==================== design 1
## src/rtl/mips_pkg.sv

```systemverilog
// Shared pipeline-control constants: forwarding selects and branch-resolve stage codes.
package mips_pkg;

    typedef logic [1:0] fwd_sel_t;

    localparam fwd_sel_t FWD_RF  = 2'd0;
    localparam fwd_sel_t FWD_WB  = 2'd1;
    localparam fwd_sel_t FWD_MEM = 2'd2;

    localparam int BR_STAGE_EX  = 2;
    localparam int BR_STAGE_MEM = 3;

endpackage

```

## src/rtl/pipe_ctrl_if.sv

```systemverilog
// Bundle between the 5-stage datapath (master) and the hazard/forwarding controller (slave).
interface pipe_ctrl_if #(
    parameter int REG_AW = 5,
    parameter int CNT_W  = 32
);
    // dm_ready is the only flow-control input: when low every stage holds and no
    // strobe fires; id_valid/v_* mark stages that carry a real instruction.
    logic [REG_AW-1:0] id_rs, id_rt, ex_rs, ex_rt;
    logic [REG_AW-1:0] ex_wreg, mem_wreg, wb_wreg;
    logic              id_valid, ex_regwrite, mem_regwrite, wb_regwrite;
    logic              ex_memread, br_taken, dm_ready;
    logic              pc_we, ifid_we;
    logic              idex_bubble, ifid_flush, idex_flush, exmem_flush;
    logic [1:0]        fwd_a, fwd_b;
    logic              v_ex, v_mem, v_wb;
    logic [CNT_W-1:0]  stall_cnt, flush_cnt;

    modport master (
        output id_rs, id_rt, id_valid, ex_rs, ex_rt,
        output ex_wreg, mem_wreg, wb_wreg,
        output ex_regwrite, mem_regwrite, wb_regwrite,
        output ex_memread, br_taken, dm_ready,
        input  pc_we, ifid_we, idex_bubble, ifid_flush, idex_flush, exmem_flush,
        input  fwd_a, fwd_b, v_ex, v_mem, v_wb, stall_cnt, flush_cnt
    );

    modport slave (
        input  id_rs, id_rt, id_valid, ex_rs, ex_rt,
        input  ex_wreg, mem_wreg, wb_wreg,
        input  ex_regwrite, mem_regwrite, wb_regwrite,
        input  ex_memread, br_taken, dm_ready,
        output pc_we, ifid_we, idex_bubble, ifid_flush, idex_flush, exmem_flush,
        output fwd_a, fwd_b, v_ex, v_mem, v_wb, stall_cnt, flush_cnt
    );

endinterface

```

## src/rtl/pipe_ctrl_fwd_unit.sv

```systemverilog
// Per-operand forwarding compare: picks MEM, then WB, then the register file.
module fwd_unit
    import mips_pkg::*;
#(
    parameter int REG_AW = 5
) (
    input  logic [REG_AW-1:0] i_src,
    input  logic [REG_AW-1:0] i_mem_wreg,
    input  logic              i_mem_regwrite,
    input  logic              i_v_mem,
    input  logic [REG_AW-1:0] i_wb_wreg,
    input  logic              i_wb_regwrite,
    input  logic              i_v_wb,
    output fwd_sel_t          o_sel
);

    logic w_mem_hit, w_wb_hit;

    // r0 is hardwired zero, so a write to it must never be forwarded.
    assign w_mem_hit = i_mem_regwrite & i_v_mem & (i_mem_wreg != '0) & (i_mem_wreg == i_src);
    assign w_wb_hit  = i_wb_regwrite  & i_v_wb  & (i_wb_wreg  != '0) & (i_wb_wreg  == i_src);

    always_comb begin
        o_sel = FWD_RF;
        if (w_mem_hit) begin
            o_sel = FWD_MEM;
        end else if (w_wb_hit) begin
            o_sel = FWD_WB;
        end
    end

endmodule

```

## src/rtl/pipe_ctrl.sv

```systemverilog
// Hazard controller: load-use stall, branch flush, freeze, stage valids and
// optional event counters (enabled by defining PIPE_CTRL_PERF_EN).
module pipe_ctrl
    import mips_pkg::*;
#(
    parameter int REG_AW   = 5,
    parameter int BR_STAGE = 3,
    parameter int CNT_W    = 32
) (
    input logic         clk,
    input logic         rst,
    pipe_ctrl_if.slave  bus
);

    logic             r_v_ex, r_v_mem, r_v_wb;
    logic             w_run, w_br_valid, w_br, w_exmem_flush;
    logic             w_load_hit, w_load_use, w_stall;
    logic [CNT_W-1:0] w_stall_cnt, w_flush_cnt;

    // Nothing fires while in reset or while data memory freezes the pipe.
    assign w_run         = rst & bus.dm_ready;
    assign w_br_valid    = (BR_STAGE == BR_STAGE_EX) ? r_v_ex : r_v_mem;
    assign w_br          = w_run & bus.br_taken & w_br_valid;
    assign w_exmem_flush = w_br & (BR_STAGE == BR_STAGE_MEM);

    assign w_load_hit = (bus.ex_wreg == bus.id_rs) | (bus.ex_wreg == bus.id_rt);
    assign w_load_use = bus.ex_memread & bus.ex_regwrite & (bus.ex_wreg != '0)
                      & bus.id_valid & w_load_hit;
    // A taken branch kills the dependent instruction anyway, so it wins.
    assign w_stall    = w_run & w_load_use & ~w_br;

    assign bus.pc_we       = ~rst | (bus.dm_ready & ~w_stall);
    assign bus.ifid_we     = ~rst | (bus.dm_ready & ~w_stall);
    assign bus.idex_bubble = w_stall;
    assign bus.ifid_flush  = w_br;
    assign bus.idex_flush  = w_br;
    assign bus.exmem_flush = w_exmem_flush;

    always_ff @(posedge clk or negedge rst) begin
        if (!rst) begin
            r_v_ex  <= 1'b0;
            r_v_mem <= 1'b0;
            r_v_wb  <= 1'b0;
        end else if (bus.dm_ready) begin
            r_v_ex  <= bus.id_valid & ~w_stall & ~w_br;
            r_v_mem <= r_v_ex & ~w_exmem_flush;
            r_v_wb  <= r_v_mem;
        end
    end

    assign bus.v_ex  = r_v_ex;
    assign bus.v_mem = r_v_mem;
    assign bus.v_wb  = r_v_wb;

    fwd_unit #(.REG_AW(REG_AW)) u_fwd_a (
        .i_src          (bus.ex_rs),
        .i_mem_wreg     (bus.mem_wreg),
        .i_mem_regwrite (bus.mem_regwrite),
        .i_v_mem        (r_v_mem),
        .i_wb_wreg      (bus.wb_wreg),
        .i_wb_regwrite  (bus.wb_regwrite),
        .i_v_wb         (r_v_wb),
        .o_sel          (bus.fwd_a)
    );

    fwd_unit #(.REG_AW(REG_AW)) u_fwd_b (
        .i_src          (bus.ex_rt),
        .i_mem_wreg     (bus.mem_wreg),
        .i_mem_regwrite (bus.mem_regwrite),
        .i_v_mem        (r_v_mem),
        .i_wb_wreg      (bus.wb_wreg),
        .i_wb_regwrite  (bus.wb_regwrite),
        .i_v_wb         (r_v_wb),
        .o_sel          (bus.fwd_b)
    );

`ifdef PIPE_CTRL_PERF_EN
    logic [CNT_W-1:0] r_stall_cnt, r_flush_cnt;

    // Saturating counters; w_stall/w_br are already masked by freeze and reset.
    always_ff @(posedge clk or negedge rst) begin
        if (!rst) begin
            r_stall_cnt <= '0;
            r_flush_cnt <= '0;
        end else begin
            if (w_stall && (r_stall_cnt != '1)) begin
                r_stall_cnt <= r_stall_cnt + CNT_W'(1);
            end
            if (w_br && (r_flush_cnt != '1)) begin
                r_flush_cnt <= r_flush_cnt + CNT_W'(1);
            end
        end
    end

    assign w_stall_cnt = r_stall_cnt;
    assign w_flush_cnt = r_flush_cnt;
`else
    assign w_stall_cnt = '0;
    assign w_flush_cnt = '0;
`endif

    assign bus.stall_cnt = w_stall_cnt;
    assign bus.flush_cnt = w_flush_cnt;

endmodule

```

## src/flat_wrapper.sv

```systemverilog
// flat-port wrapper written by rule: the top's interface ports become plain ports
module pipe_ctrl_flat import mips_pkg::*;
#(
    parameter int REG_AW   = 5,
    parameter int BR_STAGE = 3,
    parameter int CNT_W    = 32
)
  (clk, rst, bus_id_rs, bus_id_rt, bus_id_valid, bus_ex_rs, bus_ex_rt, bus_ex_wreg, bus_mem_wreg, bus_wb_wreg, bus_ex_regwrite, bus_mem_regwrite, bus_wb_regwrite, bus_ex_memread, bus_br_taken, bus_dm_ready, bus_pc_we, bus_ifid_we, bus_idex_bubble, bus_ifid_flush, bus_idex_flush, bus_exmem_flush, bus_fwd_a, bus_fwd_b, bus_v_ex, bus_v_mem, bus_v_wb, bus_stall_cnt, bus_flush_cnt);
  pipe_ctrl_if #(.REG_AW(REG_AW), .CNT_W(CNT_W)) bus_i ();
  input logic clk;
  input logic rst;
  input wire logic [$bits(bus_i.id_rs)-1:0] bus_id_rs;
  input wire logic [$bits(bus_i.id_rt)-1:0] bus_id_rt;
  input wire logic [$bits(bus_i.id_valid)-1:0] bus_id_valid;
  input wire logic [$bits(bus_i.ex_rs)-1:0] bus_ex_rs;
  input wire logic [$bits(bus_i.ex_rt)-1:0] bus_ex_rt;
  input wire logic [$bits(bus_i.ex_wreg)-1:0] bus_ex_wreg;
  input wire logic [$bits(bus_i.mem_wreg)-1:0] bus_mem_wreg;
  input wire logic [$bits(bus_i.wb_wreg)-1:0] bus_wb_wreg;
  input wire logic [$bits(bus_i.ex_regwrite)-1:0] bus_ex_regwrite;
  input wire logic [$bits(bus_i.mem_regwrite)-1:0] bus_mem_regwrite;
  input wire logic [$bits(bus_i.wb_regwrite)-1:0] bus_wb_regwrite;
  input wire logic [$bits(bus_i.ex_memread)-1:0] bus_ex_memread;
  input wire logic [$bits(bus_i.br_taken)-1:0] bus_br_taken;
  input wire logic [$bits(bus_i.dm_ready)-1:0] bus_dm_ready;
  output wire logic [$bits(bus_i.pc_we)-1:0] bus_pc_we;
  output wire logic [$bits(bus_i.ifid_we)-1:0] bus_ifid_we;
  output wire logic [$bits(bus_i.idex_bubble)-1:0] bus_idex_bubble;
  output wire logic [$bits(bus_i.ifid_flush)-1:0] bus_ifid_flush;
  output wire logic [$bits(bus_i.idex_flush)-1:0] bus_idex_flush;
  output wire logic [$bits(bus_i.exmem_flush)-1:0] bus_exmem_flush;
  output wire logic [$bits(bus_i.fwd_a)-1:0] bus_fwd_a;
  output wire logic [$bits(bus_i.fwd_b)-1:0] bus_fwd_b;
  output wire logic [$bits(bus_i.v_ex)-1:0] bus_v_ex;
  output wire logic [$bits(bus_i.v_mem)-1:0] bus_v_mem;
  output wire logic [$bits(bus_i.v_wb)-1:0] bus_v_wb;
  output wire logic [$bits(bus_i.stall_cnt)-1:0] bus_stall_cnt;
  output wire logic [$bits(bus_i.flush_cnt)-1:0] bus_flush_cnt;
  assign bus_i.id_rs = bus_id_rs;
  assign bus_i.id_rt = bus_id_rt;
  assign bus_i.id_valid = bus_id_valid;
  assign bus_i.ex_rs = bus_ex_rs;
  assign bus_i.ex_rt = bus_ex_rt;
  assign bus_i.ex_wreg = bus_ex_wreg;
  assign bus_i.mem_wreg = bus_mem_wreg;
  assign bus_i.wb_wreg = bus_wb_wreg;
  assign bus_i.ex_regwrite = bus_ex_regwrite;
  assign bus_i.mem_regwrite = bus_mem_regwrite;
  assign bus_i.wb_regwrite = bus_wb_regwrite;
  assign bus_i.ex_memread = bus_ex_memread;
  assign bus_i.br_taken = bus_br_taken;
  assign bus_i.dm_ready = bus_dm_ready;
  assign bus_pc_we = bus_i.pc_we;
  assign bus_ifid_we = bus_i.ifid_we;
  assign bus_idex_bubble = bus_i.idex_bubble;
  assign bus_ifid_flush = bus_i.ifid_flush;
  assign bus_idex_flush = bus_i.idex_flush;
  assign bus_exmem_flush = bus_i.exmem_flush;
  assign bus_fwd_a = bus_i.fwd_a;
  assign bus_fwd_b = bus_i.fwd_b;
  assign bus_v_ex = bus_i.v_ex;
  assign bus_v_mem = bus_i.v_mem;
  assign bus_v_wb = bus_i.v_wb;
  assign bus_stall_cnt = bus_i.stall_cnt;
  assign bus_flush_cnt = bus_i.flush_cnt;
  pipe_ctrl #(.REG_AW(REG_AW), .BR_STAGE(BR_STAGE), .CNT_W(CNT_W)) u_core (.clk(clk), .rst(rst), .bus(bus_i));
endmodule
```

## config.mk

```make
export PLATFORM = sky130hd
export DESIGN_NAME = pipe_ctrl_flat
export DESIGN_NICKNAME = d
export VERILOG_FILES = /design/src/rtl/mips_pkg.sv /design/src/rtl/pipe_ctrl_if.sv /design/src/rtl/pipe_ctrl_fwd_unit.sv /design/src/rtl/pipe_ctrl.sv /design/src/flat_wrapper.sv
export SDC_FILE = /design/constraint.sdc
export NUM_CORES = 1
export LEC_CHECK = 0
export CORE_MARGIN = 2
export CORE_UTILIZATION = 30
export CTS_CLUSTER_SIZE = 14
export DETAILED_ROUTE_END_ITERATION = 8
export GPL_TIMING_DRIVEN = 0
export PLACE_DENSITY = 0.9
export REMOVE_ABC_BUFFERS = 1
export SYNTH_ARGS = -nofsm -noshare
export SYNTH_HDL_FRONTEND = slang
export SYNTH_SLANG_ARGS = --single-unit
```

## constraint.sdc

```tcl
create_clock -name clk -period 4.2 [get_ports clk]
set_clock_uncertainty 0.1 [all_clocks]
set_input_delay 0.63 -clock clk [delete_from_list [all_inputs] [get_ports clk]]
set_output_delay 0.63 -clock clk [all_outputs]
set_load 0.01 [all_outputs]
```

==================== design 2
===== src/rtl/seg7_pkg.sv =====
// Shared constants, glyph table and scan state type for the 7-segment scan path.
// Segment order is {g,f,e,d,c,b,a}, active-low throughout.
package seg7_pkg;

   localparam logic [6:0] SEG_OFF    = 7'h7F;
   localparam logic [3:0] CODE_BLANK = 4'hF;
   localparam logic [3:0] CODE_DASH  = 4'hA;

   localparam logic [6:0] GLYPH_0    = 7'h40;
   localparam logic [6:0] GLYPH_1    = 7'h79;
   localparam logic [6:0] GLYPH_2    = 7'h24;
   localparam logic [6:0] GLYPH_3    = 7'h30;
   localparam logic [6:0] GLYPH_4    = 7'h19;
   localparam logic [6:0] GLYPH_5    = 7'h12;
   localparam logic [6:0] GLYPH_6    = 7'h02;
   localparam logic [6:0] GLYPH_7    = 7'h78;
   localparam logic [6:0] GLYPH_8    = 7'h00;
   localparam logic [6:0] GLYPH_9    = 7'h10;
   localparam logic [6:0] GLYPH_DASH = 7'h3F;

   typedef enum logic {
      BLANK = 1'b0,
      DRIVE = 1'b1
   } scan_state_e;

endpackage


===== src/rtl/seg7_decoder.sv =====
// Combinational 4-bit code to active-low segment decoder; 0-9 digits, A dash, B-F blank.
// Latency: zero cycles; backpressure: none.
module seg7_decoder
   import seg7_pkg::*;
(
   input  logic [3:0] code,
   output logic [6:0] seg
);

   always_comb begin
      seg = SEG_OFF;
      case (code)
         4'h0:      seg = GLYPH_0;
         4'h1:      seg = GLYPH_1;
         4'h2:      seg = GLYPH_2;
         4'h3:      seg = GLYPH_3;
         4'h4:      seg = GLYPH_4;
         4'h5:      seg = GLYPH_5;
         4'h6:      seg = GLYPH_6;
         4'h7:      seg = GLYPH_7;
         4'h8:      seg = GLYPH_8;
         4'h9:      seg = GLYPH_9;
         CODE_DASH: seg = GLYPH_DASH;
         default:   seg = SEG_OFF;
      endcase
   end

endmodule


===== src/rtl/seg7_scan_scheduler.sv =====
// Round-robin digit scanner with per-slot blanking and frame-atomic double-buffered data.
// Latency: outputs registered, new data visible at next frame; no backpressure; blink built only with SEG7_BLINK_EN.
module seg7_scan_scheduler
   import seg7_pkg::*;
#(
   parameter int NUM_DIGITS   = 7,
   parameter int SCAN_DIV     = 50000,
   parameter int BLANK_CYCLES = 500,
   parameter int BLINK_DIV    = 12500000
)(
   input  logic                          clk,
   input  logic                          rst,
   input  logic [4*NUM_DIGITS-1:0]       digit_data,
   input  logic                          data_valid,
   input  logic [NUM_DIGITS-1:0]         digit_en,
   input  logic [NUM_DIGITS-1:0]         blink_mask,
   output logic [NUM_DIGITS-1:0]         trans,
   output logic [6:0]                    led7seg,
   output logic                          commit,
   output logic [$clog2(NUM_DIGITS)-1:0] cur_digit
);

   localparam int DW = $clog2(NUM_DIGITS);
   localparam int CW = $clog2(SCAN_DIV);
   localparam logic [CW-1:0] SLOT_LAST  = CW'(SCAN_DIV - 1);
   localparam logic [CW-1:0] BLANK_LAST = CW'(BLANK_CYCLES - 1);

   scan_state_e                  state_q, state_n;
   logic [CW-1:0]                cnt_q, cnt_n;
   logic [DW-1:0]                dig_n;
   logic [NUM_DIGITS-1:0][3:0]   pend_q, shadow_q;
   logic                         pend_flag_q;
   logic                         boundary, commit_n;

   logic [DW-1:0]                next_idx, hi_idx, lo_idx;
   logic                         hi_vld, lo_vld, next_wrap;

   logic [3:0]                   cur_code;
   logic [6:0]                   cur_glyph;
   logic                         mask_cur;
   logic [NUM_DIGITS-1:0]        trans_n;
   logic [6:0]                   led_n;

   // Lowest enabled index above cur_digit, else lowest enabled overall (a wrap).
   always_comb begin
      hi_vld = 1'b0;
      hi_idx = '0;
      lo_vld = 1'b0;
      lo_idx = '0;
      for (int i = NUM_DIGITS - 1; i >= 0; i--) begin
         if (digit_en[i]) begin
            lo_vld = 1'b1;
            lo_idx = DW'(i);
            if (i > int'(cur_digit)) begin
               hi_vld = 1'b1;
               hi_idx = DW'(i);
            end
         end
      end
      next_wrap = ~hi_vld;
      next_idx  = hi_vld ? hi_idx : (lo_vld ? lo_idx : cur_digit);
   end

   always_comb begin
      state_n  = state_q;
      cnt_n    = cnt_q;
      dig_n    = cur_digit;
      boundary = 1'b0;
      case (state_q)
         BLANK: begin
            if (digit_en == '0) begin
               cnt_n    = '0;
               boundary = 1'b1;
            end else if (cnt_q == BLANK_LAST) begin
               if (digit_en[cur_digit]) begin
                  state_n = DRIVE;
                  cnt_n   = cnt_q + 1'b1;
               end else begin
                  // Slot landed on a digit that is now disabled: skip it without lighting it.
                  cnt_n    = '0;
                  dig_n    = next_idx;
                  boundary = next_wrap;
               end
            end else begin
               cnt_n = cnt_q + 1'b1;
            end
         end
         DRIVE: begin
            if (!digit_en[cur_digit] || cnt_q == SLOT_LAST) begin
               state_n  = BLANK;
               cnt_n    = '0;
               dig_n    = next_idx;
               boundary = next_wrap;
            end else begin
               cnt_n = cnt_q + 1'b1;
            end
         end
         default: begin
            state_n = BLANK;
            cnt_n   = '0;
         end
      endcase
   end

   assign commit_n = boundary & (pend_flag_q | data_valid);

   assign cur_code = shadow_q[cur_digit];

   seg7_decoder u_decoder (
      .code (cur_code),
      .seg  (cur_glyph)
   );

`ifdef SEG7_BLINK_EN
   localparam int BW = $clog2(BLINK_DIV);
   localparam logic [BW-1:0] BLINK_LAST = BW'(BLINK_DIV - 1);

   logic [BW-1:0] blink_cnt_q;
   logic          blink_phase_q, blink_phase_n;

   assign blink_phase_n = (blink_cnt_q == BLINK_LAST) ? ~blink_phase_q : blink_phase_q;

   always_ff @(posedge clk) begin
      if (rst) begin
         blink_cnt_q   <= '0;
         blink_phase_q <= 1'b0;
      end else begin
         blink_cnt_q   <= (blink_cnt_q == BLINK_LAST) ? '0 : blink_cnt_q + 1'b1;
         blink_phase_q <= blink_phase_n;
      end
   end

   // Uses the upcoming phase so the masked output lines up with the phase register.
   assign mask_cur = blink_phase_n & blink_mask[cur_digit];
`else
   logic unused_blink_mask;
   assign unused_blink_mask = ^blink_mask;
   assign mask_cur          = 1'b0;
`endif

   // DRIVE never changes digit or shadow on its entry edge, so current values are safe here.
   always_comb begin
      trans_n = '1;
      led_n   = SEG_OFF;
      if (state_n == DRIVE) begin
         trans_n[cur_digit] = 1'b0;
         led_n              = mask_cur ? SEG_OFF : cur_glyph;
      end
   end

   always_ff @(posedge clk) begin
      if (rst) begin
         state_q   <= BLANK;
         cnt_q     <= '0;
         cur_digit <= '0;
         trans     <= '1;
         led7seg   <= SEG_OFF;
         commit    <= 1'b0;
      end else begin
         state_q   <= state_n;
         cnt_q     <= cnt_n;
         cur_digit <= dig_n;
         trans     <= trans_n;
         led7seg   <= led_n;
         commit    <= commit_n;
      end
   end

   always_ff @(posedge clk) begin
      if (rst) begin
         pend_q      <= {NUM_DIGITS{CODE_BLANK}};
         shadow_q    <= {NUM_DIGITS{CODE_BLANK}};
         pend_flag_q <= 1'b0;
      end else begin
         if (data_valid) begin
            pend_q <= digit_data;
         end
         if (commit_n) begin
            shadow_q    <= data_valid ? digit_data : pend_q;
            pend_flag_q <= 1'b0;
         end else if (data_valid) begin
            pend_flag_q <= 1'b1;
         end
      end
   end

endmodule


===== config.mk =====
export PLATFORM = sky130hd
export DESIGN_NAME = seg7_scan_scheduler
export DESIGN_NICKNAME = d
export VERILOG_FILES = /design/src/rtl/seg7_pkg.sv /design/src/rtl/seg7_decoder.sv /design/src/rtl/seg7_scan_scheduler.sv
export SDC_FILE = /design/constraint.sdc
export NUM_CORES = 1
export LEC_CHECK = 0
export CORE_ASPECT_RATIO = 0.5
export CORE_MARGIN = 2
export CORE_UTILIZATION = 55
export CTS_CLUSTER_DIAMETER = 100
export DETAILED_ROUTE_END_ITERATION = 8
export GPL_ROUTABILITY_DRIVEN = 0
export HOLD_SLACK_MARGIN = 0.03
export PLACE_DENSITY_LB_ADDON = 0.3
export SYNTH_ARGS = -nofsm -noshare
export SYNTH_HDL_FRONTEND = slang
export SYNTH_SLANG_ARGS = --single-unit

===== constraint.sdc =====
create_clock -name clk -period 3.4 [get_ports clk]
set_input_delay 0.51 -clock clk [delete_from_list [all_inputs] [get_ports clk]]
set_output_delay 0.51 -clock clk [all_outputs]
set_load 0.01 [all_outputs]

==================== design 3
**config.mk**
```make
export PLATFORM = sky130hd
export DESIGN_NAME = seg_display_driver
export DESIGN_NICKNAME = d
export VERILOG_FILES = /design/src/rtl/display_pkg.sv /design/src/rtl/hex_to_seg.sv /design/src/rtl/seg_display_driver.sv
export SDC_FILE = /design/constraint.sdc
export NUM_CORES = 1
export LEC_CHECK = 0
export CELL_PAD_IN_SITES_DETAIL_PLACEMENT = 2
export CELL_PAD_IN_SITES_GLOBAL_PLACEMENT = 2
export CORE_ASPECT_RATIO = 2
export CORE_MARGIN = 10
export CORE_UTILIZATION = 34
export DETAILED_ROUTE_END_ITERATION = 10
export PLACE_DENSITY_LB_ADDON = 0.1
export SLEW_MARGIN = 25
export SYNTH_ARGS = -nofsm -noshare
export SYNTH_HDL_FRONTEND = slang
export SYNTH_HIERARCHICAL = 1
export SYNTH_SLANG_ARGS = --single-unit
```
**constraint.sdc**
```tcl
create_clock -name clk -period 3.57 [get_ports clk]
set_clock_uncertainty 0.15 [all_clocks]
set_input_delay 0.714 -clock clk [delete_from_list [all_inputs] [get_ports clk]]
set_output_delay 0.714 -clock clk [all_outputs]
set_load 0.05 [all_outputs]
```
**src/rtl/display_pkg.sv**
```systemverilog
// display_pkg: shared seven-segment constants for the display driver
package display_pkg;
  localparam logic [6:0] SEG_BLANK = 7'b1111111;
  localparam logic [1:0] AN_OFF = 2'b11;
  localparam logic [6:0] HEX_SEG [16] = '{
    7'b1000000, 7'b1111001, 7'b0100100, 7'b0110000,
    7'b0011001, 7'b0010010, 7'b0000010, 7'b1111000,
    7'b0000000, 7'b0010000, 7'b0001000, 7'b0000011,
    7'b1000110, 7'b0100001, 7'b0000110, 7'b0001110
  };
endpackage

```
**src/rtl/hex_to_seg.sv**
```systemverilog
// hex_to_seg: 4-bit nibble to active-low {g..a} segment pattern
module hex_to_seg
  import display_pkg::*;
(
  input  logic [3:0] nib,
  output logic [6:0] seg
);
  assign seg = HEX_SEG[nib];
endmodule

```
**src/rtl/seg_display_driver.sv**
```systemverilog
// seg_display_driver: two-digit multiplexed hex display with halt blinking
module seg_display_driver
  import display_pkg::*;
#(
  parameter int REFRESH_DIV = 100000,
  parameter int BLINK_PERIOD = 256
) (
  input  logic       clk,
  input  logic       rst,
  input  logic       load,
  input  logic [7:0] load_data,
  input  logic       halt,
  output logic [6:0] seg,
  output logic [1:0] an
);
  localparam int RW = REFRESH_DIV > 2 ? $clog2(REFRESH_DIV) : 1;
  localparam int BW = BLINK_PERIOD > 2 ? $clog2(BLINK_PERIOD) : 1;
  logic [7:0] disp_val, val_nx;
  logic [RW-1:0] ref_cnt, ref_nx;
  logic [BW-1:0] blink_cnt, blink_nx;
  logic dsel, dsel_nx, blink_ph, ph_nx, ref_tc, blink_wrap, blank;
  logic [6:0] hex_seg;
  // next-state view shared by the registers and the output encoder
  always_comb begin
    ref_tc = ref_cnt == RW'(REFRESH_DIV - 1);
    blink_wrap = ref_tc && blink_cnt == BW'(BLINK_PERIOD - 1);
    ref_nx = ref_tc ? '0 : ref_cnt + RW'(1);
    dsel_nx = dsel ^ ref_tc;
    val_nx = load ? load_data : disp_val;
    blink_nx = !halt || blink_wrap ? '0 : blink_cnt + BW'(ref_tc);
    ph_nx = halt && (blink_ph ^ blink_wrap);
    blank = halt && ph_nx;
  end
  hex_to_seg u_hex (
    .nib(dsel_nx ? val_nx[7:4] : val_nx[3:0]),
    .seg(hex_seg)
  );
  // state and registered outputs, cleared asynchronously
  always_ff @(posedge clk or negedge rst) begin
    if (!rst) begin
      disp_val <= '0;
      ref_cnt <= '0;
      dsel <= 1'b0;
      blink_cnt <= '0;
      blink_ph <= 1'b0;
      seg <= SEG_BLANK;
      an <= AN_OFF;
    end else begin
      disp_val <= val_nx;
      ref_cnt <= ref_nx;
      dsel <= dsel_nx;
      blink_cnt <= blink_nx;
      blink_ph <= ph_nx;
      seg <= blank ? SEG_BLANK : hex_seg;
      an <= blank ? AN_OFF : dsel_nx ? 2'b01 : 2'b10;
    end
  end
endmodule

```
**Design 3: routed clock nets over the placement**

Bar = 20 um.
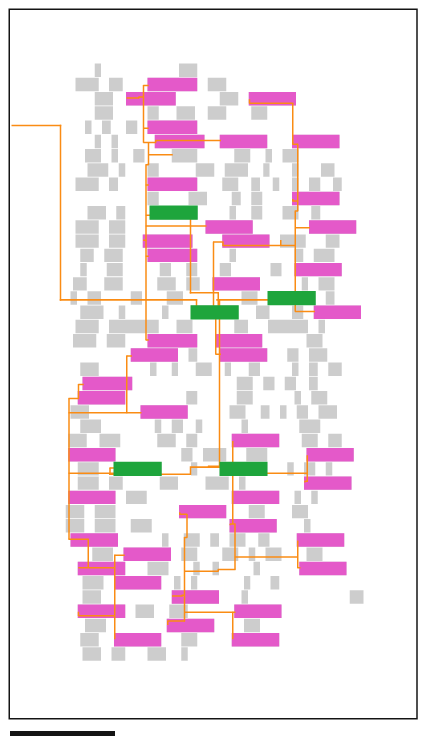
- green: clock drivers (count 5)
- orange: clock wires (length 601 um)
- magenta: flip-flops (count 44)
- routed clock nets: 6

==> tab_implementation.tex, design 3 <==
% Synthesis and place-and-route results
\begin{tabular}{lr}
\hline
Metric & Value \\
\hline
\multicolumn{2}{l}{\textbf{Clocking}} \\
Clock input transition at the sequential cells of the worst setup and hold paths & 0.06 ns \\
Setup Buffers After CTS & 0 \\
\multicolumn{2}{l}{\textbf{Outcome}} \\
Status & completed \\
\multicolumn{2}{l}{\textbf{Logic synthesis}} \\
\#FFs+latches synth & 44 \\
Mux area share & 10.8\% \\
Floorplan Nets & 224 \\
Share of async-settable or async-resettable flops after synthesis & 100\% \\
Ao+oa area frac & 4.15\% \\
\multicolumn{2}{l}{\textbf{STA}} \\
Number of setup violations in the final report & 0 \\
\multicolumn{2}{l}{\textbf{Die}} \\
\# IOs & 21 \\
\multicolumn{2}{l}{\textbf{Detailed routing}} \\
Iteration-0 DRC count of the detailed router & 45 \\
Total vias in the final route & 1638 \\
Routed wire length per instance & 17.4 um \\
Detailed-route wire length on metal 1 & 1.75 mm \\
\multicolumn{2}{l}{\textbf{Place}} \\
Setup WS pre-CTS & 0.0658 ns \\
\multicolumn{2}{l}{\textbf{Global route}} \\
Largest net degree at the start of global routing & 45 \\
\multicolumn{2}{l}{\textbf{Final layout}} \\
Count of plain and timing-repair buffers & 32 \\
Combined flip-flop and latch cell area & 1110 um2 \\
\multicolumn{2}{l}{\textbf{Pwr}} \\
Clock network fraction of design power & 39.4\% \\
Leakage & 1.26 nW \\
Sw Share & 24.9\% \\
\multicolumn{2}{l}{\textbf{Critical path}} \\
Launch instance of the worst register-to-register path & ref\_cnt[10] \\
\hline
\end{tabular}
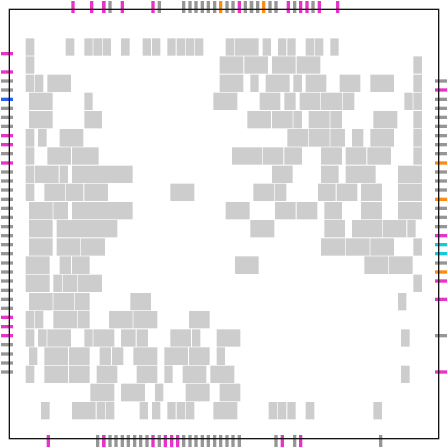
**Above:** design 1 (pin map).
Pins as bars across the die edge, other pins in gray.
- blue: clk (pins 1; direction input; edge west)
- orange: bus_wb_wreg (pins 5; direction input; edge 3 east, 2 north)
- magenta: bus_flush_cnt (pins 32; direction output; edge 11 north, 8 south, 8 west, 5 east)
- cyan: bus_fwd_a (pins 2; direction output; edge east)

==> tab_implementation.tex, design 1 <==
% Synthesis and place-and-route results
\begin{tabular}{lr}
\hline
Metric & Value \\
\hline
\multicolumn{2}{l}{\textbf{STA}} \\
Final-report hold violation count & 0 \\
Min cycle time layout & 3.51 ns \\
\multicolumn{2}{l}{\textbf{Logic synthesis}} \\
Count of flip-flops with a built-in enable after synthesis & 0 \\
Count of yosys warnings during synthesis & 0 \\
Ao+oa area frac & 4.17\% \\
Cell type with the largest total area & buf\_4 \\
Area fraction of the dominant cell type after synthesis & 48.0\% \\
Leading post-synthesis cells by instance count & 69 x buf\_4, 18 x xnor2\_1, 12 x xor2\_1, 5 x nand3\_1 \\
\multicolumn{2}{l}{\textbf{Outcome}} \\
Status & completed \\
\multicolumn{2}{l}{\textbf{Place}} \\
Setup WS pre-CTS & 0.682 ns \\
Routability cong. & 0.797 \\
Number of cells after detailed placement & 231 \\
Area of placed instances & 1410 um2 \\
\multicolumn{2}{l}{\textbf{Pwr}} \\
Sequential fraction of design power & 17.5\% \\
Sw Share & 38.2\% \\
\multicolumn{2}{l}{\textbf{Die}} \\
Floorplan Core Area & 3390 um2 \\
Fp util & 31.9\% \\
Total die size & 4100 um2 \\
\multicolumn{2}{l}{\textbf{Critical path}} \\
Destination of the worst register-to-register timing path & u\_core.bus.v\_ex \\
Critical Path Sink Type & output port \\
Cell with the largest stage delay on the worst path & clkdlybuf4s50\_1 \\
\multicolumn{2}{l}{\textbf{Final layout}} \\
Clock buffers and inverters, area share & 1.83\% \\
Share of final-layout standard cells stronger than drive strength 1 & 3.70\% \\
\multicolumn{2}{l}{\textbf{Clocking}} \\
Setup Buffers After CTS & 0 \\
Clock Latency Late Sink & 0.23 ns \\
Clock input transition at the sequential cells of the worst setup and hold paths & 0.04 ns \\
Root cell of the clock tree & clkbuf\_4 \\
\multicolumn{2}{l}{\textbf{Worst hold path}} \\
Endpoint with the worst hold slack & u\_core.bus.v\_wb \\
\multicolumn{2}{l}{\textbf{Detailed routing}} \\
Detailed-route wire length on metal 1 & 783 um \\
Routed wire length per instance & 9.66 um \\
\hline
\end{tabular}
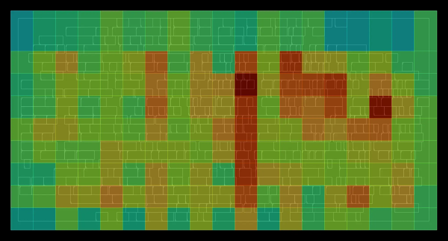
**Above:** design 2 (routing congestion).
Layout Utilization: 67.4%
GR Util met2: 33.0%
met3 track utilization from global routing: 7.73%
GRT busiest layer: met2
GRT Overall Usage: 20.0%

==> tab_implementation.tex, design 2 <==
% Synthesis and place-and-route results
\begin{tabular}{lr}
\hline
Metric & Value \\
\hline
\multicolumn{2}{l}{\textbf{Detailed routing}} \\
Iteration-0 DRC count of the detailed router & 175 \\
Detailed route wirelength on metal2 & 3.68 mm \\
Vias per cell & 5.21 \\
Routed wire length per instance & 14.2 um \\
Total vias in the final route & 3094 \\
\multicolumn{2}{l}{\textbf{Logic synthesis}} \\
Dominant kind of combinational cell & simple AND/OR/NAND/NOR gates \\
Avg Synthesized Cell Area & 10.3 um2 \\
Predominant post-synthesis flop cell & dfxtp\_1 \\
\multicolumn{2}{l}{\textbf{STA}} \\
Highest Clock Rate & 367 MHz \\
\multicolumn{2}{l}{\textbf{Clocking}} \\
TritonCTS clock tree & done \\
\multicolumn{2}{l}{\textbf{Critical path}} \\
Data arrival, critical path & 2.96 ns \\
\multicolumn{2}{l}{\textbf{Pwr}} \\
Power in combinational cells & 152 uW \\
Power density relative to cell area & 443 nW/um2 \\
Internal power & 1.89 mW \\
\multicolumn{2}{l}{\textbf{Final layout}} \\
Number of sequential cells in the layout & 92 \\
Most frequent logic cell in the layout & dfxtp\_1 \\
\multicolumn{2}{l}{\textbf{Global route}} \\
Largest net degree at the start of global routing & 64 \\
Global-route wire length before repair & 13.8 mm \\
\multicolumn{2}{l}{\textbf{Outcome}} \\
Status & completed \\
\hline
\end{tabular}

==================== design 4
**Design 4: routed clock nets over the placement**

Bar = 20 um.
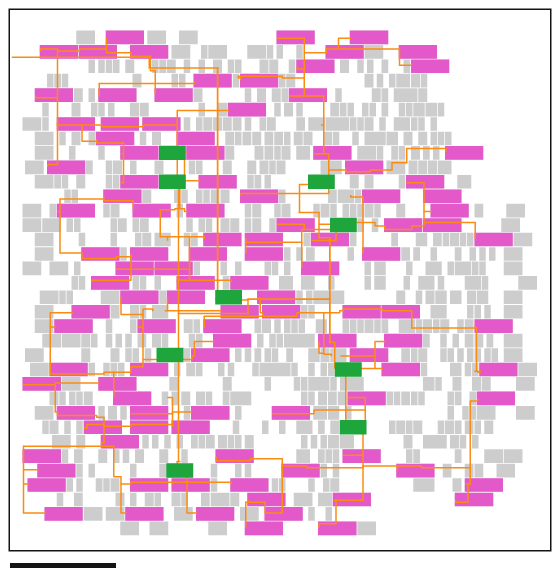

==> src/rtl/i2s_sample_bridge_pkg.sv <==
// ---------------------------------------------------------------------------
// i2s_sample_bridge_pkg
//   Shared definitions for the I2S sample bridge: bridge state encoding,
//   bit/fall counter width and a saturating counter increment helper.
// ---------------------------------------------------------------------------
package i2s_sample_bridge_pkg;

    // Counters cover slots up to 64 BCLKs; they stick at the maximum value.
    localparam int BR_CNT_WIDTH = 6;
    localparam logic [BR_CNT_WIDTH-1:0] BR_CNT_MAX = '1;

    typedef enum logic [1:0] {
        BR_STATE_SYNC  = 2'd0,
        BR_STATE_LEFT  = 2'd1,
        BR_STATE_RIGHT = 2'd2
    } br_state_e;

    function automatic logic [BR_CNT_WIDTH-1:0] br_cnt_inc(input logic [BR_CNT_WIDTH-1:0] c);
        return (c == BR_CNT_MAX) ? c : c + BR_CNT_WIDTH'(1);
    endfunction

endpackage

==> src/rtl/i2s_edge_sync.sv <==
// ---------------------------------------------------------------------------
// i2s_edge_sync
//   Brings one asynchronous codec signal into the clk domain through a
//   STAGES-deep flop chain and derives single-cycle rise/fall strobes from
//   the synchronised value.
// Ports:
//   clk, reset : system clock, synchronous active-high reset
//   async_i    : asynchronous input
//   sync_o     : synchronised level
//   rise_o     : one-clk strobe on a 0->1 of sync_o
//   fall_o     : one-clk strobe on a 1->0 of sync_o
// ---------------------------------------------------------------------------
module i2s_edge_sync #(
    parameter int STAGES = 2
) (
    input  logic clk,
    input  logic reset,
    input  logic async_i,
    output logic sync_o,
    output logic rise_o,
    output logic fall_o
);

    logic [STAGES-1:0] sync_q;
    logic              prev_q;

    always_ff @(posedge clk) begin
        if (reset) begin
            sync_q <= '0;
            prev_q <= 1'b0;
        end else begin
            sync_q[0] <= async_i;
            for (int i = 1; i < STAGES; i++) begin
                sync_q[i] <= sync_q[i-1];
            end
            prev_q <= sync_q[STAGES-1];
        end
    end

    assign sync_o = sync_q[STAGES-1];
    assign rise_o = sync_q[STAGES-1] & ~prev_q;
    assign fall_o = ~sync_q[STAGES-1] & prev_q;

endmodule

==> src/rtl/i2s_sample_bridge.sv <==
// ---------------------------------------------------------------------------
// i2s_sample_bridge
//   Codec-side bridge for the DSP engine. Deserialises the left ADC slot of
//   an I2S stream into in_sample (+ sample_ready pulse) and serialises the
//   engine's out_sample on the next left DAC slot. The codec is bus master.
//   Build option I2S_BRIDGE_STEREO_DUP_EN: when defined the right DAC slot
//   repeats the left word; otherwise the right DAC slot is driven 0.
// Ports:
//   clk, reset      : system clock (>= 8x BCLK), synchronous active-high reset
//   i2s_bclk/lrclk  : codec bit clock / word select (0 = left), asynchronous
//   i2s_adc         : ADC serial data in
//   i2s_dac         : DAC serial data out
//   in_sample       : latest left ADC sample, held until next capture
//   sample_ready    : one-clk pulse, in_sample is new
//   out_sample      : engine output sample
//   engine_ready    : rising edge marks out_sample valid
//   underrun        : one-clk pulse, left slot started with no new sample
//   underrun_count  : saturating count of underrun pulses
//   frame_error     : one-clk pulse, short slot detected
// ---------------------------------------------------------------------------
module i2s_sample_bridge
    import i2s_sample_bridge_pkg::*;
#(
    parameter int data_width  = 16,
    parameter int slot_width  = 32,
    parameter int sync_stages = 2
) (
    input  logic                  clk,
    input  logic                  reset,
    input  logic                  i2s_bclk,
    input  logic                  i2s_lrclk,
    input  logic                  i2s_adc,
    output logic                  i2s_dac,
    output logic [data_width-1:0] in_sample,
    output logic                  sample_ready,
    input  logic [data_width-1:0] out_sample,
    input  logic                  engine_ready,
    output logic                  underrun,
    output logic [15:0]           underrun_count,
    output logic                  frame_error
);

    if (slot_width <= data_width || slot_width > 64) begin : g_bad_cfg
        $error("i2s_sample_bridge: slot_width must be data_width+1..64");
    end

    localparam logic [BR_CNT_WIDTH-1:0] DW_C  = BR_CNT_WIDTH'(data_width);
    localparam logic [BR_CNT_WIDTH-1:0] DW_M1 = BR_CNT_WIDTH'(data_width - 1);
    localparam int IDX_W = (data_width > 1) ? $clog2(data_width) : 1;

`ifdef I2S_BRIDGE_STEREO_DUP_EN
    localparam logic RIGHT_DRIVE = 1'b1;
`else
    localparam logic RIGHT_DRIVE = 1'b0;
`endif

    // ---- synchronisers --------------------------------------------------
    logic bclk_s, bclk_rise, bclk_fall, lr_s, adc_s;

    i2s_edge_sync #(.STAGES(sync_stages)) u_sync_bclk (
        .clk(clk), .reset(reset), .async_i(i2s_bclk),
        .sync_o(bclk_s), .rise_o(bclk_rise), .fall_o(bclk_fall)
    );
    i2s_edge_sync #(.STAGES(sync_stages)) u_sync_lrclk (
        .clk(clk), .reset(reset), .async_i(i2s_lrclk),
        .sync_o(lr_s), .rise_o(), .fall_o()
    );
    i2s_edge_sync #(.STAGES(sync_stages)) u_sync_adc (
        .clk(clk), .reset(reset), .async_i(i2s_adc),
        .sync_o(adc_s), .rise_o(), .fall_o()
    );

    // ---- RX state machine -----------------------------------------------
    br_state_e                 state_q;
    logic                      lr_prev_q;
    logic [BR_CNT_WIDTH-1:0]   rc_q;
    logic [data_width-1:0]     rx_shift_q;
    logic [data_width-1:0]     in_sample_q;
    logic                      rdy_pend_q;
    logic                      sample_ready_q;
    logic                      frame_error_q;
    // A slot start seen on a rise is acted on by the TX side at the next fall.
    logic                      slot_pend_q;
    logic                      slot_left_q;

    always_ff @(posedge clk) begin
        if (reset) begin
            state_q        <= BR_STATE_SYNC;
            lr_prev_q      <= 1'b0;
            rc_q           <= '0;
            rx_shift_q     <= '0;
            in_sample_q    <= '0;
            rdy_pend_q     <= 1'b0;
            sample_ready_q <= 1'b0;
            frame_error_q  <= 1'b0;
            slot_pend_q    <= 1'b0;
            slot_left_q    <= 1'b0;
        end else begin
            rdy_pend_q     <= 1'b0;
            frame_error_q  <= 1'b0;
            sample_ready_q <= rdy_pend_q;
            if (bclk_fall) slot_pend_q <= 1'b0;

            if (bclk_rise) begin
                if (lr_s != lr_prev_q) begin
                    lr_prev_q <= lr_s;
                    rc_q      <= '0;
                    // The slot just ended never reached its last data bit.
                    if (state_q != BR_STATE_SYNC && rc_q < DW_C) frame_error_q <= 1'b1;
                    case (state_q)
                        BR_STATE_SYNC:  if (!lr_s) state_q <= BR_STATE_LEFT;
                        BR_STATE_LEFT:  state_q <= BR_STATE_RIGHT;
                        default:        state_q <= BR_STATE_LEFT;
                    endcase
                    if (state_q != BR_STATE_SYNC || !lr_s) begin
                        slot_pend_q <= 1'b1;
                        slot_left_q <= !lr_s;
                    end
                end else begin
                    rc_q <= br_cnt_inc(rc_q);
                    // Bits arrive one BCLK after the lrclk change, MSB first.
                    if (rc_q < DW_C) rx_shift_q <= {rx_shift_q[data_width-2:0], adc_s};
                    if (state_q == BR_STATE_LEFT && rc_q == DW_M1) begin
                        in_sample_q <= {rx_shift_q[data_width-2:0], adc_s};
                        rdy_pend_q  <= 1'b1;
                    end
                end
            end
        end
    end

    // ---- TX hold / shift / drive ----------------------------------------
    logic                    er_q;
    logic                    er_rise;
    logic [data_width-1:0]   tx_hold_q;
    logic                    tx_valid_q;
    logic [data_width-1:0]   tx_shift_q;
    logic [BR_CNT_WIDTH-1:0] fc_q;
    logic                    drive_q;
    logic                    dac_q;
    logic                    underrun_q;
    logic [15:0]             urun_cnt_q;
    logic [BR_CNT_WIDTH-1:0] fc_d;
    logic [IDX_W-1:0]        tx_idx;
    logic                    dac_d;

    assign er_rise = engine_ready & ~er_q;
    assign fc_d    = br_cnt_inc(fc_q);
    assign tx_idx  = IDX_W'(DW_C - fc_d);
    // fc 1..data_width maps to bits MSB..LSB of the loaded word.
    assign dac_d   = (drive_q && fc_d <= DW_C) ? tx_shift_q[tx_idx] : 1'b0;

    always_ff @(posedge clk) begin
        if (reset) begin
            er_q       <= 1'b0;
            tx_hold_q  <= '0;
            tx_valid_q <= 1'b0;
            tx_shift_q <= '0;
            fc_q       <= '0;
            drive_q    <= 1'b0;
            dac_q      <= 1'b0;
            underrun_q <= 1'b0;
            urun_cnt_q <= '0;
        end else begin
            er_q       <= engine_ready;
            underrun_q <= 1'b0;

            if (bclk_fall && slot_pend_q) begin
                fc_q  <= '0;
                dac_q <= 1'b0;
                if (slot_left_q) begin
                    drive_q <= 1'b1;
                    if (tx_valid_q) begin
                        tx_shift_q <= tx_hold_q;
                    end else begin
                        underrun_q <= 1'b1;
                        if (urun_cnt_q != 16'hFFFF) urun_cnt_q <= urun_cnt_q + 16'd1;
                    end
                end else begin
                    drive_q <= RIGHT_DRIVE;
                end
            end else if (bclk_fall) begin
                fc_q  <= fc_d;
                dac_q <= dac_d;
            end

            // A ready edge coinciding with a load wins: the load used the old
            // hold/valid, and the new word waits for the following frame.
            if (er_rise) begin
                tx_hold_q  <= out_sample;
                tx_valid_q <= 1'b1;
            end else if (bclk_fall && slot_pend_q && slot_left_q) begin
                tx_valid_q <= 1'b0;
            end
        end
    end

    assign i2s_dac        = dac_q;
    assign in_sample      = in_sample_q;
    assign sample_ready   = sample_ready_q;
    assign underrun       = underrun_q;
    assign underrun_count = urun_cnt_q;
    assign frame_error    = frame_error_q;

endmodule

==> config.mk <==
export PLATFORM = sky130hd
export DESIGN_NAME = i2s_sample_bridge
export DESIGN_NICKNAME = d
export VERILOG_FILES = /design/src/rtl/i2s_sample_bridge_pkg.sv /design/src/rtl/i2s_edge_sync.sv /design/src/rtl/i2s_sample_bridge.sv
export SDC_FILE = /design/constraint.sdc
export NUM_CORES = 1
export LEC_CHECK = 0
export ABC_AREA = 1
export ABC_CLOCK_PERIOD_IN_PS = 2700
export CORE_MARGIN = 2
export CORE_UTILIZATION = 48
export DETAILED_ROUTE_END_ITERATION = 10
export GPL_ROUTABILITY_DRIVEN = 0
export GPL_TIMING_DRIVEN = 0
export PLACE_DENSITY_LB_ADDON = 0.15
export SYNTH_ARGS = -nofsm -noshare
export SYNTH_HDL_FRONTEND = slang
export SYNTH_HIERARCHICAL = 1
export SYNTH_SLANG_ARGS = --single-unit
==> constraint.sdc <==
create_clock -name clk -period 2.7 [get_ports clk]
set_input_delay 0.54 -clock clk [delete_from_list [all_inputs] [get_ports clk]]
set_output_delay 0.54 -clock clk [all_outputs]
set_load 0.02 [all_outputs]
==================== design 5
==> config.mk <==
export PLATFORM = sky130hd
export DESIGN_NAME = rs_tx_framer_flat
export DESIGN_NICKNAME = d
export VERILOG_FILES = /design/src/rtl/rs_tx_framer_pkg.sv /design/src/rtl/rs_tx_framer_if.sv /design/src/rtl/rs_tx_byte_ctl.sv /design/src/rtl/rs_tx_framer.sv /design/src/flat_wrapper.sv
export SDC_FILE = /design/constraint.sdc
export NUM_CORES = 1
export LEC_CHECK = 0
export ABC_AREA = 1
export CAP_MARGIN = 20
export CORE_ASPECT_RATIO = 0.8
export CORE_MARGIN = 1.5
export CORE_UTILIZATION = 48
export CTS_CLUSTER_DIAMETER = 60
export CTS_CLUSTER_SIZE = 28
export DETAILED_ROUTE_END_ITERATION = 6
export GPL_TIMING_DRIVEN = 0
export PLACE_DENSITY = 0.73
export SYNTH_ARGS = -nofsm -noshare
export SYNTH_HDL_FRONTEND = slang
export SYNTH_SLANG_ARGS = --single-unit
==> constraint.sdc <==
create_clock -name clk -period 1.7 [get_ports clk]
set_input_delay 0.34 -clock clk [delete_from_list [all_inputs] [get_ports clk]]
set_output_delay 0.34 -clock clk [all_outputs]
set_load 0.01 [all_outputs]
==> src/rtl/rs_tx_framer_pkg.sv <==
// rs_tx_framer_pkg: shared types and defaults for the RS232C byte-stream framer.
// The checksum trailer exists only when RS_TX_FRAMER_CKSUM_EN is defined.
package rs_tx_framer_pkg;

    localparam int         LEN_W_DEF = 24;
    localparam logic [7:0] SYNC0_DEF = 8'hA5;
    localparam logic [7:0] SYNC1_DEF = 8'h5A;

    // Main frame sequencer states
    typedef enum logic [3:0] {
        IDLE = 4'd0,
        HDR0 = 4'd1,
        HDR1 = 4'd2,
        LEN2 = 4'd3,
        LEN1 = 4'd4,
        LEN0 = 4'd5,
        PAY  = 4'd6,
`ifdef RS_TX_FRAMER_CKSUM_EN
        CKS  = 4'd7,
`endif
        FIN  = 4'd8
    } mainState_t;

    // Byte sender states (UART start/guard/wait handshake)
    typedef enum logic [1:0] {
        S_IDLE  = 2'd0,
        S_GO    = 2'd1,
        S_GUARD = 2'd2,
        S_WAIT  = 2'd3
    } sendState_t;

    // Byte idx (0 = least significant) of a length field
    function automatic logic [7:0] fieldByte(input logic [31:0] v, input logic [1:0] idx);
        return v[{idx, 3'b000} +: 8];
    endfunction

    // Trailer value that makes payload sum + trailer == 0 mod 256
    function automatic logic [7:0] negSum(input logic [7:0] s);
        return 8'(8'd0 - s);
    endfunction

endpackage

==> src/rtl/rs_tx_framer_if.sv <==
// rs_tx_framer_if: frame control, upstream payload stream and UART handshake.
// master = framer side, slave = sequencer/upstream/UART side.
interface rs_tx_framer_if #(parameter int LEN_W = 24);
    logic             start;
    logic [LEN_W-1:0] length;
    logic             busy;
    logic             done;
    logic             in_valid;
    logic [7:0]       in_data;
    logic             in_ready;
    logic             rs_tx_start;
    logic [7:0]       rs_tx_data;
    logic             rs_tx_status;

    modport master (
        input  start, length, in_valid, in_data, rs_tx_status,
        output busy, done, in_ready, rs_tx_start, rs_tx_data
    );

    modport slave (
        output start, length, in_valid, in_data, rs_tx_status,
        input  busy, done, in_ready, rs_tx_start, rs_tx_data
    );
endinterface

==> src/rtl/rs_tx_byte_ctl.sv <==
// rs_tx_byte_ctl: hands one byte at a time to the UART. A send request in
// S_IDLE latches the byte, pulses txStart for one cycle, skips one cycle of
// txStatus (the UART may not have raised busy yet) and then waits for idle.
module rs_tx_byte_ctl
    import rs_tx_framer_pkg::*;
(
    input  logic       clk,
    input  logic       reset,
    input  logic       sendReq,
    input  logic [7:0] sendData,
    output logic       senderIdle,
    output logic       senderFinishing,
    output logic       txStart,
    output logic [7:0] txData,
    input  logic       txStatus
);

    sendState_t state_r;
    logic       txStart_r;
    logic [7:0] txData_r;

    // Sender handshake FSM with registered start pulse and data holding register
    always_ff @(posedge clk) begin
        if (reset) begin
            state_r   <= S_IDLE;
            txStart_r <= 1'b0;
            txData_r  <= 8'h00;
        end else begin
            case (state_r)
                S_IDLE: begin
                    if (sendReq) begin
                        txData_r  <= sendData;
                        txStart_r <= 1'b1;
                        state_r   <= S_GO;
                    end else begin
                        txStart_r <= 1'b0;
                    end
                end
                S_GO: begin
                    txStart_r <= 1'b0;
                    state_r   <= S_GUARD;
                end
                S_GUARD: begin
                    txStart_r <= 1'b0;
                    state_r   <= S_WAIT;
                end
                S_WAIT: begin
                    txStart_r <= 1'b0;
                    if (!txStatus) begin
                        state_r <= S_IDLE;
                    end
                end
                default: begin
                    txStart_r <= 1'b0;
                    state_r   <= S_IDLE;
                end
            endcase
        end
    end

    assign senderIdle      = (state_r == S_IDLE);
    assign senderFinishing = (state_r == S_WAIT) && !txStatus;
    assign txStart         = txStart_r;
    assign txData          = txData_r;

endmodule

==> src/rtl/rs_tx_framer.sv <==
// rs_tx_framer: emits SYNC0 SYNC1 LEN[23:16] LEN[15:8] LEN[7:0], then `length`
// payload bytes pulled from the upstream stream, then (when
// RS_TX_FRAMER_CKSUM_EN is defined) a trailer making the payload sum zero mod 256.
module rs_tx_framer
    import rs_tx_framer_pkg::*;
#(
    parameter logic [7:0] SYNC0 = SYNC0_DEF,
    parameter logic [7:0] SYNC1 = SYNC1_DEF,
    parameter int         LEN_W = LEN_W_DEF
)(
    input  logic          clk,
    input  logic          reset,
    rs_tx_framer_if.master bus
);

`ifdef RS_TX_FRAMER_CKSUM_EN
    localparam mainState_t AFTER_PAY = CKS;
`else
    localparam mainState_t AFTER_PAY = FIN;
`endif

    mainState_t       state_r;
    logic [LEN_W-1:0] count_r;
    logic             busy_r;
    logic             done_r;
`ifdef RS_TX_FRAMER_CKSUM_EN
    logic [7:0]       sum_r;
`endif

    logic             sendReq_s;
    logic [7:0]       sendData_s;
    logic             inReady_s;
    logic             senderIdle_s;
    logic             senderFinishing_s;
    logic [31:0]      lenExt_s;
    logic             countZero_s;

    // The counter is untouched until PAY, so it doubles as the header length source
    assign lenExt_s    = 32'(count_r);
    assign countZero_s = (count_r == {LEN_W{1'b0}});

    // Byte offered to the sender in the current state
    always_comb begin
        sendReq_s  = 1'b0;
        sendData_s = 8'h00;
        inReady_s  = 1'b0;
        case (state_r)
            HDR0: begin
                sendReq_s  = senderIdle_s;
                sendData_s = SYNC0;
            end
            HDR1: begin
                sendReq_s  = senderIdle_s;
                sendData_s = SYNC1;
            end
            LEN2: begin
                sendReq_s  = senderIdle_s;
                sendData_s = fieldByte(lenExt_s, 2'd2);
            end
            LEN1: begin
                sendReq_s  = senderIdle_s;
                sendData_s = fieldByte(lenExt_s, 2'd1);
            end
            LEN0: begin
                sendReq_s  = senderIdle_s;
                sendData_s = fieldByte(lenExt_s, 2'd0);
            end
            PAY: begin
                inReady_s  = senderIdle_s && !countZero_s;
                sendReq_s  = senderIdle_s && !countZero_s && bus.in_valid;
                sendData_s = bus.in_data;
            end
`ifdef RS_TX_FRAMER_CKSUM_EN
            CKS: begin
                sendReq_s  = senderIdle_s;
                sendData_s = negSum(sum_r);
            end
`endif
            default: begin
                sendReq_s  = 1'b0;
                sendData_s = 8'h00;
                inReady_s  = 1'b0;
            end
        endcase
    end

    // Frame sequencer: header, length, payload, optional trailer, completion
    always_ff @(posedge clk) begin
        if (reset) begin
            state_r <= IDLE;
            count_r <= {LEN_W{1'b0}};
            busy_r  <= 1'b0;
            done_r  <= 1'b0;
`ifdef RS_TX_FRAMER_CKSUM_EN
            sum_r   <= 8'h00;
`endif
        end else begin
            done_r <= 1'b0;
            case (state_r)
                IDLE: begin
                    if (bus.start) begin
                        count_r <= bus.length;
                        busy_r  <= 1'b1;
                        state_r <= HDR0;
`ifdef RS_TX_FRAMER_CKSUM_EN
                        sum_r   <= 8'h00;
`endif
                    end
                end
                HDR0: if (senderIdle_s) state_r <= HDR1;
                HDR1: if (senderIdle_s) state_r <= LEN2;
                LEN2: if (senderIdle_s) state_r <= LEN1;
                LEN1: if (senderIdle_s) state_r <= LEN0;
                LEN0: begin
                    if (senderIdle_s) begin
                        state_r <= countZero_s ? AFTER_PAY : PAY;
                    end
                end
                PAY: begin
                    if (countZero_s) begin
                        state_r <= AFTER_PAY;
                    end else if (sendReq_s) begin
                        count_r <= count_r - LEN_W'(1);
`ifdef RS_TX_FRAMER_CKSUM_EN
                        sum_r   <= sum_r + bus.in_data;
`endif
                    end
                end
`ifdef RS_TX_FRAMER_CKSUM_EN
                CKS: if (senderIdle_s) state_r <= FIN;
`endif
                FIN: begin
                    // Finish in the cycle the UART is seen idle, not one later
                    if (senderIdle_s || senderFinishing_s) begin
                        done_r  <= 1'b1;
                        busy_r  <= 1'b0;
                        state_r <= IDLE;
                    end
                end
                default: begin
                    busy_r  <= 1'b0;
                    state_r <= IDLE;
                end
            endcase
        end
    end

    rs_tx_byte_ctl u_byteCtl (
        .clk             (clk),
        .reset           (reset),
        .sendReq         (sendReq_s),
        .sendData        (sendData_s),
        .senderIdle      (senderIdle_s),
        .senderFinishing (senderFinishing_s),
        .txStart         (bus.rs_tx_start),
        .txData          (bus.rs_tx_data),
        .txStatus        (bus.rs_tx_status)
    );

    assign bus.busy     = busy_r;
    assign bus.done     = done_r;
    assign bus.in_ready = inReady_s;

endmodule
==> src/flat_wrapper.sv <==
// flat-port wrapper written by rule: the top's interface ports become plain ports
module rs_tx_framer_flat import rs_tx_framer_pkg::*;
#(
    parameter logic [7:0] SYNC0 = SYNC0_DEF,
    parameter logic [7:0] SYNC1 = SYNC1_DEF,
    parameter int         LEN_W = LEN_W_DEF
)
  (clk, reset, bus_start, bus_length, bus_in_valid, bus_in_data, bus_rs_tx_status, bus_busy, bus_done, bus_in_ready, bus_rs_tx_start, bus_rs_tx_data);
  rs_tx_framer_if #(.LEN_W(LEN_W)) bus_i ();
  input  logic clk;
  input  logic reset;
  input wire logic [$bits(bus_i.start)-1:0] bus_start;
  input wire logic [$bits(bus_i.length)-1:0] bus_length;
  input wire logic [$bits(bus_i.in_valid)-1:0] bus_in_valid;
  input wire logic [$bits(bus_i.in_data)-1:0] bus_in_data;
  input wire logic [$bits(bus_i.rs_tx_status)-1:0] bus_rs_tx_status;
  output wire logic [$bits(bus_i.busy)-1:0] bus_busy;
  output wire logic [$bits(bus_i.done)-1:0] bus_done;
  output wire logic [$bits(bus_i.in_ready)-1:0] bus_in_ready;
  output wire logic [$bits(bus_i.rs_tx_start)-1:0] bus_rs_tx_start;
  output wire logic [$bits(bus_i.rs_tx_data)-1:0] bus_rs_tx_data;
  assign bus_i.start = bus_start;
  assign bus_i.length = bus_length;
  assign bus_i.in_valid = bus_in_valid;
  assign bus_i.in_data = bus_in_data;
  assign bus_i.rs_tx_status = bus_rs_tx_status;
  assign bus_busy = bus_i.busy;
  assign bus_done = bus_i.done;
  assign bus_in_ready = bus_i.in_ready;
  assign bus_rs_tx_start = bus_i.rs_tx_start;
  assign bus_rs_tx_data = bus_i.rs_tx_data;
  rs_tx_framer #(.SYNC0(SYNC0), .SYNC1(SYNC1), .LEN_W(LEN_W)) u_core (.clk(clk), .reset(reset), .bus(bus_i));
endmodule
==================== design 6
$ cat src/rtl/cart_rom_rd.sv
// Cartridge ROM read sequencer: SETUP/ACCESS/HOLD strobe timing on a shared cartridge bus.
// Define CART_RD_CACHE_EN to add a one-entry read cache that answers repeat addresses without a bus cycle.
module cart_rom_rd #(
    parameter int SETUP_CYC  = 2,
    parameter int ACCESS_CYC = 6,
    parameter int HOLD_CYC   = 1
) (
    input  logic        clk_8m,
    input  logic        rst,
    input  logic        bus_en,
    input  logic [15:0] rom_addr,
    input  logic        rom_rd,
    output logic [7:0]  rom_data,
    output logic        rom_bsy,
    output logic [15:0] cart_a,
    input  logic [7:0]  cart_d,
    output logic        cart_nrd,
    output logic        cart_oe
);

    localparam logic [1:0] ST_IDLE   = 2'd0;
    localparam logic [1:0] ST_SETUP  = 2'd1;
    localparam logic [1:0] ST_ACCESS = 2'd2;
    localparam logic [1:0] ST_HOLD   = 2'd3;

    // Counters count down to zero, so each phase loads its length minus one.
    localparam logic [3:0] SETUP_LD  = 4'(SETUP_CYC - 1);
    localparam logic [3:0] ACCESS_LD = 4'(ACCESS_CYC - 1);
    localparam logic [3:0] HOLD_LD   = 4'(HOLD_CYC - 1);

    logic [1:0] state_r;
    logic [3:0] cnt_r;
    logic       rd_q_r;
    logic       accept_s;
    logic       capture_s;
    logic       hit_s;

`ifdef CART_RD_CACHE_EN
    logic [15:0] cache_tag_r;
    logic [7:0]  cache_data_r;
    logic        cache_valid_r;
`endif

    // Request acceptance, capture strobe and cache hit decode.
    always_comb begin
        accept_s  = 1'b0;
        capture_s = 1'b0;
        hit_s     = 1'b0;
        if (state_r == ST_IDLE) begin
            accept_s = cart_oe & rom_rd & ~rd_q_r;
        end else begin
            accept_s = 1'b0;
        end
        if ((state_r == ST_ACCESS) && (cnt_r == 4'd0)) begin
            capture_s = 1'b1;
        end else begin
            capture_s = 1'b0;
        end
`ifdef CART_RD_CACHE_EN
        if (cache_valid_r && (cache_tag_r == rom_addr)) begin
            hit_s = 1'b1;
        end else begin
            hit_s = 1'b0;
        end
`endif
    end

    // Main read sequencer with registered bus and host outputs.
    always_ff @(posedge clk_8m) begin
        if (rst) begin
            state_r  <= ST_IDLE;
            cnt_r    <= 4'd0;
            rd_q_r   <= 1'b1;
            rom_bsy  <= 1'b0;
            cart_nrd <= 1'b1;
            cart_a   <= 16'h0000;
            rom_data <= 8'h00;
            cart_oe  <= 1'b0;
        end else begin
            rd_q_r  <= rom_rd;
            cart_oe <= bus_en;
            case (state_r)
                ST_IDLE: begin
                    rom_bsy <= 1'b0;
                    if (accept_s) begin
                        cart_a  <= rom_addr;
                        rom_bsy <= 1'b1;
                        if (hit_s) begin
`ifdef CART_RD_CACHE_EN
                            rom_data <= cache_data_r;
`endif
                        end else begin
                            state_r <= ST_SETUP;
                            cnt_r   <= SETUP_LD;
                        end
                    end
                end
                ST_SETUP: begin
                    if (cnt_r == 4'd0) begin
                        state_r  <= ST_ACCESS;
                        cnt_r    <= ACCESS_LD;
                        cart_nrd <= 1'b0;
                    end else begin
                        cnt_r <= cnt_r - 4'd1;
                    end
                end
                ST_ACCESS: begin
                    if (capture_s) begin
                        state_r  <= ST_HOLD;
                        cnt_r    <= HOLD_LD;
                        cart_nrd <= 1'b1;
                        rom_data <= cart_d;
                    end else begin
                        cnt_r <= cnt_r - 4'd1;
                    end
                end
                ST_HOLD: begin
                    if (cnt_r == 4'd0) begin
                        state_r <= ST_IDLE;
                        rom_bsy <= 1'b0;
                    end else begin
                        cnt_r <= cnt_r - 4'd1;
                    end
                end
                default: begin
                    state_r  <= ST_IDLE;
                    cnt_r    <= 4'd0;
                    rom_bsy  <= 1'b0;
                    cart_nrd <= 1'b1;
                end
            endcase
        end
    end

`ifdef CART_RD_CACHE_EN
    // One-entry cache; dropping bus ownership invalidates it since the cartridge may change.
    always_ff @(posedge clk_8m) begin
        if (rst) begin
            cache_tag_r   <= 16'h0000;
            cache_data_r  <= 8'h00;
            cache_valid_r <= 1'b0;
        end else if (!bus_en) begin
            cache_valid_r <= 1'b0;
        end else if (capture_s) begin
            cache_tag_r   <= cart_a;
            cache_data_r  <= cart_d;
            cache_valid_r <= 1'b1;
        end else begin
            cache_valid_r <= cache_valid_r;
        end
    end
`endif

endmodule

$ cat config.mk
export PLATFORM = sky130hd
export DESIGN_NAME = cart_rom_rd
export DESIGN_NICKNAME = d
export VERILOG_FILES = /design/src/rtl/cart_rom_rd.sv
export SDC_FILE = /design/constraint.sdc
export NUM_CORES = 1
export LEC_CHECK = 0
export CORE_MARGIN = 2
export CORE_UTILIZATION = 32
export CTS_BUF_LIST = sky130_fd_sc_hd__clkbuf_4 sky130_fd_sc_hd__clkbuf_8 sky130_fd_sc_hd__clkbuf_16
export CTS_CLUSTER_SIZE = 12
export DETAILED_ROUTE_END_ITERATION = 12
export HOLD_SLACK_MARGIN = 0.15
export PLACE_DENSITY = 0.63
export SLEW_MARGIN = 10
export SYNTH_ARGS = -nofsm -noshare
export SYNTH_HDL_FRONTEND = slang
export SYNTH_SLANG_ARGS = --single-unit
$ cat constraint.sdc
create_clock -name clk_8m -period 1.68 [get_ports clk_8m]
set_input_delay 0.168 -clock clk_8m [delete_from_list [all_inputs] [get_ports clk_8m]]
set_output_delay 0.168 -clock clk_8m [all_outputs]
set_load 0.1 [all_outputs]
==================== design 7
File: config.mk
export PLATFORM = sky130hd
export DESIGN_NAME = alu_sequencer_flat
export DESIGN_NICKNAME = d
export VERILOG_FILES = /design/src/rtl/alu_sequencer_if.sv /design/src/rtl/alu_sequencer.sv /design/src/flat_wrapper.sv
export SDC_FILE = /design/constraint.sdc
export NUM_CORES = 1
export LEC_CHECK = 0
export CORE_UTILIZATION = 47
export CTS_BUF_LIST = sky130_fd_sc_hd__clkbuf_16
export DETAILED_ROUTE_END_ITERATION = 6
export PLACE_DENSITY_LB_ADDON = 0.1
export SLEW_MARGIN = 25
export SYNTH_ARGS = -nofsm -noshare
export SYNTH_HDL_FRONTEND = slang
export SYNTH_SLANG_ARGS = --single-unit
File: constraint.sdc
create_clock -name clk -period 4.3 [get_ports clk]
set_clock_uncertainty 0.05 [all_clocks]
set_input_delay 1.29 -clock clk [delete_from_list [all_inputs] [get_ports clk]]
set_output_delay 1.29 -clock clk [all_outputs]
set_load 0.02 [all_outputs]
File: src/rtl/alu_sequencer_if.sv
// Operand/opcode entry and ALU hookup bundle for the ALU sequencer.
// The slave modport faces the sequencer. The master modport faces the switch panel and the ALU.
interface alu_sequencer_if;
    logic [15:0] data_in;
    logic        enter;
    logic        clear;
    logic [15:0] alu_a;
    logic [15:0] alu_b;
    logic [15:0] alu_op;
    logic [16:0] alu_result;
    logic        alu_error;
    logic [16:0] result;
    logic        error;
    logic [2:0]  state;
    logic        done;
    logic        busy;

    modport slave (
        input  data_in, enter, clear, alu_result, alu_error,
        output alu_a, alu_b, alu_op, result, error, state, done, busy
    );

    modport master (
        output data_in, enter, clear, alu_result, alu_error,
        input  alu_a, alu_b, alu_op, result, error, state, done, busy
    );
endinterface

File: src/rtl/alu_sequencer.sv
// Steps an external ALU through operand A, operand B and opcode entry on enter-button edges.
// It captures the ALU result one cycle after the opcode loads and holds it for display.
module alu_sequencer (
    input  logic           clk,
    input  logic           resetN,
    alu_sequencer_if.slave bus
);
    typedef enum logic [2:0] {
        WAIT_A  = 3'd0,
        WAIT_B  = 3'd1,
        WAIT_OP = 3'd2,
        EXEC    = 3'd3,
        SHOW    = 3'd4
    } state_t;

    typedef struct packed {
        logic [16:0] result;
        logic        error;
    } rsp_t;

    // Plain vector so unused codes 5-7 stay representable and fall back to WAIT_A.
    logic [2:0]  state_q, state_d;
    logic        enter_q;
    logic        enter_edge;
    logic        ld_a, ld_b, ld_op, capture;
    logic [15:0] alu_a_q, alu_b_q, alu_op_q;
    rsp_t        rsp_q;
    logic        done_q;

    assign enter_edge = bus.enter & ~enter_q;

    always_ff @(posedge clk or negedge resetN) begin
        if (!resetN) begin
            state_q <= WAIT_A;
            enter_q <= 1'b0;
        end else begin
            state_q <= state_d;
            enter_q <= bus.enter;
        end
    end

    always_comb begin
        state_d = state_q;
        ld_a    = 1'b0;
        ld_b    = 1'b0;
        ld_op   = 1'b0;
        capture = 1'b0;
        if (bus.clear) begin
            state_d = WAIT_A;
        end else begin
            case (state_q)
                WAIT_A: if (enter_edge) begin
                    ld_a    = 1'b1;
                    state_d = WAIT_B;
                end
                WAIT_B: if (enter_edge) begin
                    ld_b    = 1'b1;
                    state_d = WAIT_OP;
                end
                WAIT_OP: if (enter_edge) begin
                    ld_op   = 1'b1;
                    state_d = EXEC;
                end
                EXEC: begin
                    capture = 1'b1;
                    state_d = SHOW;
                end
                SHOW: if (enter_edge) state_d = WAIT_A;
                default: state_d = WAIT_A;
            endcase
        end
    end

    always_ff @(posedge clk or negedge resetN) begin
        if (!resetN) begin
            alu_a_q  <= '0;
            alu_b_q  <= '0;
            alu_op_q <= '0;
            rsp_q    <= '0;
            done_q   <= 1'b0;
        end else if (bus.clear) begin
            alu_a_q  <= '0;
            alu_b_q  <= '0;
            alu_op_q <= '0;
            rsp_q    <= '0;
            done_q   <= 1'b0;
        end else begin
            if (ld_a)    alu_a_q  <= bus.data_in;
            if (ld_b)    alu_b_q  <= bus.data_in;
            if (ld_op)   alu_op_q <= bus.data_in;
            if (capture) rsp_q    <= '{result: bus.alu_result, error: bus.alu_error};
            done_q <= capture;
        end
    end

    assign bus.alu_a  = alu_a_q;
    assign bus.alu_b  = alu_b_q;
    assign bus.alu_op = alu_op_q;
    assign bus.result = rsp_q.result;
    assign bus.error  = rsp_q.error;
    assign bus.state  = state_q;
    assign bus.done   = done_q;
    assign bus.busy   = (state_q != SHOW);
endmodule

File: src/flat_wrapper.sv
// flat-port wrapper written by rule: the top's interface ports become plain ports
module alu_sequencer_flat 
  (clk, resetN, bus_data_in, bus_enter, bus_clear, bus_alu_result, bus_alu_error, bus_alu_a, bus_alu_b, bus_alu_op, bus_result, bus_error, bus_state, bus_done, bus_busy);
  alu_sequencer_if bus_i ();
  input  logic clk;
  input  logic resetN;
  input wire logic [$bits(bus_i.data_in)-1:0] bus_data_in;
  input wire logic [$bits(bus_i.enter)-1:0] bus_enter;
  input wire logic [$bits(bus_i.clear)-1:0] bus_clear;
  input wire logic [$bits(bus_i.alu_result)-1:0] bus_alu_result;
  input wire logic [$bits(bus_i.alu_error)-1:0] bus_alu_error;
  output wire logic [$bits(bus_i.alu_a)-1:0] bus_alu_a;
  output wire logic [$bits(bus_i.alu_b)-1:0] bus_alu_b;
  output wire logic [$bits(bus_i.alu_op)-1:0] bus_alu_op;
  output wire logic [$bits(bus_i.result)-1:0] bus_result;
  output wire logic [$bits(bus_i.error)-1:0] bus_error;
  output wire logic [$bits(bus_i.state)-1:0] bus_state;
  output wire logic [$bits(bus_i.done)-1:0] bus_done;
  output wire logic [$bits(bus_i.busy)-1:0] bus_busy;
  assign bus_i.data_in = bus_data_in;
  assign bus_i.enter = bus_enter;
  assign bus_i.clear = bus_clear;
  assign bus_i.alu_result = bus_alu_result;
  assign bus_i.alu_error = bus_alu_error;
  assign bus_alu_a = bus_i.alu_a;
  assign bus_alu_b = bus_i.alu_b;
  assign bus_alu_op = bus_i.alu_op;
  assign bus_result = bus_i.result;
  assign bus_error = bus_i.error;
  assign bus_state = bus_i.state;
  assign bus_done = bus_i.done;
  assign bus_busy = bus_i.busy;
  alu_sequencer u_core (.clk(clk), .resetN(resetN), .bus(bus_i));
endmodule

==> gallery <==
Routing congestion.
(a)
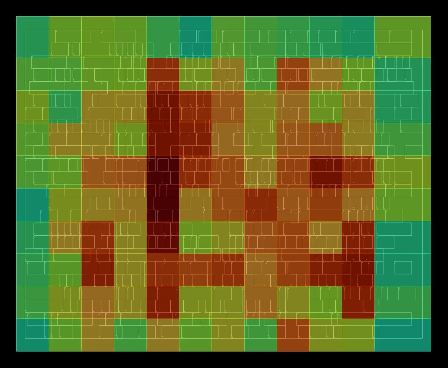
(b)
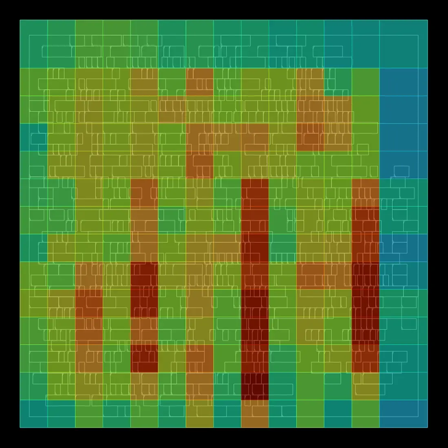
(c)
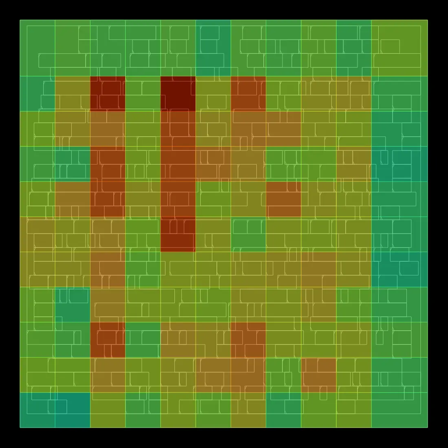
(d)
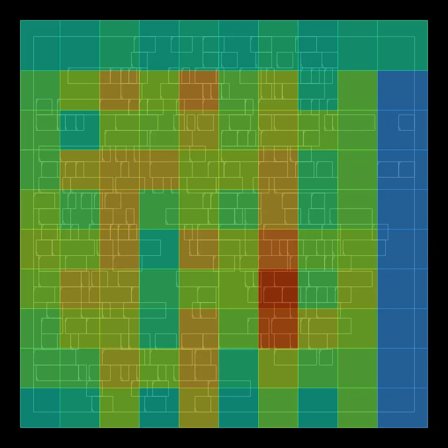
design 6 -> (d)
design 7 -> (c)
design 5 -> (a)
design 4 -> (b)

**Design 4: where the registers sit**

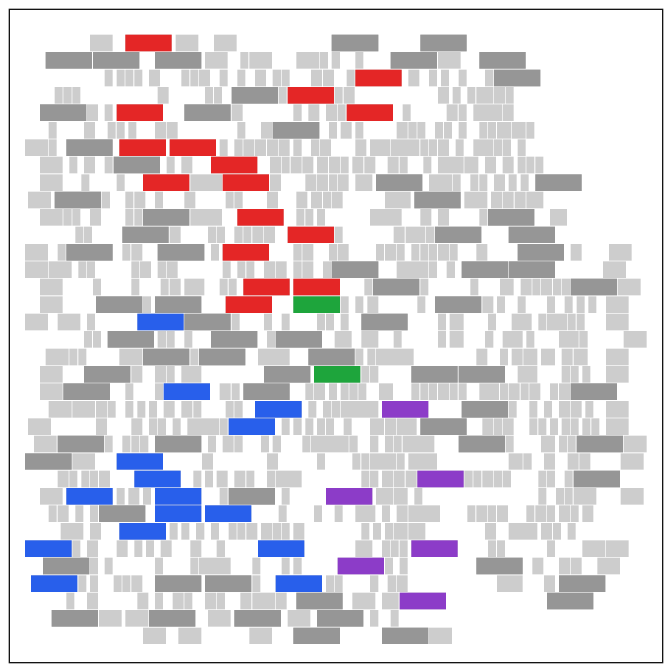
- blue: rx_shift_q (placed flops 15)
- red: tx_shift_q (placed flops 16)
- purple: rc_q (placed flops 6)
- green: state_q (placed flops 2)

## Picture notes: 'routed clock nets over the placement' of design 4
- orange: clock wires (length 1260 um)
- magenta: flip-flops (count 111)
- green: clock drivers (count 9)
- routed clock nets: 10
- flops lie: widely spread

==> tab_implementation.tex, design 4 <==
% Synthesis and place-and-route results
\begin{tabular}{lr}
\hline
Metric & Value \\
\hline
\multicolumn{2}{l}{\textbf{Clocking}} \\
Worst-case clock buffer depth & 2 \\
Clock input transition at the sequential cells of the worst setup and hold paths & 0.11 ns \\
Clock Latency Late Sink & 0.37 ns \\
\multicolumn{2}{l}{\textbf{Pwr}} \\
Net switching power figure & 718 uW \\
Power in combinational cells & 175 uW \\
Power density relative to cell area & 513 nW/um2 \\
Share of total power in combinational logic & 6.2\% \\
Sw Share & 25.5\% \\
Internal power & 2.10 mW \\
\multicolumn{2}{l}{\textbf{Final layout}} \\
Post-layout instance count excluding filler cells & 832 \\
Most frequent cells in the layout & 148 x nor2\_1, 111 x dfxtp\_1, 102 x nand2\_1 \\
NonClk Buf Share & 12.1\% \\
Logic share of the area & 37.0\% \\
\multicolumn{2}{l}{\textbf{Worst hold path}} \\
Worst hold path startpoint & u\_sync\_lrclk/sync\_q[0] \\
\multicolumn{2}{l}{\textbf{Critical path}} \\
Cell-by-cell listing of the critical path & ha\_1 > nand3\_1 > o21bai\_2 > nand2\_4 > ha\_1 > inv\_1 > nand3\_1 > nand3\_1 > nand3b\_1 > nand3\_1 > a21oi\_1 \\
Kind of critical path & reg -> reg \\
\multicolumn{2}{l}{\textbf{Outcome}} \\
Status & completed \\
\multicolumn{2}{l}{\textbf{Detailed routing}} \\
Top routing layer used & met4 \\
Vias per cell & 4.96 \\
DR DRC count & 0 \\
Iteration-0 DRC count of the detailed router & 252 \\
\multicolumn{2}{l}{\textbf{Logic synthesis}} \\
Gate Count Post-Synth & 630 \\
Floorplan Nets & 656 \\
\multicolumn{2}{l}{\textbf{Job}} \\
Reported max-cap violation count & 0 \\
\multicolumn{2}{l}{\textbf{STA}} \\
Final-report hold violation count & 0 \\
Min cycle time layout & 2.41 ns \\
Max\_slew headroom & 63.4\% \\
\hline
\end{tabular}
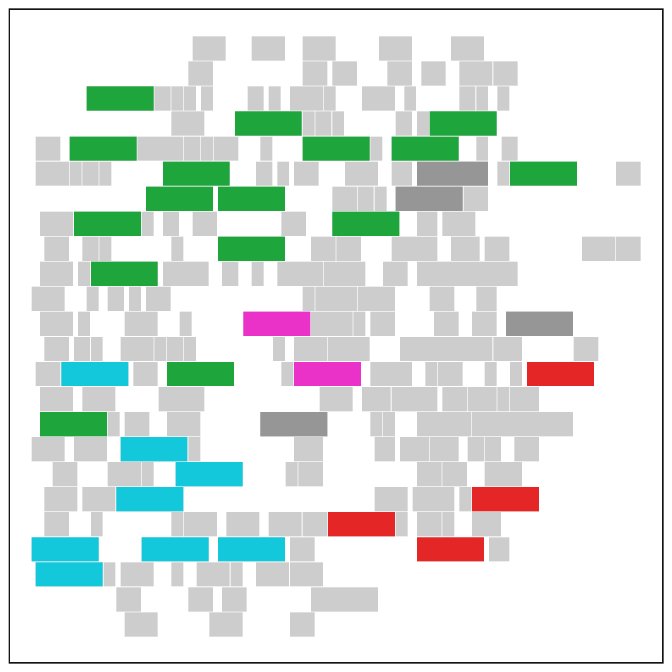
**Above:** design 6 (where the registers sit).
- cyan: rom_data (placed flops 8; where south-west)
- red: cnt_r (placed flops 4; where south-east)
- green: cart_a (placed flops 16)
- magenta: state_r (placed flops 2)
- not colored: 4

==> tab_implementation.tex, design 6 <==
% Synthesis and place-and-route results
\begin{tabular}{lr}
\hline
Metric & Value \\
\hline
\multicolumn{2}{l}{\textbf{Final layout}} \\
Number of nets at the end of the flow & 255 \\
Combined flip-flop and latch cell area & 682 um2 \\
Count of inverters not on the clock network in the layout & 8 \\
Most frequent cells in the layout & 38 x buf\_4, 35 x nand2\_1, 33 x dfxtp\_1 \\
Multi-input logic cell count & 107 \\
Largest register FFs & 16 \\
Multi-input gate area & 687 um2 \\
Clock buffers and inverters, area share & 6.54\% \\
\multicolumn{2}{l}{\textbf{Global route}} \\
GR Util met2 & 17.5\% \\
GRT busiest layer & met2 \\
\multicolumn{2}{l}{\textbf{STA}} \\
Max-slew violations & 0 \\
Period Utilization, post-route & 95.4\% \\
Sum Neg Setup Slack & 0 ns \\
Setup Skew & 0.00807 ns \\
\multicolumn{2}{l}{\textbf{Pwr}} \\
Clock network fraction of design power & 36.3\% \\
Net switching power figure & 760 uW \\
Power in combinational cells & 739 uW \\
\multicolumn{2}{l}{\textbf{Logic synthesis}} \\
Area reported by Yosys stat & 1430 um2 \\
Predominant post-synthesis flop cell & dfxtp\_1 \\
Number of cell instances after yosys synthesis & 159 \\
\multicolumn{2}{l}{\textbf{Critical path}} \\
Kind of critical path & reg -> reg \\
Cell with the largest stage delay on the worst path & or3b\_4 \\
Critical path buffer and inverter count & 1 \\
\multicolumn{2}{l}{\textbf{Clocking}} \\
Num Clock Sinks & 34 \\
TritonCTS clock tree & done \\
Clock Latency Late Sink & 0.28 ns \\
\multicolumn{2}{l}{\textbf{Worst hold path}} \\
Worst hold path depth & 3 \\
\multicolumn{2}{l}{\textbf{Job}} \\
Reported max-cap violation count & 0 \\
\multicolumn{2}{l}{\textbf{Outcome}} \\
Status & completed \\
\hline
\end{tabular}
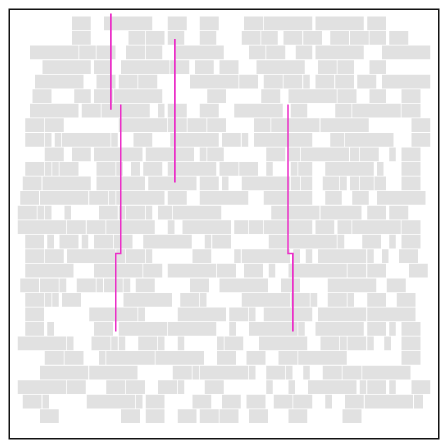
**Above:** design 7 (met4 routing).
- share of all routed wire: 2.0%
- wire length on this layer: 130 um
- nets with wire on the layer: 3
- longest straight run: 27.7 um
- main direction: vertical

==> tab_implementation.tex, design 7 <==
% Synthesis and place-and-route results
\begin{tabular}{lr}
\hline
Metric & Value \\
\hline
\multicolumn{2}{l}{\textbf{Outcome}} \\
Status & completed \\
\multicolumn{2}{l}{\textbf{STA}} \\
Hold slack final & 0.447 ns \\
\multicolumn{2}{l}{\textbf{Pwr}} \\
Clock network power consumption & 756 uW \\
Power dissipated in sequential cells & 691 uW \\
\multicolumn{2}{l}{\textbf{Logic synthesis}} \\
Ao+oa area frac & 6.52\% \\
Library cell with the highest instance count after synthesis & dfrtp\_1 \\
Post-Synthesis Cell Area & 2860 um2 \\
\multicolumn{2}{l}{\textbf{Detailed routing}} \\
Detailed route wirelength on metal2 & 3.13 mm \\
Detailed-route wire length on metal 1 & 3.00 mm \\
\multicolumn{2}{l}{\textbf{Clocking}} \\
Num Clock Sinks & 71 \\
Number of buffers added by the clock tree synthesis step & 9 \\
\multicolumn{2}{l}{\textbf{Die}} \\
Fp util & 48.6\% \\
Width of the die & 80.0 um \\
\multicolumn{2}{l}{\textbf{Final layout}} \\
Area delta synth->final & 49.9\% \\
\multicolumn{2}{l}{\textbf{Global route}} \\
Global-route wire length before repair & 10.5 mm \\
Largest net degree at the start of global routing & 66 \\
\multicolumn{2}{l}{\textbf{Critical path}} \\
CP Depth & 3 \\
\multicolumn{2}{l}{\textbf{Job}} \\
Number of warnings the tools reported & 26 \\
\hline
\end{tabular}
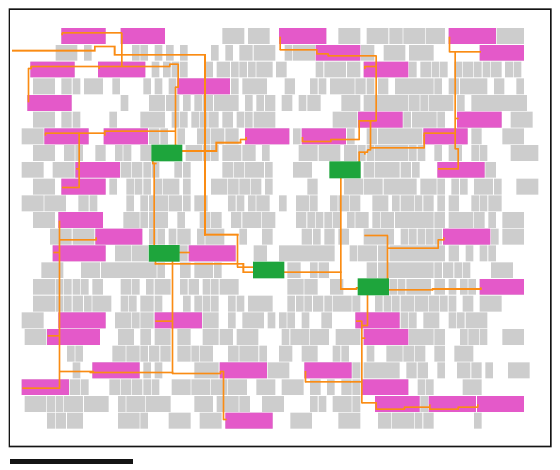
**Above:** design 5 (routed clock nets over the placement).
Bar = 20 um.
- green: clock drivers (count 5)
- orange: clock wires (length 565 um)
- magenta: flip-flops (count 41)
- flops lie: widely spread
- routed clock nets: 6

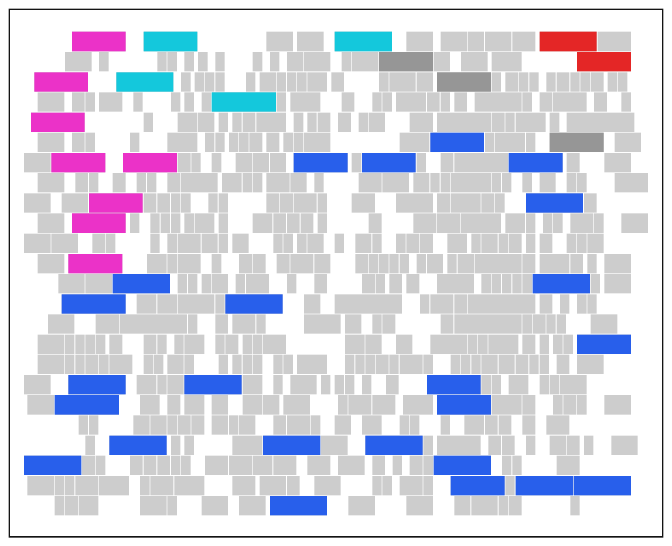
**Above:** design 5 (where the registers sit).
- cyan: u_core.state_r (placed flops 4)
- blue: u_core.count_r (placed flops 24; where widely spread)
- magenta: u_core.u_byteCtl.txData (placed flops 8)
- red: u_core.u_byteCtl.state_r (placed flops 2)
- not colored: 3

==> tab_implementation.tex, design 5 <==
% Synthesis and place-and-route results
\begin{tabular}{lr}
\hline
Metric & Value \\
\hline
\multicolumn{2}{l}{\textbf{Worst hold path}} \\
Endpoint with the worst hold slack & u\_core.bus.busy \\
\multicolumn{2}{l}{\textbf{Pwr}} \\
Power in combinational cells & 4.34 mW \\
\multicolumn{2}{l}{\textbf{STA}} \\
Number of setup violations in the final report & 5 \\
Highest Clock Rate & 580 MHz \\
Setup Skew & 0.00339 ns \\
Worst Max-Slew Pin Slew & 0.785 ns \\
PnR worst setup slack & -0.0256 ns \\
\multicolumn{2}{l}{\textbf{Clocking}} \\
Clock Latency Late Sink & 0.29 ns \\
\multicolumn{2}{l}{\textbf{Outcome}} \\
Violated checks & setup timing \\
Status & finished with violations \\
\multicolumn{2}{l}{\textbf{Logic synthesis}} \\
Post-synthesis share of cell area spent on xor and xnor gates & 2.53\% \\
Predominant post-synthesis flop cell & dfxtp\_1 \\
Count of yosys warnings during synthesis & 0 \\
Gate Count Post-Synth & 451 \\
\multicolumn{2}{l}{\textbf{Critical path}} \\
Capture point of the critical path & bus\_in\_ready \\
Cell-by-cell listing of the critical path & inv\_4 > ha\_4 > nand2\_4 > nor2\_4 > nand3\_4 > nand2\_2 > inv\_2 > buf\_6 \\
\multicolumn{2}{l}{\textbf{Die}} \\
Count of standard-cell rows & 24 \\
\multicolumn{2}{l}{\textbf{Final layout}} \\
Post-route cell area & 3970 um2 \\
Multi-input logic cell count & 359 \\
\multicolumn{2}{l}{\textbf{Place}} \\
Number of cells after detailed placement & 576 \\
\hline
\end{tabular}


==> gallery <==
Pin map.
Pins as bars across the die edge, other pins in gray.
panel A
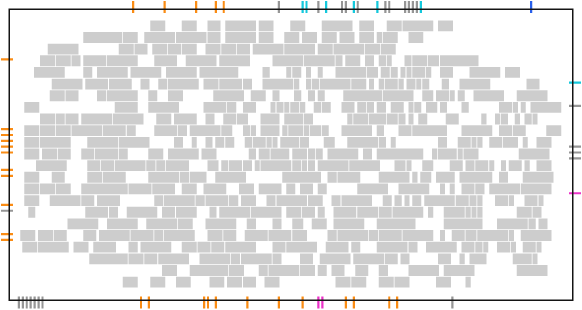
panel B
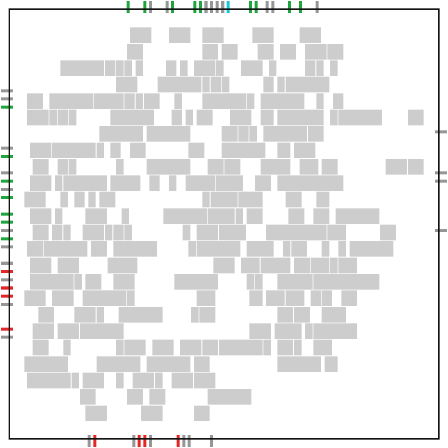
panel C
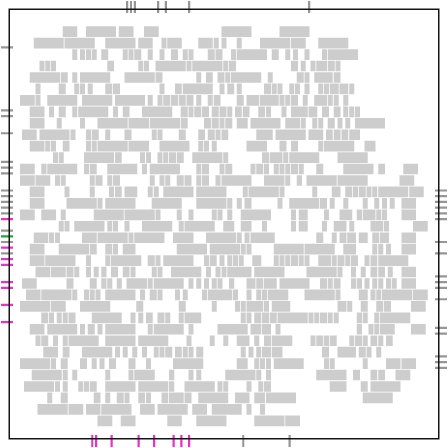
panel D
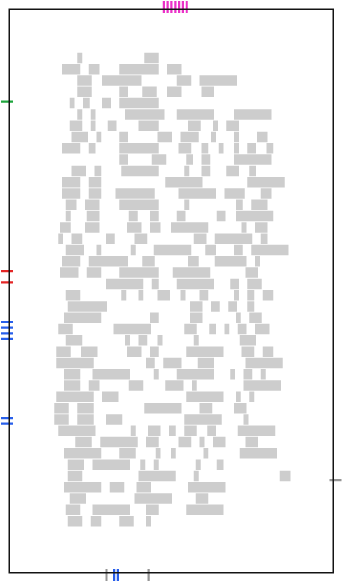
panel E
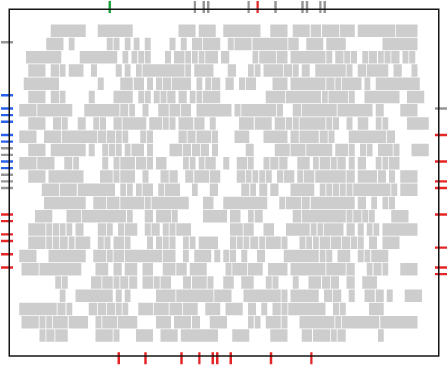
panel F
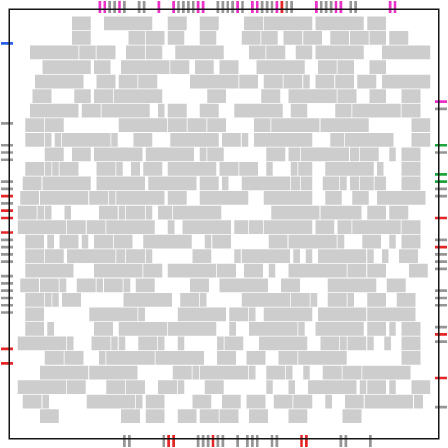
Design 2 is panel A.
Design 3 is panel D.
Design 6 is panel B.
Design 4 is panel C.
Design 5 is panel E.
Design 7 is panel F.
- fewest pins: panel D
- most pins: panel F


## Gallery

Routed clock nets over the placement.
picture 1
Bar = 20 um.
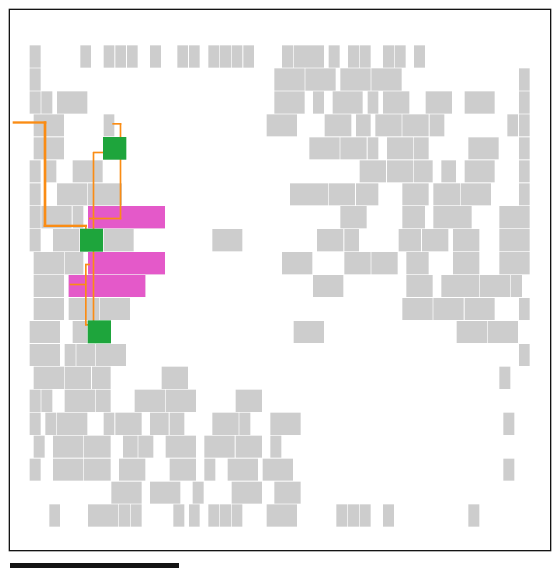
picture 2
Bar = 50 um.
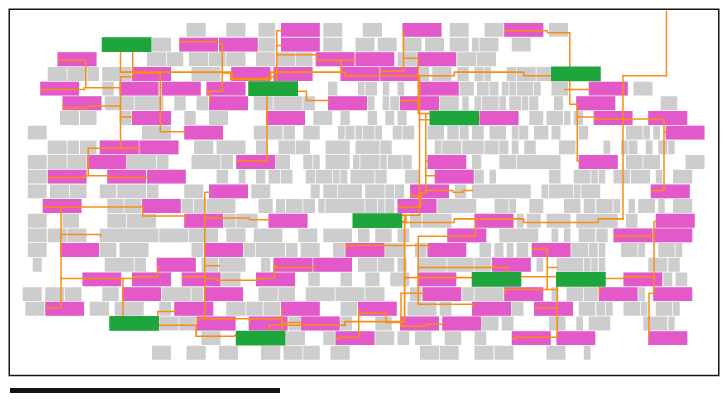
picture 3
Bar = 20 um.
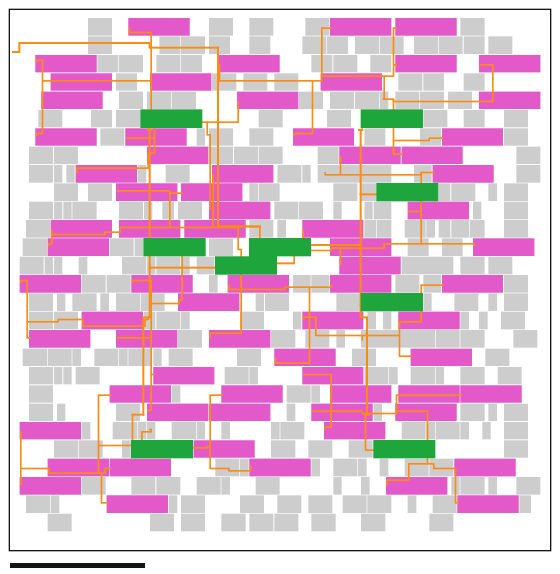
picture 4
Bar = 20 um.
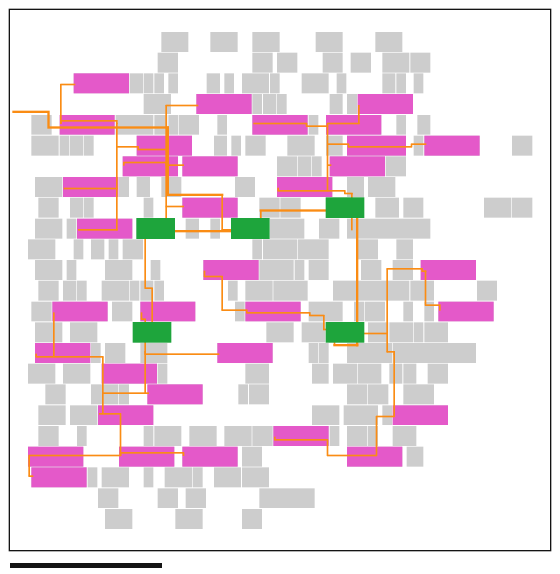
The one with the fewest sequential cells is picture 1.
The one with the most sequential cells is picture 2.
- design 6 = picture 4
- design 1 = picture 1
- design 2 = picture 2
- design 7 = picture 3

Key to picture 3:
- magenta: flip-flops (count 71)
- green: clock drivers (count 9)
- orange: clock wires (length 845 um)
- flops lie: widely spread

Power and IR drop assume default switching activity.
